==================== design 1
Figure 1. The metal 2 layer (design 1).
Scale: 2 px per um. Cells faint in the background.
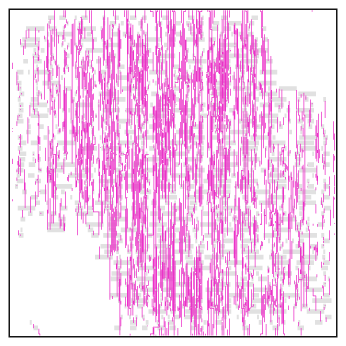

===== src/rtl/if_fetch.sv =====
// if_fetch: instruction-fetch stage of the RV32 pipeline.
// It holds the PC and keeps at most one instruction-memory request in flight.
// It drives the IF/ID register that decode consumes. Where no fetched word is
// available, it inserts NOP bubbles.
//
// Ports:
//   clk, rst               clock (rising edge), asynchronous active-low reset
//   stall                  decode hold request; IF/ID holds its contents
//   redirect, redirect_pc  taken branch/jump from EXE; redirect_pc[1:0] ignored
//   im_req, im_addr        one-cycle fetch request and its word address
//   im_valid, im_rdata     response strobe and instruction word
//   IF_pc_out              IF/ID program counter
//   IF_instr_out           IF/ID instruction
//   IF_valid               IF/ID valid flag (0 = bubble)
//
// state | meaning
// ------+-----------------------------------------------------------
// FETCH | issue request for pc (suppressed when redirect is present)
// WAIT  | request outstanding, waiting for im_valid
// HOLD  | response captured in hold_buf while decode is stalled
// DROP  | outstanding response is stale (redirected), discard it
module if_fetch #(
    parameter logic [31:0] RESET_PC  = 32'h0000_0000,
    parameter logic [31:0] NOP_INSTR = 32'h0000_0013
) (
    input  logic        clk,
    input  logic        rst,
    input  logic        stall,
    input  logic        redirect,
    input  logic [31:0] redirect_pc,
    output logic        im_req,
    output logic [31:0] im_addr,
    input  logic        im_valid,
    input  logic [31:0] im_rdata,
    output logic [31:0] IF_pc_out,
    output logic [31:0] IF_instr_out,
    output logic        IF_valid
);

    localparam logic [1:0] S_FETCH = 2'd0;
    localparam logic [1:0] S_WAIT  = 2'd1;
    localparam logic [1:0] S_HOLD  = 2'd2;
    localparam logic [1:0] S_DROP  = 2'd3;

    logic [1:0]  state, state_nxt;
    logic [31:0] pc, pc_nxt;
    logic [31:0] hold_buf, hold_buf_nxt;
    logic [31:0] target;
    logic        deliver;
    logic [31:0] deliver_data;

    assign target = redirect_pc & ~32'h0000_0003;

    // Moore request: only redirect may gate it, so im_req/im_addr have no
    // other combinational dependence on inputs.
    assign im_req  = (state == S_FETCH) && !redirect;
    assign im_addr = pc;

    always_comb begin
        state_nxt    = state;
        pc_nxt       = pc;
        hold_buf_nxt = hold_buf;
        deliver      = 1'b0;
        deliver_data = hold_buf;
        case (state)
            S_FETCH: begin
                if (redirect) begin
                    pc_nxt = target;
                end else begin
                    state_nxt = S_WAIT;
                end
            end
            S_WAIT: begin
                if (redirect) begin
                    pc_nxt    = target;
                    state_nxt = im_valid ? S_FETCH : S_DROP;
                end else if (im_valid) begin
                    if (stall) begin
                        hold_buf_nxt = im_rdata;
                        state_nxt    = S_HOLD;
                    end else begin
                        deliver      = 1'b1;
                        deliver_data = im_rdata;
                        pc_nxt       = pc + 32'd4;
                        state_nxt    = S_FETCH;
                    end
                end
            end
            S_HOLD: begin
                if (redirect) begin
                    pc_nxt    = target;
                    state_nxt = S_FETCH;
                end else if (!stall) begin
                    deliver   = 1'b1;
                    pc_nxt    = pc + 32'd4;
                    state_nxt = S_FETCH;
                end
            end
            default: begin
                if (redirect) begin
                    pc_nxt = target;
                end
                if (im_valid) begin
                    state_nxt = S_FETCH;
                end
            end
        endcase
    end

    always_ff @(posedge clk or negedge rst) begin
        if (!rst) begin
            state    <= S_FETCH;
            pc       <= RESET_PC;
            hold_buf <= 32'd0;
        end else begin
            state    <= state_nxt;
            pc       <= pc_nxt;
            hold_buf <= hold_buf_nxt;
        end
    end

    // The IF/ID update priority is: redirect, then stall, then deliver, then bubble.
    // The pc captured on delivery is the pre-increment fetch address.
    always_ff @(posedge clk or negedge rst) begin
        if (!rst) begin
            IF_pc_out    <= 32'd0;
            IF_instr_out <= NOP_INSTR;
            IF_valid     <= 1'b0;
        end else if (redirect) begin
            IF_instr_out <= NOP_INSTR;
            IF_valid     <= 1'b0;
        end else if (stall) begin
            IF_pc_out    <= IF_pc_out;
            IF_instr_out <= IF_instr_out;
            IF_valid     <= IF_valid;
        end else if (deliver) begin
            IF_pc_out    <= pc;
            IF_instr_out <= deliver_data;
            IF_valid     <= 1'b1;
        end else begin
            IF_instr_out <= NOP_INSTR;
            IF_valid     <= 1'b0;
        end
    end

endmodule


===== config.mk =====
export PLATFORM = sky130hd
export DESIGN_NAME = if_fetch
export DESIGN_NICKNAME = d
export VERILOG_FILES = /design/src/rtl/if_fetch.sv
export SDC_FILE = /design/constraint.sdc
export NUM_CORES = 1
export LEC_CHECK = 0
export ABC_AREA = 1
export CELL_PAD_IN_SITES_DETAIL_PLACEMENT = 2
export CELL_PAD_IN_SITES_GLOBAL_PLACEMENT = 2
export CORE_MARGIN = 2
export CORE_UTILIZATION = 25
export CTS_CLUSTER_DIAMETER = 40
export DETAILED_ROUTE_END_ITERATION = 10
export GPL_TIMING_DRIVEN = 0
export PLACE_DENSITY = 0.73
export SYNTH_ARGS = -nofsm -noshare
export SYNTH_HDL_FRONTEND = slang
export SYNTH_SLANG_ARGS = --single-unit

===== constraint.sdc =====
create_clock -name clk -period 1.55 [get_ports clk]
set_input_delay 0.3875 -clock clk [delete_from_list [all_inputs] [get_ports clk]]
set_output_delay 0.3875 -clock clk [all_outputs]
set_load 0.05 [all_outputs]

==================== design 2
$ cat src/rtl/ex_pkg.sv
// Shared definitions for the execute issue stage: opcode encodings, the
// S1 (issue) and S2 (writeback) entry layouts, and small operand helpers.
package ex_pkg;

    localparam int unsigned EX_XLEN   = 32;
    localparam int unsigned EX_REG_AW = 5;
    localparam int unsigned EX_IMM_W  = 16;
    localparam int unsigned SHAMT_W   = 5;

    localparam logic [2:0] OP_NOP0 = 3'b000;
    localparam logic [2:0] OP_NOP1 = 3'b001;
    localparam logic [2:0] OP_ADD  = 3'b010;
    localparam logic [2:0] OP_SUB  = 3'b011;
    localparam logic [2:0] OP_SLL  = 3'b100;
    localparam logic [2:0] OP_SRL  = 3'b101;
    localparam logic [2:0] OP_ADDI = 3'b110;
    localparam logic [2:0] OP_SUBI = 3'b111;

    // Issue register contents: everything the ALU drive needs plus the
    // source indices used by the forwarding compare.
    typedef struct packed {
        logic [2:0]           op;
        logic [EX_REG_AW-1:0] rs1;
        logic [EX_REG_AW-1:0] rs2;
        logic [EX_XLEN-1:0]   rs1_val;
        logic [EX_XLEN-1:0]   rs2_val;
        logic                 use_imm;
        logic [EX_IMM_W-1:0]  imm;
        logic [EX_REG_AW-1:0] rd;
        logic                 we;
    } s1_entry_t;

    // Writeback register contents presented to the register file.
    typedef struct packed {
        logic [EX_REG_AW-1:0] rd;
        logic                 we;
        logic [EX_XLEN-1:0]   data;
    } s2_entry_t;

    function automatic logic [EX_XLEN-1:0] sext_imm(input logic [EX_IMM_W-1:0] imm);
        return {{(EX_XLEN-EX_IMM_W){imm[EX_IMM_W-1]}}, imm};
    endfunction

    function automatic logic is_nop(input logic [2:0] op);
        return (op == OP_NOP0) || (op == OP_NOP1);
    endfunction

    function automatic logic is_shift(input logic [2:0] op);
        return (op == OP_SLL) || (op == OP_SRL);
    endfunction

endpackage

$ cat src/rtl/ex_issue_stage_fwd.sv
// ex_fwd_unit: one-level result forwarding from the writeback register into
// the S1 register operands. Only built when EX_ISSUE_FWD_EN is defined; the
// default build has no compare logic at all.
`ifdef EX_ISSUE_FWD_EN
module ex_fwd_unit
    import ex_pkg::*;
#(
    parameter int XLEN   = 32,
    parameter int REG_AW = 5
) (
    input  logic              s2_valid_i,
    input  logic              s2_we_i,
    input  logic [REG_AW-1:0] s2_rd_i,
    input  logic [XLEN-1:0]   s2_data_i,
    input  logic [REG_AW-1:0] rs1_i,
    input  logic [REG_AW-1:0] rs2_i,
    input  logic [XLEN-1:0]   rs1_val_i,
    input  logic [XLEN-1:0]   rs2_val_i,
    output logic [XLEN-1:0]   opa_o,
    output logic [XLEN-1:0]   opb_o
);

    logic fwd_a_s;
    logic fwd_b_s;

    // S2 is a valid source even while stalled, since S1 cannot advance past it.
    assign fwd_a_s = s2_valid_i && s2_we_i && (s2_rd_i == rs1_i);
    assign fwd_b_s = s2_valid_i && s2_we_i && (s2_rd_i == rs2_i);

    // Select register-file data or the pending writeback value per operand.
    always_comb begin
        opa_o = rs1_val_i;
        opb_o = rs2_val_i;
        if (fwd_a_s) begin
            opa_o = s2_data_i;
        end else begin
            opa_o = rs1_val_i;
        end
        if (fwd_b_s) begin
            opb_o = s2_data_i;
        end else begin
            opb_o = rs2_val_i;
        end
    end

endmodule
`endif

$ cat src/rtl/ex_issue_stage.sv
// ex_issue_stage: two-entry execute wrapper around an external ALU.
// S1 latches decoded instructions and drives the ALU; S2 captures the ALU
// result for writeback. Define EX_ISSUE_FWD_EN to forward S2 into S1 operands.
module ex_issue_stage
    import ex_pkg::*;
#(
    parameter int XLEN   = 32,
    parameter int REG_AW = 5
) (
    input  logic              clk,
    input  logic              rst_n,
    input  logic              flush,
    input  logic              in_valid,
    output logic              in_ready,
    input  logic [2:0]        in_op,
    input  logic [REG_AW-1:0] in_rs1,
    input  logic [REG_AW-1:0] in_rs2,
    input  logic [XLEN-1:0]   in_rs1_val,
    input  logic [XLEN-1:0]   in_rs2_val,
    input  logic              in_use_imm,
    input  logic [15:0]       in_imm,
    input  logic [REG_AW-1:0] in_rd,
    input  logic              in_we,
    output logic [XLEN-1:0]   alu_a,
    output logic [XLEN-1:0]   alu_b,
    output logic [2:0]        alu_op,
    input  logic [XLEN-1:0]   alu_result,
    output logic              out_valid,
    input  logic              out_ready,
    output logic [REG_AW-1:0] out_rd,
    output logic              out_we,
    output logic [XLEN-1:0]   out_data
);

    s1_entry_t         s1_q, s1_d;
    logic              s1_valid_q, s1_valid_d;
    s2_entry_t         s2_q, s2_d;
    logic              s2_valid_q, s2_valid_d;

    logic              s2_free_s;
    logic              s1_adv_s;
    logic              accept_s;
    logic [XLEN-1:0]   opa_s;
    logic [XLEN-1:0]   opb_reg_s;
    logic [XLEN-1:0]   b_sel_s;

    assign s2_free_s = !s2_valid_q || out_ready;
    assign s1_adv_s  = s1_valid_q && s2_free_s;
    assign in_ready  = !s1_valid_q || s1_adv_s;
    assign accept_s  = in_valid && in_ready && !flush;

`ifdef EX_ISSUE_FWD_EN
    ex_fwd_unit #(
        .XLEN   (XLEN),
        .REG_AW (REG_AW)
    ) u_fwd (
        .s2_valid_i (s2_valid_q),
        .s2_we_i    (s2_q.we),
        .s2_rd_i    (s2_q.rd),
        .s2_data_i  (s2_q.data),
        .rs1_i      (s1_q.rs1),
        .rs2_i      (s1_q.rs2),
        .rs1_val_i  (s1_q.rs1_val),
        .rs2_val_i  (s1_q.rs2_val),
        .opa_o      (opa_s),
        .opb_o      (opb_reg_s)
    );
`else
    // Decode resolves hazards; source indices are carried but not compared.
    logic unused_rs_s;
    assign unused_rs_s = ^{s1_q.rs1, s1_q.rs2};
    assign opa_s       = s1_q.rs1_val;
    assign opb_reg_s   = s1_q.rs2_val;
`endif

    // Drive the ALU from S1; an empty S1 presents zero operands and opcode.
    always_comb begin
        b_sel_s = {XLEN{1'b0}};
        alu_op  = OP_NOP0;
        alu_a   = {XLEN{1'b0}};
        alu_b   = {XLEN{1'b0}};
        if (s1_valid_q) begin
            alu_op = s1_q.op;
            alu_a  = opa_s;
            if (s1_q.use_imm) begin
                b_sel_s = sext_imm(s1_q.imm);
            end else begin
                b_sel_s = opb_reg_s;
            end
            if (is_shift(s1_q.op)) begin
                alu_b = {{(XLEN-SHAMT_W){1'b0}}, b_sel_s[SHAMT_W-1:0]};
            end else begin
                alu_b = b_sel_s;
            end
        end else begin
            alu_op = OP_NOP0;
            alu_a  = {XLEN{1'b0}};
            alu_b  = {XLEN{1'b0}};
        end
    end

    // Next state of both entries: flush wins, then S1->S2 advance and S1 refill.
    always_comb begin
        s1_d       = s1_q;
        s1_valid_d = s1_valid_q;
        s2_d       = s2_q;
        s2_valid_d = s2_valid_q;
        if (flush) begin
            s1_valid_d = 1'b0;
            s2_valid_d = 1'b0;
        end else begin
            if (s1_adv_s) begin
                s2_d.rd    = s1_q.rd;
                s2_d.we    = s1_q.we && !is_nop(s1_q.op);
                s2_d.data  = alu_result;
                s2_valid_d = 1'b1;
            end else if (out_ready) begin
                s2_valid_d = 1'b0;
            end else begin
                s2_valid_d = s2_valid_q;
            end

            if (accept_s) begin
                s1_d.op      = in_op;
                s1_d.rs1     = in_rs1;
                s1_d.rs2     = in_rs2;
                s1_d.rs1_val = in_rs1_val;
                s1_d.rs2_val = in_rs2_val;
                s1_d.use_imm = in_use_imm;
                s1_d.imm     = in_imm;
                s1_d.rd      = in_rd;
                s1_d.we      = in_we && (in_rd != {REG_AW{1'b0}});
                s1_valid_d   = 1'b1;
            end else if (s1_adv_s) begin
                s1_valid_d = 1'b0;
            end else begin
                s1_valid_d = s1_valid_q;
            end
        end
    end

    // State registers; reset discards any in-flight instruction immediately.
    always_ff @(posedge clk or negedge rst_n) begin
        if (!rst_n) begin
            s1_q       <= '0;
            s1_valid_q <= 1'b0;
            s2_q       <= '0;
            s2_valid_q <= 1'b0;
        end else begin
            s1_q       <= s1_d;
            s1_valid_q <= s1_valid_d;
            s2_q       <= s2_d;
            s2_valid_q <= s2_valid_d;
        end
    end

    assign out_valid = s2_valid_q;
    assign out_rd    = s2_q.rd;
    assign out_we    = s2_q.we;
    assign out_data  = s2_q.data;

endmodule

$ cat config.mk
export PLATFORM = sky130hd
export DESIGN_NAME = ex_issue_stage
export DESIGN_NICKNAME = d
export VERILOG_FILES = /design/src/rtl/ex_pkg.sv /design/src/rtl/ex_issue_stage_fwd.sv /design/src/rtl/ex_issue_stage.sv
export SDC_FILE = /design/constraint.sdc
export NUM_CORES = 1
export LEC_CHECK = 0
export CAP_MARGIN = 20
export CORE_ASPECT_RATIO = 0.5
export CORE_MARGIN = 10
export CORE_UTILIZATION = 45
export CTS_BUF_LIST = sky130_fd_sc_hd__clkbuf_8
export DETAILED_ROUTE_END_ITERATION = 12
export GPL_TIMING_DRIVEN = 0
export HOLD_SLACK_MARGIN = 0.05
export MAX_ROUTING_LAYER = met4
export PLACE_DENSITY_LB_ADDON = 0.15
export SYNTH_ARGS = -nofsm -noshare
export SYNTH_HDL_FRONTEND = slang
export SYNTH_SLANG_ARGS = --single-unit
$ cat constraint.sdc
create_clock -name clk -period 1.8 [get_ports clk]
set_input_delay 0.18 -clock clk [delete_from_list [all_inputs] [get_ports clk]]
set_output_delay 0.18 -clock clk [all_outputs]
set_load 0.02 [all_outputs]
==================== design 3
## config.mk

```make
export PLATFORM = sky130hd
export DESIGN_NAME = vliw_stage_reg
export DESIGN_NICKNAME = d
export VERILOG_FILES = /design/src/rtl/cpu_pkg.sv /design/src/rtl/vliw_lane_reg.sv /design/src/rtl/vliw_stage_reg.sv
export SDC_FILE = /design/constraint.sdc
export NUM_CORES = 1
export LEC_CHECK = 0
export CORE_AREA = 5 5 206 208
export CTS_BUF_LIST = sky130_fd_sc_hd__clkbuf_16
export DETAILED_ROUTE_END_ITERATION = 8
export DIE_AREA = 0 0 211 213
export PLACE_DENSITY_LB_ADDON = 0.1
export SYNTH_ARGS = -nofsm -noshare
export SYNTH_HDL_FRONTEND = slang
export SYNTH_SLANG_ARGS = --single-unit
```

## constraint.sdc

```tcl
create_clock -name clk -period 1.53 [get_ports clk]
set_input_delay 0.306 -clock clk [delete_from_list [all_inputs] [get_ports clk]]
set_output_delay 0.306 -clock clk [all_outputs]
set_load 0.01 [all_outputs]
```

## src/rtl/cpu_pkg.sv

```systemverilog
// Shared widths, the no-writeback tag and lane slicing helpers for the
// VLIW issue-stage register.
package cpu_pkg;

   localparam int DATA_W    = 16;
   localparam int TAG_W     = 5;
   localparam int CTRL_W    = 6;
   localparam int NO_WB_TAG = 0;

   function automatic int lane_base(input int lane, input int width);
      return lane * width;
   endfunction

   function automatic int src_base(input int lane, input int src,
                                   input int nsrc, input int width);
      return (lane * nsrc + src) * width;
   endfunction

endpackage

```

## src/rtl/vliw_lane_reg.sv

```systemverilog
// One issue slot of the VLIW stage register: squash on predicate-false or
// empty slot, suppress writeback tag when the op does not write Rd.
module vliw_lane_reg
   import cpu_pkg::*;
#(
   parameter int NUM_SRC = 3,
   parameter int DATA_W  = cpu_pkg::DATA_W,
   parameter int TAG_W   = cpu_pkg::TAG_W,
   parameter int CTRL_W  = cpu_pkg::CTRL_W
) (
   input  logic                      clk,
   input  logic                      rst,
   input  logic                      stall,
   input  logic                      flush,
   input  logic                      valid,
   input  logic                      cnd,
   input  logic                      wr_en,
   input  logic [CTRL_W-1:0]         ctrl,
   input  logic [NUM_SRC*DATA_W-1:0] src,
   input  logic [TAG_W-1:0]          rd_tag,
   input  logic [TAG_W-1:0]          imm,
   output logic                      out_valid,
   output logic [CTRL_W-1:0]         out_ctrl,
   output logic [NUM_SRC*DATA_W-1:0] out_src,
   output logic [TAG_W-1:0]          out_rd_tag,
   output logic [TAG_W-1:0]          out_imm
);

   localparam logic [TAG_W-1:0] NO_WB = TAG_W'(NO_WB_TAG);

   logic keep;

   assign keep = valid & ~cnd;

   always_ff @(posedge clk) begin
      if (rst) begin
         out_valid  <= 1'b0;
         out_ctrl   <= '0;
         out_src    <= '0;
         out_rd_tag <= NO_WB;
         out_imm    <= '0;
      end else if (!stall) begin
         if (flush) begin
            out_valid  <= 1'b0;
            out_ctrl   <= '0;
            out_rd_tag <= NO_WB;
         end else begin
            out_src    <= src;
            out_imm    <= imm;
            out_valid  <= keep;
            out_ctrl   <= keep ? ctrl : '0;
            out_rd_tag <= (keep && wr_en) ? rd_tag : NO_WB;
         end
      end
   end

endmodule

```

## src/rtl/vliw_stage_reg.sv

```systemverilog
// Multi-lane VLIW pipeline register with registered mispredict flush.
// Define VLIW_STAGE_REG_PERF_EN to add the saturating squash_cnt output.
module vliw_stage_reg
   import cpu_pkg::*;
#(
   parameter int NUM_LANES = 4,
   parameter int NUM_SRC   = 3,
   parameter int DATA_W    = cpu_pkg::DATA_W,
   parameter int TAG_W     = cpu_pkg::TAG_W,
   parameter int CTRL_W    = cpu_pkg::CTRL_W
) (
   input  logic                                clk,
   input  logic                                rst,
   input  logic                                stall,
   input  logic                                mispred,
   input  logic [NUM_LANES-1:0]                in_valid,
   input  logic [NUM_LANES-1:0]                in_cnd,
   input  logic [NUM_LANES-1:0]                in_wr_en,
   input  logic [NUM_LANES*CTRL_W-1:0]         in_ctrl,
   input  logic [NUM_LANES*NUM_SRC*DATA_W-1:0] in_src,
   input  logic [NUM_LANES*TAG_W-1:0]          in_rd_tag,
   input  logic [NUM_LANES*TAG_W-1:0]          in_imm,
   output logic [NUM_LANES-1:0]                out_valid,
   output logic [NUM_LANES*CTRL_W-1:0]         out_ctrl,
   output logic [NUM_LANES*NUM_SRC*DATA_W-1:0] out_src,
   output logic [NUM_LANES*TAG_W-1:0]          out_rd_tag,
   output logic [NUM_LANES*TAG_W-1:0]          out_imm
`ifdef VLIW_STAGE_REG_PERF_EN
   ,
   output logic [15:0]                         squash_cnt
`endif
);

   localparam int SW = NUM_SRC * DATA_W;

   logic flush_pend;

   // A pending flush survives stalls and is only consumed by a moving cycle.
   always_ff @(posedge clk) begin
      if (rst) flush_pend <= 1'b0;
      else     flush_pend <= mispred | (flush_pend & stall);
   end

   for (genvar i = 0; i < NUM_LANES; i++) begin : g_lane
      vliw_lane_reg #(
         .NUM_SRC (NUM_SRC),
         .DATA_W  (DATA_W),
         .TAG_W   (TAG_W),
         .CTRL_W  (CTRL_W)
      ) u_lane (
         .clk        (clk),
         .rst        (rst),
         .stall      (stall),
         .flush      (flush_pend),
         .valid      (in_valid[i]),
         .cnd        (in_cnd[i]),
         .wr_en      (in_wr_en[i]),
         .ctrl       (in_ctrl[lane_base(i, CTRL_W) +: CTRL_W]),
         .src        (in_src[src_base(i, 0, NUM_SRC, DATA_W) +: SW]),
         .rd_tag     (in_rd_tag[lane_base(i, TAG_W) +: TAG_W]),
         .imm        (in_imm[lane_base(i, TAG_W) +: TAG_W]),
         .out_valid  (out_valid[i]),
         .out_ctrl   (out_ctrl[lane_base(i, CTRL_W) +: CTRL_W]),
         .out_src    (out_src[src_base(i, 0, NUM_SRC, DATA_W) +: SW]),
         .out_rd_tag (out_rd_tag[lane_base(i, TAG_W) +: TAG_W]),
         .out_imm    (out_imm[lane_base(i, TAG_W) +: TAG_W])
      );
   end

`ifdef VLIW_STAGE_REG_PERF_EN
   localparam int CNT_W = $clog2(NUM_LANES + 1);

   logic [NUM_LANES-1:0] sq;
   logic [CNT_W-1:0]     n_sq;
   logic [16:0]          sum;

   assign sq  = flush_pend ? '1 : (~in_valid | in_cnd);
   assign sum = {1'b0, squash_cnt} + 17'(n_sq);

   always_comb begin
      n_sq = '0;
      for (int i = 0; i < NUM_LANES; i++)
         n_sq = n_sq + CNT_W'(sq[i]);
   end

   always_ff @(posedge clk) begin
      if (rst)         squash_cnt <= '0;
      else if (!stall) squash_cnt <= sum[16] ? 16'hFFFF : sum[15:0];
   end
`endif

endmodule

```

==================== design 4
[src/rtl/d_flip_flop_reg.sv]
// d_flip_flop_reg: parameterized multi-stage D register with clock enable,
// synchronous clear and a per-stage valid flag. It is the generic data-holding
// and retiming stage placed between datapath blocks.
//
// Build option: define DFF_PARITY_EN to add d_par_out. It is a parity bit that
// travels alongside the data through every stage, so d_par_out == ^d_out holds
// on every cycle after the first edge.
//
// Priority at each rising clk edge: rst > clr > en > hold.
// rst and clr both load RESET_VAL into every stage and clear every valid flag.
// The output always comes from a register, so there is no combinational path
// from d_in to d_out.
module d_flip_flop_reg #(
  parameter int          WDT       = 4,
  parameter int unsigned RESET_VAL = 0,
  parameter int          DEPTH     = 1
) (
  input  logic           clk,
  input  logic           rst,
  input  logic           en,
  input  logic           clr,
  input  logic [WDT-1:0] d_in,
  output logic [WDT-1:0] d_out,
  output logic           vld_out
`ifdef DFF_PARITY_EN
  ,
  output logic           d_par_out
`endif
);

  // Reset constant narrowed or zero-extended to the datapath width.
  localparam logic [WDT-1:0] L_RESET_VAL = WDT'(RESET_VAL);

  // Refuse to elaborate a degenerate register.
  generate
    if (DEPTH < 1 || WDT < 1) begin : g_bad_param
      $error("d_flip_flop_reg: DEPTH and WDT must both be >= 1");
    end
  endgenerate

  // rst and clr have the same effect on state. Merging them here keeps every
  // stage's update logic identical.
  logic w_flush;
  assign w_flush = rst | clr;

  // Pipeline state. Element 0 is nearest d_in and element DEPTH-1 drives d_out.
  logic [WDT-1:0] r_stage   [DEPTH];
  logic           r_vld     [DEPTH];
  logic [WDT-1:0] w_stage_d [DEPTH];
  logic           w_vld_d   [DEPTH];

`ifdef DFF_PARITY_EN
  // The parity of the reset constant is what a flushed stage must report.
  localparam logic L_RESET_PAR = ^L_RESET_VAL;

  logic r_par   [DEPTH];
  logic w_par_d [DEPTH];
`endif

  genvar gi;
  generate
    for (gi = 0; gi < DEPTH; gi++) begin : g_stage
      // Stage input: d_in for the first stage, otherwise the previous stage.
      if (gi == 0) begin : g_head
        assign w_stage_d[gi] = d_in;
        assign w_vld_d[gi]   = 1'b1;
`ifdef DFF_PARITY_EN
        assign w_par_d[gi]   = ^d_in;
`endif
      end else begin : g_body
        assign w_stage_d[gi] = r_stage[gi-1];
        assign w_vld_d[gi]   = r_vld[gi-1];
`ifdef DFF_PARITY_EN
        assign w_par_d[gi]   = r_par[gi-1];
`endif
      end

      // Stage register: on flush load the reset constant, otherwise advance
      // when enabled and hold when not. A stall freezes every stage together,
      // so no bubble is created and no data is lost.
      always_ff @(posedge clk) begin
        if (w_flush) begin
          r_stage[gi] <= L_RESET_VAL;
          r_vld[gi]   <= 1'b0;
        end else if (en) begin
          r_stage[gi] <= w_stage_d[gi];
          r_vld[gi]   <= w_vld_d[gi];
        end
      end

`ifdef DFF_PARITY_EN
      // Parity register follows exactly the same flush/advance/hold rules as
      // the data register beside it.
      always_ff @(posedge clk) begin
        if (w_flush) begin
          r_par[gi] <= L_RESET_PAR;
        end else if (en) begin
          r_par[gi] <= w_par_d[gi];
        end
      end
`endif
    end
  endgenerate

  assign d_out   = r_stage[DEPTH-1];
  assign vld_out = r_vld[DEPTH-1];
`ifdef DFF_PARITY_EN
  assign d_par_out = r_par[DEPTH-1];
`endif

endmodule

[config.mk]
export PLATFORM = sky130hd
export DESIGN_NAME = d_flip_flop_reg
export DESIGN_NICKNAME = d
export VERILOG_FILES = /design/src/rtl/d_flip_flop_reg.sv
export SDC_FILE = /design/constraint.sdc
export NUM_CORES = 1
export LEC_CHECK = 0
export CAP_MARGIN = 10
export CORE_AREA = 2 2 39 41
export DETAILED_ROUTE_END_ITERATION = 7
export DIE_AREA = 0 0 41 43
export HOLD_SLACK_MARGIN = 0.05
export PLACE_DENSITY = 0.51
export SETUP_SLACK_MARGIN = 0.02
export SYNTH_ARGS = -nofsm -noshare
export SYNTH_HDL_FRONTEND = slang
export SYNTH_SLANG_ARGS = --single-unit
[constraint.sdc]
create_clock -name clk -period 1.9 [get_ports clk]
set_input_delay 0.285 -clock clk [delete_from_list [all_inputs] [get_ports clk]]
set_output_delay 0.285 -clock clk [all_outputs]
set_load 0.02 [all_outputs]
Figure 2. The metal 2 layer (design 3).
Scale: 2 px per um. Cells faint in the background.
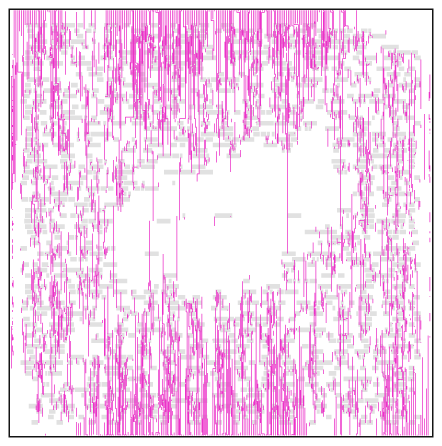
The layer carries 20.7 mm of wire. The wires run mostly vertical.

==> impl_metrics.json, design 3 <==
{
  "yosysChipArea_sq_mm": 0.01057,
  "netlist_area_sq_mm": 0.01057,
  "nNonClkBuffers": 570,
  "comb_area_share_pct": 27.46,
  "wl_met1_um": 16170,
  "dr.max_layer_used": "met5",
  "power.density_mw_per_mm2": 992.4,
  "num-fill-cells": 4162,
  "cpMaxStageDelayCell": "dfxtp_1",
  "status": "completed",
  "fp.dieW_um": 211,
  "path_buffers": 1,
  "vdd_drop_max_v": 0.0007614,
  "power.group.top": "registers",
  "simple_gate_area_share_pct": 19.88
}
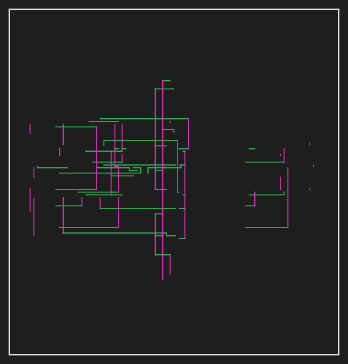
Figure 3: design 4, wiring by layer.
Scale: 8 px per um. Only two layers are drawn.
Key: magenta = met2 [wire length 130 um]; green = met1 [wire length 159 um]
DR vias: 156
total track usage: 5.990%

Figure 4. I/O pins on the die edge (design 4).
Scale: 12 px per um. Pins as bars across the die edge, other pins in grey.
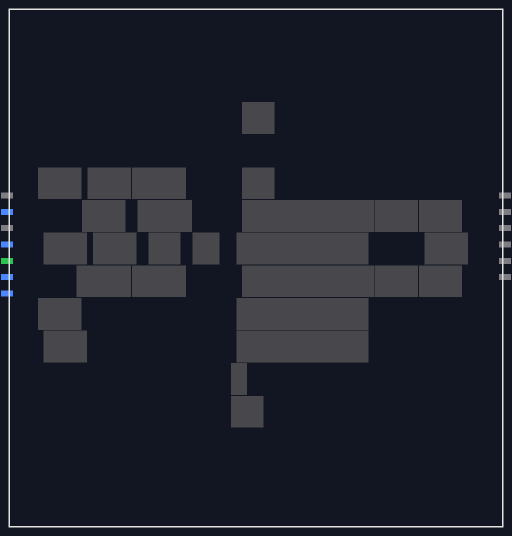
Key: blue = `d_in` [pins 4, direction input, edge west]; green = `en` [pins 1, direction input, edge west]
All pins by edge: 7 west, 6 east.

==> impl_metrics.json, design 4 <==
{
  "antenna_found_initial": 0,
  "logic_family": "simple AND/OR/NAND/NOR gates",
  "status": "completed",
  "p_leak_nw": 0.1357,
  "regArea_sq_um": 150.1,
  "ys_cells": 11,
  "grt-ovfl-total": 0,
  "hold_viol": 0,
  "root_buffer": "clkbuf_4",
  "num-nonclk-inverters": 0,
  "fp.dieW_um": 41,
  "p_clk_uw": 118,
  "tightestPinTransition_ns": 0.2128,
  "layout.nonclk_buf_share_pct": 31.58,
  "htreeDepth": 1,
  "period_needed_ns": 1.435,
  "nNonClkBuffers": 12,
  "die_h_um": 43,
  "stdcell_count": 43,
  "wl_per_cell_um": 8.302,
  "most_common_cell": "edfxtp_1",
  "antenna_left": 0
}
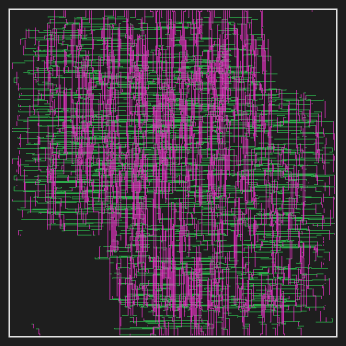
Figure 5: design 1, wiring by layer.
Scale: 2 px per um. Only two layers are drawn.
Key: green = met1 [wire length 13400 um]; magenta = met2 [wire length 15300 um]

About Figure 1:
The layer carries 15300 um of wire. The wires run mostly vertical. 1042 nets have wire on it.

==> impl_metrics.json, design 1 <==
{
  "clkTransAtPathRegs_ns": 0.08,
  "synth.cellmix.compoundShare_pct": 16.11,
  "violations": "negative setup slack",
  "report.final.setup_viol": 126,
  "regArea_sq_mm": 0.003211,
  "final.setup.worst_slack_ns": -0.2755,
  "crit_end": "im_addr[4]",
  "p_sw_mw": 11.98,
  "nWellTaps": 330,
  "timing.final.crit_share_pct": 117.8,
  "synthCells": 817,
  "drt-initial-drc-count": 352,
  "vias": 6764,
  "ys_cells": 817,
  "drive_gt1_share_pct": 35.72,
  "root_buffer": "clkbuf_16",
  "top_cells_by_count": "nand2_1, dfrtp_1, o21ai_0",
  "antenna_found_initial": 0,
  "synth_area_leader_cell": "dfrtp_1",
  "syn_area_per_cell_sq_um": 7.737,
  "core_sq_mm": 0.02504,
  "htreeDepth": 4,
  "track_usage_pct": 22.30,
  "skew_ns": 0.01310,
  "status": "finished, violations left",
  "tightestPinTransition_ns": 0.5009,
  "numCtsBuffers": 17,
  "seq_cells": 127
}
Figure 6. The metal 2 layer (design 2).
Scale: 3 px per um. Cells faint in the background.
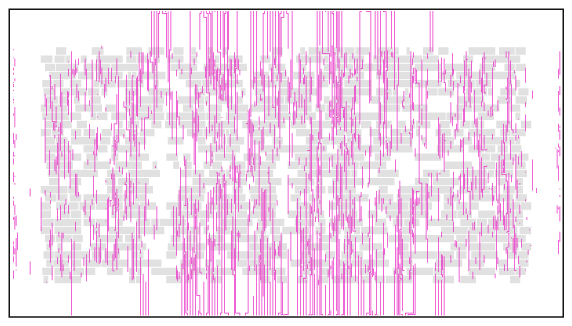
708 nets have wire on it. The layer holds 49% of the routed length. The wires run mostly vertical. The longest straight run is 48.6 um.
final WL: 16960 um
DR vias: 4076
M2 GR Usage: 29.34%

Figure 7. Placed standard cells (design 2).
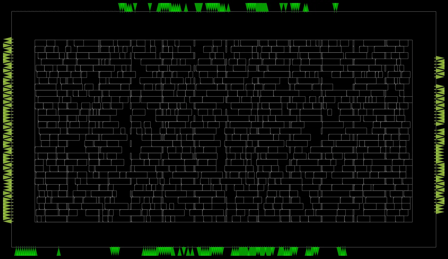
n_taps: 170
Core Area: 0.01292 sq mm
flop share of the area: 35.11%
Rows: 29
fillers: 928

==> impl_metrics.json, design 2 <==
{
  "crit_end": "alu_b[23]",
  "post-place-ws_ns": -0.4211,
  "p_seq_share_pct": 39.3,
  "power.group.top": "registers",
  "p_leak_nw": 4.371,
  "tool_warnings": 38,
  "nClkBuffers": 20,
  "area_growth_pct": 52.86,
  "stdcell_count": 844,
  "synth.cellmix.compoundShare_pct": 1.734,
  "fp.dieW_um": 184.1,
  "drive_gt1_share_pct": 42.28,
  "placed_cells": 803,
  "status": "completed",
  "postCtsSetupBuffers": 7,
  "post-route-util_pct": 71.74,
  "layout.nonclk_buf_share_pct": 28.18,
  "antenna_left": 0,
  "comb-power_mw": 2.70,
  "mux_area_share_pct": 32.90,
  "worst-r2r-setup-slack_ns": 0.20,
  "cp-end-kind": "output port",
  "ys_cells": 399,
  "ys_warn_count": 0,
  "syn-num-nets": 536,
  "root_buffer": "clkbuf_8",
  "vias_per_cell": 4.829,
  "synth_top_area_share_pct": 53.66,
  "diodes": 0,
  "cpMaxStageDelayCell": "dfrtp_1",
  "nNonClkBuffers": 271
}

==================== design 5
Figure 8. Wiring by layer (design 5).
Scale: 3 px per um. Only two layers are drawn.
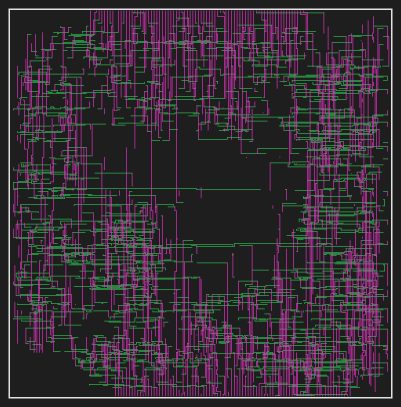

[src/rtl/ahb_apb_bridge.sv]
//==============================================================================
// Module   : ahb_apb_bridge
// Brief    : AHB slave to APB3/APB4 bridge, one outstanding transfer, PS_NUM
//            peripherals decoded from HADDR[DEC_LSB+:4]. Define APB_TIMEOUT_EN
//            to abort ACCESS phases that wait TMO_CYC cycles for PREADY.
// Revision : 1.0 - initial release
//==============================================================================
`default_nettype none

module ahb_apb_bridge #(
    parameter int AW      = 32,
    parameter int DW      = 32,
    parameter int PS_NUM  = 4,
    parameter int DEC_LSB = 12,
    parameter int TMO_CYC = 256
) (
    input  logic                 HCLK,
    input  logic                 HRESETN,
    input  logic                 HSEL,
    input  logic [AW-1:0]        HADDR,
    input  logic [1:0]           HTRANS,
    input  logic                 HWRITE,
    input  logic [2:0]           HSIZE,
    input  logic [2:0]           HBURST,
    input  logic [DW/8-1:0]      HWSTRB,
    input  logic [DW-1:0]        HWDATA,
    input  logic                 HREADY,
    output logic                 HREADYOUT,
    output logic                 HRESP,
    output logic [DW-1:0]        HRDATA,
    output logic [AW-1:0]        PADDR,
    output logic [PS_NUM-1:0]    PSEL,
    output logic                 PENABLE,
    output logic                 PWRITE,
    output logic [DW-1:0]        PWDATA,
    output logic [DW/8-1:0]      PSTRB,
    input  logic [PS_NUM*DW-1:0] PRDATA,
    input  logic [PS_NUM-1:0]    PREADY,
    input  logic [PS_NUM-1:0]    PSLVERR
);

    typedef enum logic [2:0] {
        S_IDLE   = 3'd0,
        S_WDAT   = 3'd1,
        S_SETUP  = 3'd2,
        S_ACCESS = 3'd3,
        S_DONE   = 3'd4,
        S_ERR1   = 3'd5,
        S_ERR2   = 3'd6
    } state_t;

    state_t              r_state;
    logic [PS_NUM-1:0]   r_sel;
    logic [3:0]          w_hidx;
    logic [PS_NUM-1:0]   w_dec;
    logic                w_hit;
    logic                w_accept;
    logic                w_pready;
    logic                w_pslverr;
    logic [DW-1:0]       w_prdata;
    logic                w_unused_ok;

    // Burst and size information plays no role: each beat is a full-width APB access.
    assign w_unused_ok = &{1'b0, HSIZE, HBURST, HTRANS[0], (TMO_CYC > 0)};

    assign w_hidx   = HADDR[DEC_LSB +: 4];
    assign w_accept = HSEL & HREADY & HTRANS[1];
    assign w_hit    = |w_dec;

    always_comb begin
        w_dec = '0;
        for (int i = 0; i < PS_NUM; i++) begin
            w_dec[i] = (w_hidx == 4'(i));
        end
    end

    // Peripheral responses are picked through the latched one-hot select.
    assign w_pready  = |(PREADY & r_sel);
    assign w_pslverr = |(PSLVERR & r_sel);

    always_comb begin
        w_prdata = '0;
        for (int i = 0; i < PS_NUM; i++) begin
            if (r_sel[i]) begin
                w_prdata = w_prdata | PRDATA[i*DW +: DW];
            end
        end
    end

`ifdef APB_TIMEOUT_EN
    localparam int                c_TW       = $clog2(TMO_CYC + 1);
    localparam logic [c_TW-1:0]   c_TMO_LAST = c_TW'(TMO_CYC - 1);
    localparam logic [c_TW-1:0]   c_TMO_FULL = c_TW'(TMO_CYC);
    logic [c_TW-1:0]              r_tmo;
`endif

    always_ff @(posedge HCLK or negedge HRESETN) begin
        if (!HRESETN) begin
            r_state   <= S_IDLE;
            r_sel     <= '0;
            HREADYOUT <= 1'b1;
            HRESP     <= 1'b0;
            HRDATA    <= '0;
            PADDR     <= '0;
            PSEL      <= '0;
            PENABLE   <= 1'b0;
            PWRITE    <= 1'b0;
            PWDATA    <= '0;
            PSTRB     <= '0;
`ifdef APB_TIMEOUT_EN
            r_tmo     <= '0;
`endif
        end else begin
            case (r_state)
                // DONE and ERR2 are the last data-phase cycle, so a pipelined
                // address phase is taken here exactly as in IDLE.
                S_IDLE, S_DONE, S_ERR2: begin
                    r_state   <= S_IDLE;
                    HREADYOUT <= 1'b1;
                    HRESP     <= 1'b0;
                    if (w_accept) begin
                        PADDR     <= HADDR;
                        PWRITE    <= HWRITE;
                        r_sel     <= w_dec;
                        HREADYOUT <= 1'b0;
                        if (!w_hit) begin
                            r_state <= S_ERR1;
                            HRESP   <= 1'b1;
                        end else if (HWRITE) begin
                            r_state <= S_WDAT;
                        end else begin
                            r_state <= S_SETUP;
                            PSEL    <= w_dec;
                            PSTRB   <= '0;
                        end
                    end
                end
                S_WDAT: begin
                    PWDATA  <= HWDATA;
                    PSTRB   <= HWSTRB;
                    PSEL    <= r_sel;
                    r_state <= S_SETUP;
                end
                S_SETUP: begin
                    PENABLE <= 1'b1;
                    r_state <= S_ACCESS;
`ifdef APB_TIMEOUT_EN
                    r_tmo   <= '0;
`endif
                end
                S_ACCESS: begin
                    if (w_pready) begin
                        PSEL    <= '0;
                        PENABLE <= 1'b0;
                        if (w_pslverr) begin
                            r_state <= S_ERR1;
                            HRESP   <= 1'b1;
                        end else begin
                            r_state   <= S_DONE;
                            HREADYOUT <= 1'b1;
                            if (!PWRITE) begin
                                HRDATA <= w_prdata;
                            end
                        end
                    end
`ifdef APB_TIMEOUT_EN
                    else if (r_tmo == c_TMO_LAST) begin
                        PSEL    <= '0;
                        PENABLE <= 1'b0;
                        r_state <= S_ERR1;
                        HRESP   <= 1'b1;
                        r_tmo   <= c_TMO_FULL;
                    end else begin
                        r_tmo <= r_tmo + 1'b1;
                    end
`endif
                end
                S_ERR1: begin
                    HREADYOUT <= 1'b1;
                    r_state   <= S_ERR2;
                end
                default: begin
                    r_state <= S_IDLE;
                end
            endcase
        end
    end

endmodule

`default_nettype wire

[config.mk]
export PLATFORM = sky130hd
export DESIGN_NAME = ahb_apb_bridge
export DESIGN_NICKNAME = d
export VERILOG_FILES = /design/src/rtl/ahb_apb_bridge.sv
export SDC_FILE = /design/constraint.sdc
export NUM_CORES = 1
export LEC_CHECK = 0
export CAP_MARGIN = 20
export CORE_AREA = 2 2 125 127
export CTS_CLUSTER_DIAMETER = 40
export DETAILED_ROUTE_END_ITERATION = 12
export DIE_AREA = 0 0 127 129
export HOLD_SLACK_MARGIN = 0.05
export PLACE_DENSITY = 0.76
export SETUP_SLACK_MARGIN = 0.1
export SYNTH_ARGS = -nofsm -noshare
export SYNTH_HDL_FRONTEND = slang
export SYNTH_SLANG_ARGS = --single-unit
[constraint.sdc]
create_clock -name HCLK -period 2.1 [get_ports HCLK]
set_input_delay 0.21 -clock HCLK [delete_from_list [all_inputs] [get_ports HCLK]]
set_output_delay 0.21 -clock HCLK [all_outputs]
set_load 0.05 [all_outputs]
==================== design 6
### src/rtl/div_seq_ctrl.sv
// div_seq_ctrl: sequencer for the iterative RV32M divider (DIV/DIVU/REM/REMU).
// Accepts one op from EX, runs a radix-2 restoring divide over XLEN cycles
// while stalling the pipeline, and returns the result with its rd. Divide by
// zero and signed overflow are resolved at accept and finish a cycle later.
module div_seq_ctrl #(
  parameter int XLEN  = 32,
  parameter int CNT_W = 6
) (
  input  logic            clk,
  input  logic            rst_n,
  input  logic            start,
  input  logic [1:0]      op,
  input  logic            flush,
  input  logic [XLEN-1:0] rs1_data,
  input  logic [XLEN-1:0] rs2_data,
  input  logic [4:0]      rd_addr_in,
  output logic            stall,
  output logic            busy,
  output logic            done,
  output logic [XLEN-1:0] result,
  output logic [4:0]      rd_addr_out,
  output logic            wb_en_out
);

  typedef enum logic [1:0] {
    S_IDLE = 2'd0,
    S_RUN  = 2'd1,
    S_FIX  = 2'd2,
    S_DONE = 2'd3
  } state_t;

  localparam logic [XLEN-1:0] MIN_NEG  = {1'b1, {(XLEN-1){1'b0}}};
  localparam logic [XLEN-1:0] ALL_ONES = {XLEN{1'b1}};

  // Registered state
  state_t            state_q, state_d;
  logic              busy_q, busy_d;
  logic              done_q, done_d;
  logic [XLEN-1:0]   result_q, result_d;
  logic [4:0]        rd_out_q, rd_out_d;
  logic [4:0]        rd_q, rd_d;
  logic [CNT_W-1:0]  cnt_q, cnt_d;
  logic [XLEN-1:0]   quo_q, quo_d;
  logic [XLEN-1:0]   rem_q, rem_d;
  logic [XLEN-1:0]   dvsr_q, dvsr_d;
  logic              q_neg_q, q_neg_d;
  logic              r_neg_q, r_neg_d;
  logic              rem_sel_q, rem_sel_d;

  // Operand decode at accept time
  logic              is_signed;
  logic              s1, s2;
  logic [XLEN-1:0]   abs1, abs2;
  logic              div_zero, ovf, special;
  logic              can_take, accept;
  logic [XLEN-1:0]   special_res;

  // One restoring-divide step
  logic [XLEN-1:0]   rem_shift, rem_trial;
  logic              fits;

  // Sign fix-up of the finished magnitudes
  logic [XLEN-1:0]   q_fin, r_fin;

  // Decode the incoming op: magnitudes, signs and the two one-cycle cases.
  always_comb begin
    is_signed   = ~op[0];
    s1          = is_signed & rs1_data[XLEN-1];
    s2          = is_signed & rs2_data[XLEN-1];
    abs1        = s1 ? (-rs1_data) : rs1_data;
    abs2        = s2 ? (-rs2_data) : rs2_data;
    div_zero    = (rs2_data == '0);
    ovf         = is_signed && (rs1_data == MIN_NEG) && (rs2_data == ALL_ONES);
    special     = div_zero | ovf;
    can_take    = (state_q == S_IDLE) || (state_q == S_DONE);
    accept      = can_take && start && !flush;
    special_res = '0;
    if (op[1]) begin
      special_res = div_zero ? rs1_data : '0;
    end else begin
      special_res = div_zero ? ALL_ONES : MIN_NEG;
    end
  end

  // Shift the next dividend bit into the partial remainder and trial-subtract.
  // The remainder is always below the divisor, so a set top bit means the
  // shifted value has overflowed XLEN bits and certainly fits.
  always_comb begin
    rem_shift = {rem_q[XLEN-2:0], quo_q[XLEN-1]};
    fits      = rem_q[XLEN-1] | (rem_shift >= dvsr_q);
    rem_trial = rem_shift - dvsr_q;
    q_fin     = q_neg_q ? (-quo_q) : quo_q;
    r_fin     = r_neg_q ? (-rem_q) : rem_q;
  end

  // Freeze the front of the pipeline for an accepted multi-cycle op and
  // for as long as the divider is iterating or fixing signs.
  always_comb begin
    stall = (accept && !special) || (state_q == S_RUN) || (state_q == S_FIX);
  end

  // Next-state logic for the sequencer and its datapath registers.
  always_comb begin
    state_d   = state_q;
    busy_d    = 1'b0;
    done_d    = 1'b0;
    result_d  = result_q;
    rd_out_d  = rd_out_q;
    rd_d      = rd_q;
    cnt_d     = cnt_q;
    quo_d     = quo_q;
    rem_d     = rem_q;
    dvsr_d    = dvsr_q;
    q_neg_d   = q_neg_q;
    r_neg_d   = r_neg_q;
    rem_sel_d = rem_sel_q;

    unique case (state_q)
      S_IDLE, S_DONE: begin
        state_d = S_IDLE;
        if (accept) begin
          rem_sel_d = op[1];
          rd_d      = rd_addr_in;
          if (special) begin
            state_d  = S_DONE;
            done_d   = 1'b1;
            result_d = special_res;
            rd_out_d = rd_addr_in;
          end else begin
            state_d = S_RUN;
            busy_d  = 1'b1;
            cnt_d   = CNT_W'(XLEN);
            quo_d   = abs1;
            rem_d   = '0;
            dvsr_d  = abs2;
            q_neg_d = (s1 ^ s2) & ~div_zero;
            r_neg_d = s1;
          end
        end
      end

      S_RUN: begin
        if (flush) begin
          state_d = S_IDLE;
        end else begin
          busy_d = 1'b1;
          quo_d  = {quo_q[XLEN-2:0], fits};
          rem_d  = fits ? rem_trial : rem_shift;
          cnt_d  = cnt_q - CNT_W'(1);
          if (cnt_q == CNT_W'(1)) begin
            state_d = S_FIX;
          end
        end
      end

      S_FIX: begin
        if (flush) begin
          state_d = S_IDLE;
        end else begin
          state_d  = S_DONE;
          done_d   = 1'b1;
          result_d = rem_sel_q ? r_fin : q_fin;
          rd_out_d = rd_q;
        end
      end

      default: begin
        state_d = S_IDLE;
      end
    endcase
  end

  // State and datapath registers; reset returns everything to idle at once.
  always_ff @(posedge clk or negedge rst_n) begin
    if (!rst_n) begin
      state_q   <= S_IDLE;
      busy_q    <= 1'b0;
      done_q    <= 1'b0;
      result_q  <= '0;
      rd_out_q  <= '0;
      rd_q      <= '0;
      cnt_q     <= '0;
      quo_q     <= '0;
      rem_q     <= '0;
      dvsr_q    <= '0;
      q_neg_q   <= 1'b0;
      r_neg_q   <= 1'b0;
      rem_sel_q <= 1'b0;
    end else begin
      state_q   <= state_d;
      busy_q    <= busy_d;
      done_q    <= done_d;
      result_q  <= result_d;
      rd_out_q  <= rd_out_d;
      rd_q      <= rd_d;
      cnt_q     <= cnt_d;
      quo_q     <= quo_d;
      rem_q     <= rem_d;
      dvsr_q    <= dvsr_d;
      q_neg_q   <= q_neg_d;
      r_neg_q   <= r_neg_d;
      rem_sel_q <= rem_sel_d;
    end
  end

  assign busy        = busy_q;
  assign done        = done_q;
  assign result      = result_q;
  assign rd_addr_out = rd_out_q;
  assign wb_en_out   = done_q && (rd_out_q != 5'd0);

endmodule

### config.mk
export PLATFORM = sky130hd
export DESIGN_NAME = div_seq_ctrl
export DESIGN_NICKNAME = d
export VERILOG_FILES = /design/src/rtl/div_seq_ctrl.sv
export SDC_FILE = /design/constraint.sdc
export NUM_CORES = 1
export LEC_CHECK = 0
export CAP_MARGIN = 20
export CORE_MARGIN = 8
export CORE_UTILIZATION = 43
export CTS_BUF_LIST = sky130_fd_sc_hd__clkbuf_8 sky130_fd_sc_hd__clkbuf_16
export DETAILED_ROUTE_END_ITERATION = 8
export GPL_TIMING_DRIVEN = 0
export PLACE_DENSITY = 0.71
export REMOVE_ABC_BUFFERS = 1
export SLEW_MARGIN = 25
export SYNTH_ARGS = -nofsm -noshare
export SYNTH_HDL_FRONTEND = slang
export SYNTH_SLANG_ARGS = --single-unit
### constraint.sdc
create_clock -name clk -period 5.95 [get_ports clk]
set_clock_uncertainty 0.05 [all_clocks]
set_input_delay 0.595 -clock clk [delete_from_list [all_inputs] [get_ports clk]]
set_output_delay 0.595 -clock clk [all_outputs]
set_load 0.01 [all_outputs]
==================== design 7
File: config.mk
export PLATFORM = sky130hd
export DESIGN_NAME = inst_fetch_unit
export DESIGN_NICKNAME = d
export VERILOG_FILES = /design/src/rtl/mips_pkg.sv /design/src/rtl/inst_fetch_unit.sv
export SDC_FILE = /design/constraint.sdc
export NUM_CORES = 1
export LEC_CHECK = 0
export CORE_UTILIZATION = 46
export DETAILED_ROUTE_END_ITERATION = 8
export PLACE_DENSITY = 0.95
export SYNTH_ARGS = -nofsm -noshare
export SYNTH_HDL_FRONTEND = slang
export SYNTH_SLANG_ARGS = --single-unit
File: constraint.sdc
create_clock -name clk -period 2.28 [get_ports clk]
set_input_delay 0.456 -clock clk [delete_from_list [all_inputs] [get_ports clk]]
set_output_delay 0.456 -clock clk [all_outputs]
set_load 0.02 [all_outputs]
File: src/rtl/mips_pkg.sv
// mips_pkg: constants shared by the instruction fetch unit and the
// instruction decoder of the 8-bit MIPS datapath.
//   - fetch FSM state encoding
//   - instruction/address widths
//   - opcode field position and the HALT opcode
package mips_pkg;

   localparam int INST_W  = 16;
   localparam int ADDR_W  = 8;
   localparam int OPC_W   = 4;
   localparam int OPC_MSB = INST_W - 1;   // opcode is inst[OPC_MSB -: OPC_W]

   localparam logic [OPC_W-1:0] OPC_HALT = 4'hF;

   typedef enum logic [2:0] {
      ST_IDLE    = 3'd0,
      ST_FETCH   = 3'd1,
      ST_CAPTURE = 3'd2,
      ST_ISSUE   = 3'd3,
      ST_HALT    = 3'd4
   } fetch_state_t;

   function automatic logic [OPC_W-1:0] get_opcode(input logic [INST_W-1:0] inst);
      return inst[OPC_MSB -: OPC_W];
   endfunction

endpackage

File: src/rtl/inst_fetch_unit.sv
// inst_fetch_unit: instruction sequencer. Holds the PC, reads a synchronous
// instruction memory (1-cycle latency) and hands each fetched word to the
// decoder with a one-cycle inst_valid strobe. Sequencing is one instruction
// per step pulse, or continuous while run_en is high; a HALT opcode stops
// the unit until reset.
//
// Ports:
//   clk, rst        clock, synchronous active-high reset
//   step            one-cycle fetch request (ignored unless idle)
//   run_en          level, free-run fetching while high
//   branch_en       taken-branch select, only honoured during inst_valid
//   branch_target   next PC when branch_en is honoured
//   imem_addr       memory address (held between fetches)
//   imem_rd_en      memory read enable, one cycle per fetch
//   imem_data       memory read data, valid the cycle after imem_rd_en
//   instruction     current instruction to the decoder
//   inst_valid      commit strobe, one cycle per issued instruction
//   pc              address of the next instruction to fetch
//   halted          high once HALT has been fetched
module inst_fetch_unit
   import mips_pkg::*;
#(
   parameter int               PC_WIDTH    = ADDR_W,
   parameter int               INST_WIDTH  = INST_W,
   parameter logic [OPC_W-1:0] HALT_OPCODE = OPC_HALT
) (
   input  logic                  clk,
   input  logic                  rst,
   input  logic                  step,
   input  logic                  run_en,
   input  logic                  branch_en,
   input  logic [PC_WIDTH-1:0]   branch_target,
   output logic [PC_WIDTH-1:0]   imem_addr,
   output logic                  imem_rd_en,
   input  logic [INST_WIDTH-1:0] imem_data,
   output logic [INST_WIDTH-1:0] instruction,
   output logic                  inst_valid,
   output logic [PC_WIDTH-1:0]   pc,
   output logic                  halted
);

   fetch_state_t state, state_next;

   logic is_halt;
   logic addr_ld;
   logic inst_ld;
   logic pc_ld;

   assign is_halt = (imem_data[INST_WIDTH-1 -: OPC_W] == HALT_OPCODE);

   always_ff @(posedge clk) begin
      if (rst) state <= ST_IDLE;
      else     state <= state_next;
   end

   always_comb begin
      state_next = state;
      addr_ld    = 1'b0;
      inst_ld    = 1'b0;
      pc_ld      = 1'b0;
      imem_rd_en = 1'b0;
      inst_valid = 1'b0;
      halted     = 1'b0;
      case (state)
         ST_IDLE: begin
            // step and run_en together are a single request
            if (step | run_en) begin
               state_next = ST_FETCH;
               addr_ld    = 1'b1;   // address is registered, so load it on entry to FETCH
            end
         end
         ST_FETCH: begin
            imem_rd_en = 1'b1;
            state_next = ST_CAPTURE;
         end
         ST_CAPTURE: begin
            if (is_halt) begin
               state_next = ST_HALT;   // HALT word is never loaded or issued
            end else begin
               inst_ld    = 1'b1;
               state_next = ST_ISSUE;
            end
         end
         ST_ISSUE: begin
            inst_valid = 1'b1;
            pc_ld      = 1'b1;
            state_next = ST_IDLE;
         end
         ST_HALT: begin
            halted = 1'b1;
         end
         default: state_next = ST_IDLE;
      endcase
   end

   always_ff @(posedge clk) begin
      if (rst) begin
         pc          <= '0;
         instruction <= '0;
         imem_addr   <= '0;
      end else begin
         if (addr_ld) imem_addr   <= pc;
         if (inst_ld) instruction <= imem_data;
         // PC wraps modulo 2^PC_WIDTH
         if (pc_ld)   pc          <= branch_en ? branch_target : pc + PC_WIDTH'(1);
      end
   end

endmodule

==================== design 8
`src/rtl/riscv_pkg.sv`:
```
// Shared fetch-redirect types: FSM encoding, redirect source select, defaults.
// Imported by the priority mux and the redirect controller.
package riscv_pkg;

  localparam logic [1:0] ST_IDLE  = 2'd0;
  localparam logic [1:0] ST_DRAIN = 2'd1;
  localparam logic [1:0] ST_FLUSH = 2'd2;

  localparam logic [7:0] DRAIN_MAX_DEF = 8'd255;

  typedef enum logic [2:0] {
    SRC_NONE  = 3'd0,
    SRC_CSR   = 3'd1,
    SRC_EX    = 3'd2,
    SRC_PEND  = 3'd3,
    SRC_FENCE = 3'd4,
    SRC_JUMP  = 3'd5
  } src_e;

endpackage

```
`src/rtl/redirect_prio_mux.sv`:
```
// Combinational redirect source priority select and target compute.
// Order: csr > ex > pending > fence flush > jump.
module redirect_prio_mux
  import riscv_pkg::*;
#(
  parameter int XLEN = 32
) (
  input  logic            csr_v_i,
  input  logic [XLEN-1:0] csr_addr_i,
  input  logic            ex_v_i,
  input  logic [XLEN-1:0] ex_addr_i,
  input  logic            mispredict_i,
  input  logic [XLEN-1:0] saved_pc_i,
  input  logic            pend_v_i,
  input  logic [XLEN-1:0] pend_addr_i,
  input  logic            fence_v_i,
  input  logic [XLEN-1:0] fence_addr_i,
  input  logic            jump_v_i,
  input  logic [XLEN-1:0] jump_addr_i,
  output src_e            sel_o,
  output logic [XLEN-1:0] addr_o
);

  logic [XLEN-1:0] ex_tgt;

  // A mispredicted taken branch falls through to the next sequential PC.
  assign ex_tgt = mispredict_i ? saved_pc_i + XLEN'(4) : ex_addr_i;

  always_comb begin
    sel_o  = SRC_NONE;
    addr_o = '0;
    priority case (1'b1)
      csr_v_i: begin
        sel_o  = SRC_CSR;
        addr_o = csr_addr_i;
      end
      ex_v_i: begin
        sel_o  = SRC_EX;
        addr_o = ex_tgt;
      end
      pend_v_i: begin
        sel_o  = SRC_PEND;
        addr_o = pend_addr_i;
      end
      fence_v_i: begin
        sel_o  = SRC_FENCE;
        addr_o = fence_addr_i;
      end
      jump_v_i: begin
        sel_o  = SRC_JUMP;
        addr_o = jump_addr_i;
      end
      default: ;
    endcase
  end

endmodule

```
`src/rtl/fetch_redirect_ctrl.sv`:
```
// Next-PC redirect arbiter with a one-entry pending slot and FENCE.I
// drain/flush sequencer.
module fetch_redirect_ctrl
  import riscv_pkg::*;
#(
  parameter int         XLEN      = 32,
  parameter logic [7:0] DRAIN_MAX = DRAIN_MAX_DEF
) (
  input  logic            clk,
  input  logic            rst,
  input  logic            csr_redir_valid,
  input  logic [XLEN-1:0] csr_redir_addr,
  input  logic            ex_redir_valid,
  input  logic [XLEN-1:0] ex_redir_addr,
  input  logic            mispredict,
  input  logic [XLEN-1:0] saved_pc,
  input  logic            jump_valid,
  input  logic [XLEN-1:0] jump_target,
  input  logic            fetch_stall,
  input  logic            fence_req,
  input  logic [XLEN-1:0] fence_pc,
  input  logic            pipe_empty,
  output logic            redir_valid,
  output logic [XLEN-1:0] redir_addr,
  input  logic            redir_ready,
  output logic            pc_hold,
  output logic            flush_if,
  output logic            flush_id,
  output logic            fence_busy,
  output logic            fence_timeout
);

  logic [1:0]      st_q, st_d;
  logic [7:0]      cnt_q, cnt_d;
  logic            pend_v_q, pend_v_d;
  logic            pend_full_q, pend_full_d;
  logic [XLEN-1:0] pend_a_q, pend_a_d;
  logic [XLEN-1:0] fen_a_q, fen_a_d;

  logic            busy, hi, jump_ok, vld, acc, tmo, full;
  src_e            sel;
  logic [XLEN-1:0] addr;

  assign busy    = st_q != ST_IDLE;
  assign hi      = csr_redir_valid | ex_redir_valid;
  assign jump_ok = jump_valid & ~fetch_stall & ~busy;

  redirect_prio_mux #(.XLEN(XLEN)) u_mux (
    .csr_v_i      (csr_redir_valid),
    .csr_addr_i   (csr_redir_addr),
    .ex_v_i       (ex_redir_valid),
    .ex_addr_i    (ex_redir_addr),
    .mispredict_i (mispredict),
    .saved_pc_i   (saved_pc),
    .pend_v_i     (pend_v_q),
    .pend_addr_i  (pend_a_q),
    .fence_v_i    (st_q == ST_FLUSH),
    .fence_addr_i (fen_a_q),
    .jump_v_i     (jump_ok),
    .jump_addr_i  (jump_target),
    .sel_o        (sel),
    .addr_o       (addr)
  );

  assign vld  = sel != SRC_NONE;
  assign acc  = vld & redir_ready;
  assign full = (sel == SRC_CSR) | (sel == SRC_EX) | (sel == SRC_FENCE)
              | ((sel == SRC_PEND) & pend_full_q);

  // Outputs are forced quiet while reset is held.
  assign redir_valid   = vld & ~rst;
  assign redir_addr    = rst ? '0 : addr;
  assign flush_if      = acc & ~rst;
  assign flush_id      = acc & full & ~rst;
  assign pc_hold       = (st_q == ST_DRAIN) & ~rst;
  assign fence_busy    = busy & ~rst;
  assign fence_timeout = tmo & ~rst;

  always_comb begin
    st_d    = st_q;
    cnt_d   = cnt_q;
    fen_a_d = fen_a_q;
    tmo     = 1'b0;
    case (st_q)
      ST_IDLE: begin
        if (fence_req && !hi) begin
          st_d    = ST_DRAIN;
          cnt_d   = 8'd0;
          fen_a_d = fence_pc + XLEN'(4);
        end
      end
      ST_DRAIN: begin
        cnt_d = cnt_q + 8'd1;
        if (hi) begin
          st_d = ST_IDLE;
        end else if (pipe_empty) begin
          st_d = ST_FLUSH;
        end else if (cnt_q + 8'd1 == DRAIN_MAX) begin
          tmo  = 1'b1;
          st_d = ST_FLUSH;
        end
      end
      ST_FLUSH: begin
        if (hi || (sel == SRC_FENCE && redir_ready)) begin
          st_d = ST_IDLE;
        end
      end
      default: st_d = ST_IDLE;
    endcase
  end

  always_comb begin
    pend_v_d    = pend_v_q;
    pend_full_d = pend_full_q;
    pend_a_d    = pend_a_q;
    if (!redir_ready &&
        (sel == SRC_CSR || sel == SRC_EX || sel == SRC_JUMP)) begin
      pend_v_d    = 1'b1;
      pend_full_d = sel != SRC_JUMP;
      pend_a_d    = addr;
    end else if (redir_ready && sel == SRC_PEND) begin
      pend_v_d    = 1'b0;
      pend_full_d = 1'b0;
    end
  end

  always_ff @(posedge clk) begin
    if (rst) begin
      st_q        <= ST_IDLE;
      cnt_q       <= 8'd0;
      fen_a_q     <= '0;
      pend_v_q    <= 1'b0;
      pend_full_q <= 1'b0;
      pend_a_q    <= '0;
    end else begin
      st_q        <= st_d;
      cnt_q       <= cnt_d;
      fen_a_q     <= fen_a_d;
      pend_v_q    <= pend_v_d;
      pend_full_q <= pend_full_d;
      pend_a_q    <= pend_a_d;
    end
  end

endmodule
```
`config.mk`:
```
export PLATFORM = sky130hd
export DESIGN_NAME = fetch_redirect_ctrl
export DESIGN_NICKNAME = d
export VERILOG_FILES = /design/src/rtl/riscv_pkg.sv /design/src/rtl/redirect_prio_mux.sv /design/src/rtl/fetch_redirect_ctrl.sv
export SDC_FILE = /design/constraint.sdc
export NUM_CORES = 1
export LEC_CHECK = 0
export ABC_CLOCK_PERIOD_IN_PS = 5300
export CAP_MARGIN = 15
export CORE_AREA = 10 10 132 134
export DETAILED_ROUTE_END_ITERATION = 7
export DIE_AREA = 0 0 142 144
export HOLD_SLACK_MARGIN = 0.15
export PLACE_DENSITY = 0.72
export SYNTH_ARGS = -nofsm -noshare
export SYNTH_HDL_FRONTEND = slang
export SYNTH_SLANG_ARGS = --single-unit
```
`constraint.sdc`:
```
create_clock -name clk -period 5.3 [get_ports clk]
set_clock_uncertainty 0.2 [all_clocks]
set_input_delay 0.53 -clock clk [delete_from_list [all_inputs] [get_ports clk]]
set_output_delay 0.53 -clock clk [all_outputs]
set_load 0.03 [all_outputs]
```

==> gallery <==
The metal 2 layer.
(a)
Scale: 6 px per um. Cells faint in the background.
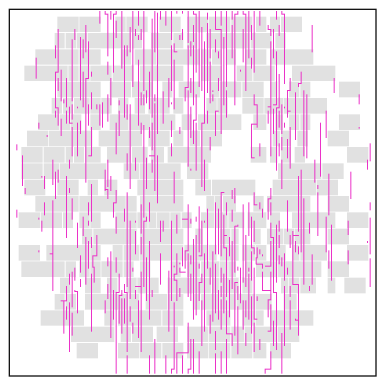
(b)
Scale: 2 px per um. Cells faint in the background.
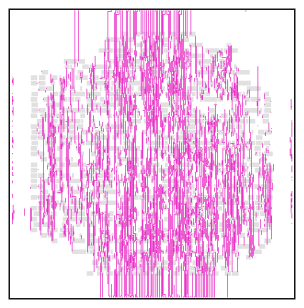
(c)
Scale: 3 px per um. Cells faint in the background.
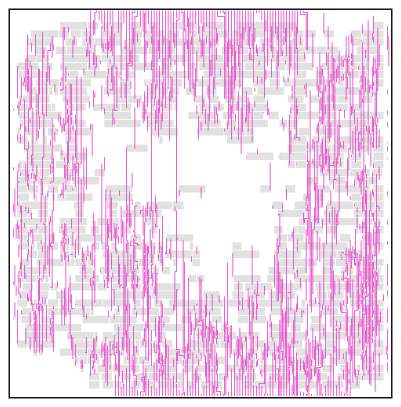
(d)
Scale: 2 px per um. Cells faint in the background.
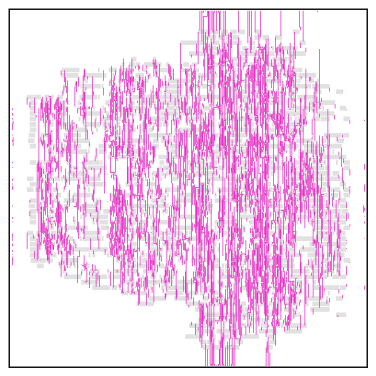
- (d) = design 6
- (b) = design 8
- (a) = design 7
- (c) = design 5
- smallest die: (a)

Figure 9. Layout detail (design 8).
Window x 51 to 91, y 52 to 92 um. Cells in grey, sequential cells in the stronger grey; small squares are vias.
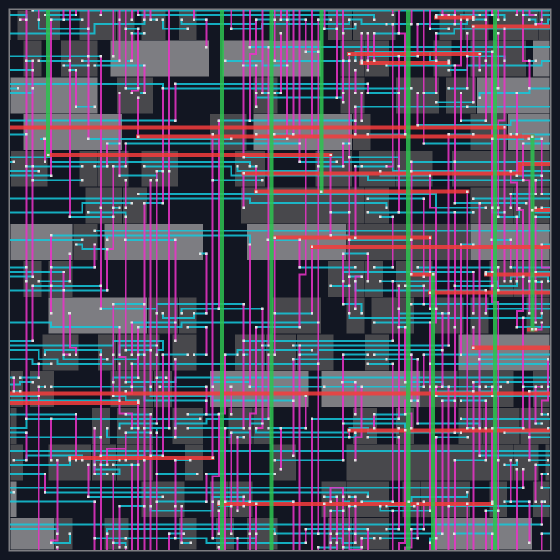
Key: green = met4; cyan = met1; red = met3; magenta = met2
Sequential cells in the window: 15. Most frequent: dfxtp_1 (15), nor2_1 (13). Netlist names of flops here include `pend_a_q` (10), `fen_a_q` (3). 122 logic cells have their middle in the window.

==> impl_metrics.json, design 8 <==
{
  "synth.distinct_cells": 67,
  "layout_top_cell": "clkdlybuf4s50_1",
  "placed_cells": 1168,
  "post-place-ws_ns": 0.9853,
  "ios": 208,
  "regArea_sq_mm": 0.001521,
  "wl_per_cell_um": 21.39,
  "tightestPinTransition_ns": 0.9230,
  "cp-end-kind": "output port",
  "status": "completed",
  "synth_top_area_share_pct": 26.02,
  "worst-r2r-setup-slack_ns": 2.19,
  "cts_hold_buf": 0,
  "swShare_pct": 31.20,
  "power.group.top": "registers",
  "simple_gate_area_share_pct": 31.05,
  "logic_family": "simple AND/OR/NAND/NOR gates",
  "final_nets": 1165,
  "vdd_drop_max_v": 0.0001779,
  "netlist_area_sq_mm": 0.005847,
  "fmax_mhz": 226.7,
  "drive_gt1_share_pct": 4.523,
  "largest_cell_class": "logic gates",
  "grt-busiest-layer": "met2",
  "synthCells": 823,
  "crit_chain": "clkdlybuf4s50_1, ha_1, nand3_1, nor4_2, mux2_2, o2111ai_1, a21oi_1, clkdlybuf4s50_1",
  "seq_cell_power_uw": 626,
  "p_clk_share_pct": 34.9,
  "htreeDepth": 3,
  "final_cell_mix": "clkdlybuf4s50_1, nor2_1, dfxtp_1",
  "cts_resized": 0,
  "async_flop_share_pct": 0,
  "synthAdderAreaFrac_pct": 0.8560,
  "period_needed_ns": 4.412,
  "vias_per_cell": 6.028,
  "numCtsBuffers": 9,
  "antenna_found_initial": 1,
  "final.setup.worst_slack_ns": 0.8885,
  "track_usage_pct": 23.79
}
Figure 10. Wiring by layer (design 6).
Scale: 2 px per um. Only two layers are drawn.
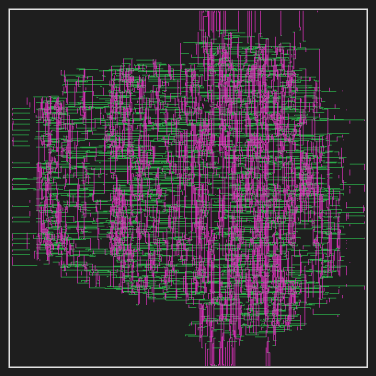
Key: green = met1 [wire length 14700 um]; magenta = met2 [wire length 14700 um]
DR vias: 10640
final WL: 32230 um
drt wl/cell: 17.70 um
total track usage: 20.18%

==> impl_metrics.json, design 6 <==
{
  "status": "completed",
  "drc": 0,
  "timing.final.crit_share_pct": 80.01,
  "synth.cellmix.compoundShare_pct": 24.49,
  "met2_length_um": 14680,
  "synth_area_leader_cell": "dfrtp_1",
  "slew_headroom_pct": 34.89,
  "tool_warnings": 28,
  "vdd_drop_max_v": 0.0002358,
  "clock_area_share_pct": 4.499,
  "synth.distinct_cells": 69,
  "ys_seq_elements": 151,
  "gr-usage-met1_pct": 27.87,
  "clkSinkCount": 151,
  "met3WireLength_um": 2310,
  "critPathTopFamily": "simple AND/OR/NAND/NOR gates",
  "comb-power_mw": 2.12,
  "yosysChipArea_sq_mm": 0.01132,
  "clkTransAtPathRegs_ns": 0.07,
  "drive_gt1_share_pct": 5.384,
  "cts_resized": 0,
  "grt_setup_unrepaired": "false",
  "ios": 116,
  "nWellTaps": 335,
  "cts_hold_buf": 0,
  "max_stage_delay_ns": 0.65,
  "seq_share_pct": 28.09,
  "synth-xor-area-share_pct": 10.99,
  "async_flop_share_pct": 100.0
}
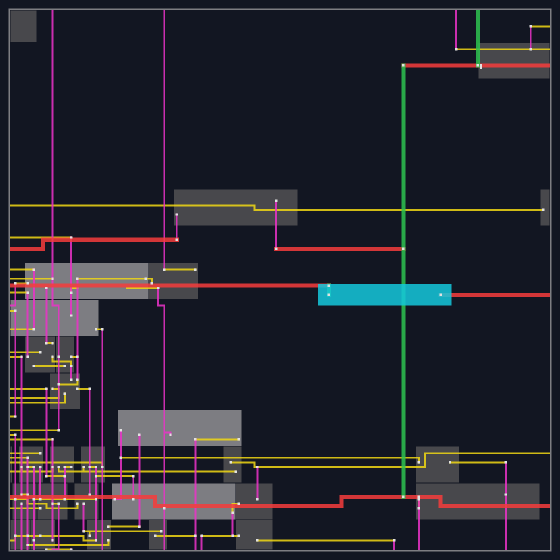
Figure 11: design 5, layout detail.
Window x 44 to 84, y 44 to 84 um. Cells in grey, sequential cells in the stronger grey; small squares are vias.
Key: yellow = met1; red = met3; green = met4; magenta = met2; cyan = met5
25 logic cells have their middle in the window. Netlist names of flops here include `r_sel` (2). Most frequent: o21ai_0 (7), dfrtp_1 (4), clkbuf_16 (3). Sequential cells in the window: 4.

Notes on Figure 8 above:
Key: magenta = met2 [wire length 8980 um]; green = met1 [wire length 6750 um]
drt wl/cell: 17.75 um
final WL: 17960 um
DR vias: 5032
total track usage: 21.70%

==> impl_metrics.json, design 5 <==
{
  "r2r_cells": 5,
  "gr-usage-met1_pct": 23.86,
  "status": "completed",
  "most_common_cell": "nand2_1",
  "path_max_fanout": 32,
  "comb_area_share_pct": 24.26,
  "cp_num_cells": 5,
  "r2r_start": "r_sel[0]",
  "drt_pre_antenna_iters": 4,
  "met2_length_um": 8981,
  "clkSinkCount": 115,
  "drc": 0,
  "post-route-util_pct": 62.36,
  "layout_top_cell": "clkdlybuf4s50_1",
  "num-fill-cells": 1218,
  "hold_viol": 0,
  "power_mw": 15.94,
  "power.density_mw_per_mm2": 1706,
  "nClkBuffers": 17,
  "cts_hold_buf": 1,
  "routabilityCongestion": 0.8279,
  "synthCells": 489
}
Figure 12. Wiring by layer (design 7).
Scale: 6 px per um. Only two layers are drawn.
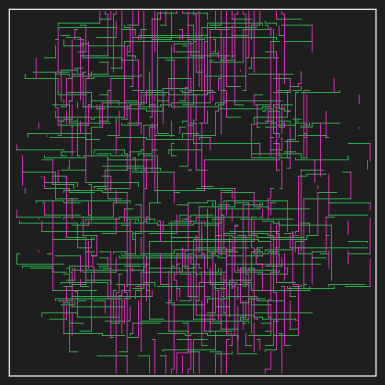
Key: magenta = met2 [wire length 1950 um]; green = met1 [wire length 1880 um]
DR vias: 1676
total track usage: 23.20%
drt wl/cell: 13.83 um

Figure 13. I/O pins on the die edge (design 7).
Scale: 8 px per um. Pins as bars across the die edge, other pins in grey.
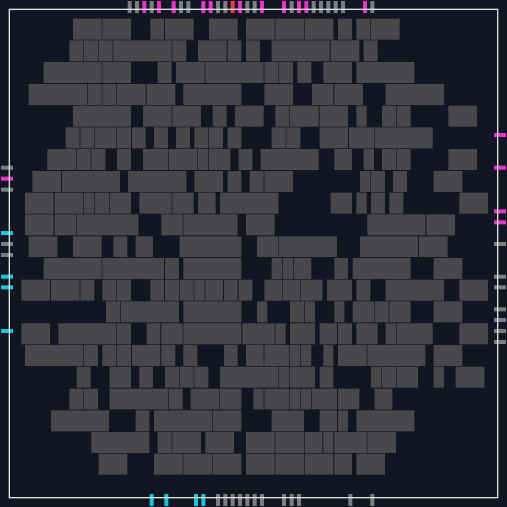
Key: cyan = `imem_addr` [pins 8, direction output, edge 4 west, 4 south]; red = `imem_rd_en` [pins 1, direction output, edge north]; magenta = `instruction` [pins 16, direction output, edge 11 north, 4 east, 1 west]
Die Width: 60.87 um
Die Ht: 60.87 um
Buffers on Ports: 63

==> impl_metrics.json, design 7 <==
{
  "status": "completed",
  "fmax_mhz": 464.2,
  "yosysChipArea_sq_mm": 0.001594,
  "mux_area_share_pct": 1.334,
  "skew_ns": 0.003383,
  "wl_met1_um": 1880,
  "swShare_pct": 29.25,
  "report.final.setup_viol": 0,
  "crit_type": "flop to output port",
  "htreeDepth": 2,
  "p_int_uw": 899.8,
  "top_regs": "instruction (16), imem_addr (8), pc (8)",
  "p_clk_uw": 302,
  "drive_gt1_share_pct": 8.333,
  "drv_cap": 0,
  "critical_path_required_ns": 1.82,
  "layout_top_cell": "clkdlybuf4s50_1",
  "r2r_cells": 4,
  "antenna_found_initial": 0,
  "cts_buffer_depth": 2
}


## Gallery

Layout detail.
image #1
Window x 69 to 109, y 69 to 109 um. Cells in grey, sequential cells in the stronger grey; small squares are vias.
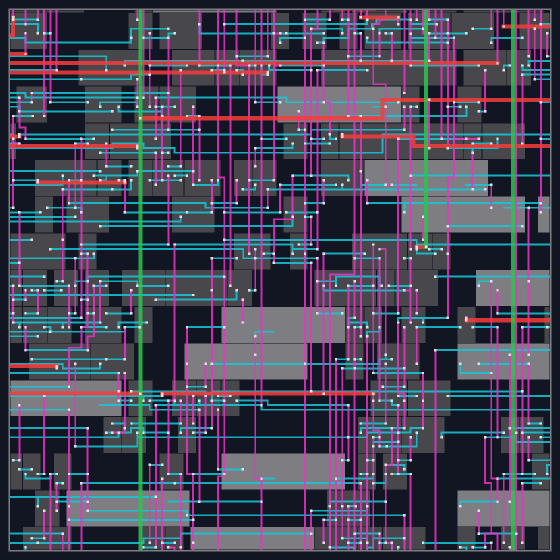
image #2
Window x 72 to 112, y 31 to 71 um. Cells in grey, sequential cells in the stronger grey; small squares are vias.
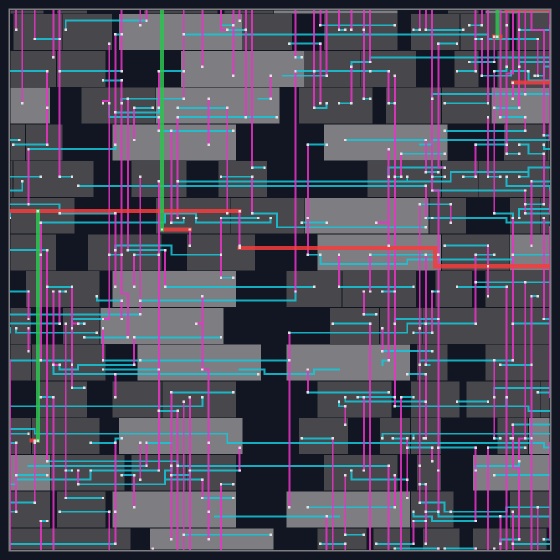
image #3
Window x 62 to 102, y 62 to 102 um. Cells in grey, sequential cells in the stronger grey; small squares are vias.
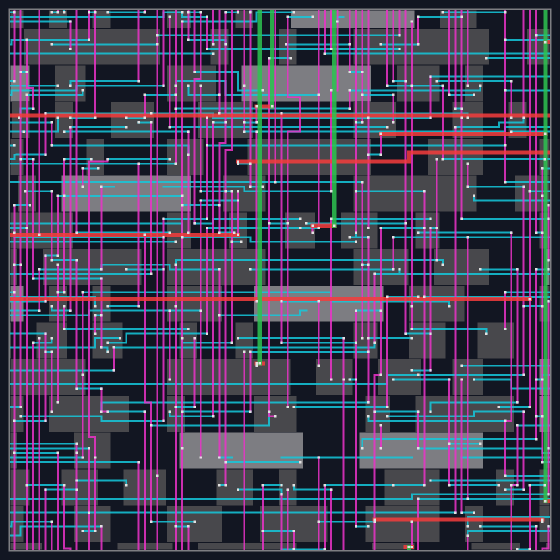
image #4
Window x 10 to 50, y 10 to 50 um. Cells in grey, sequential cells in the stronger grey; small squares are vias.
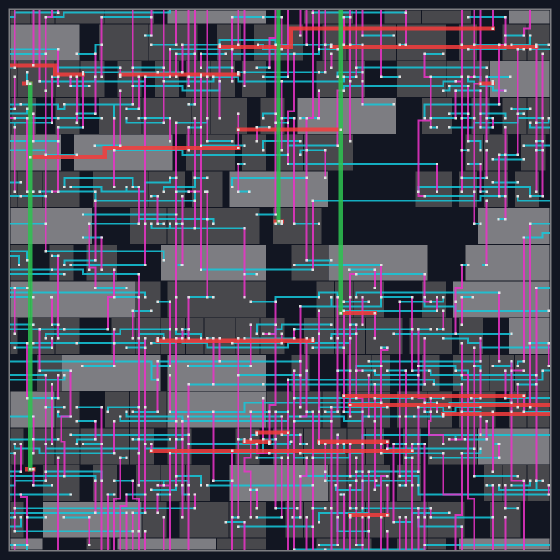
Design 2 is image #2.
Design 7 is image #4.
Design 1 is image #3.
Design 6 is image #1.

Key to image #1:
Key: cyan = met1; magenta = met2; green = met4; red = met3
114 logic cells have their middle in the window. Most frequent: nand2_1 (19), o21ai_0 (18), dfrtp_1 (12). Netlist names of flops here include `rem_q` (8), `quo_q` (3). Sequential cells in the window: 12.


## Gallery

Wiring by layer.
shot_01.png
Scale: 2 px per um. Only two layers are drawn.
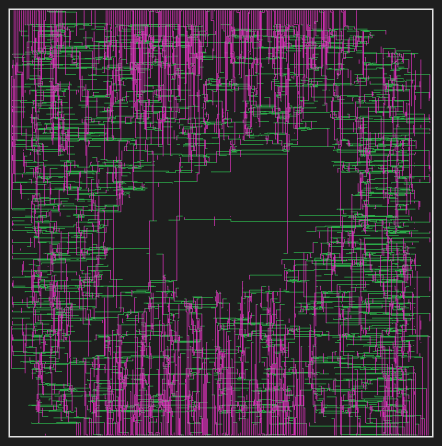
shot_02.png
Scale: 2 px per um. Only two layers are drawn.
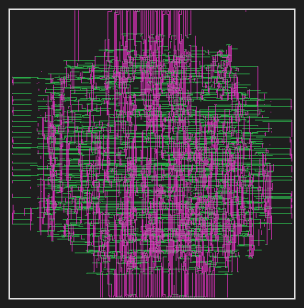
shot_03.png
Scale: 3 px per um. Only two layers are drawn.
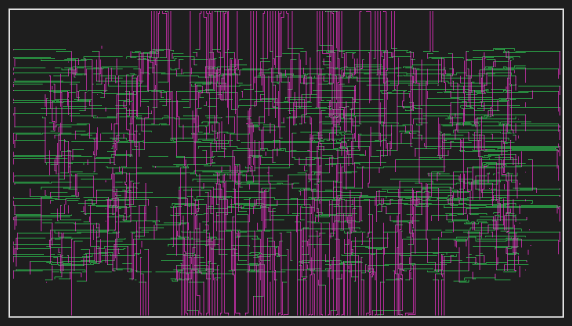
The one with the largest die is shot_01.png.
design 2 -> shot_03.png
design 3 -> shot_01.png
design 8 -> shot_02.png

Key to shot_01.png:
Key: magenta = met2 [wire length 20.7 mm]; green = met1 [wire length 16200 um]

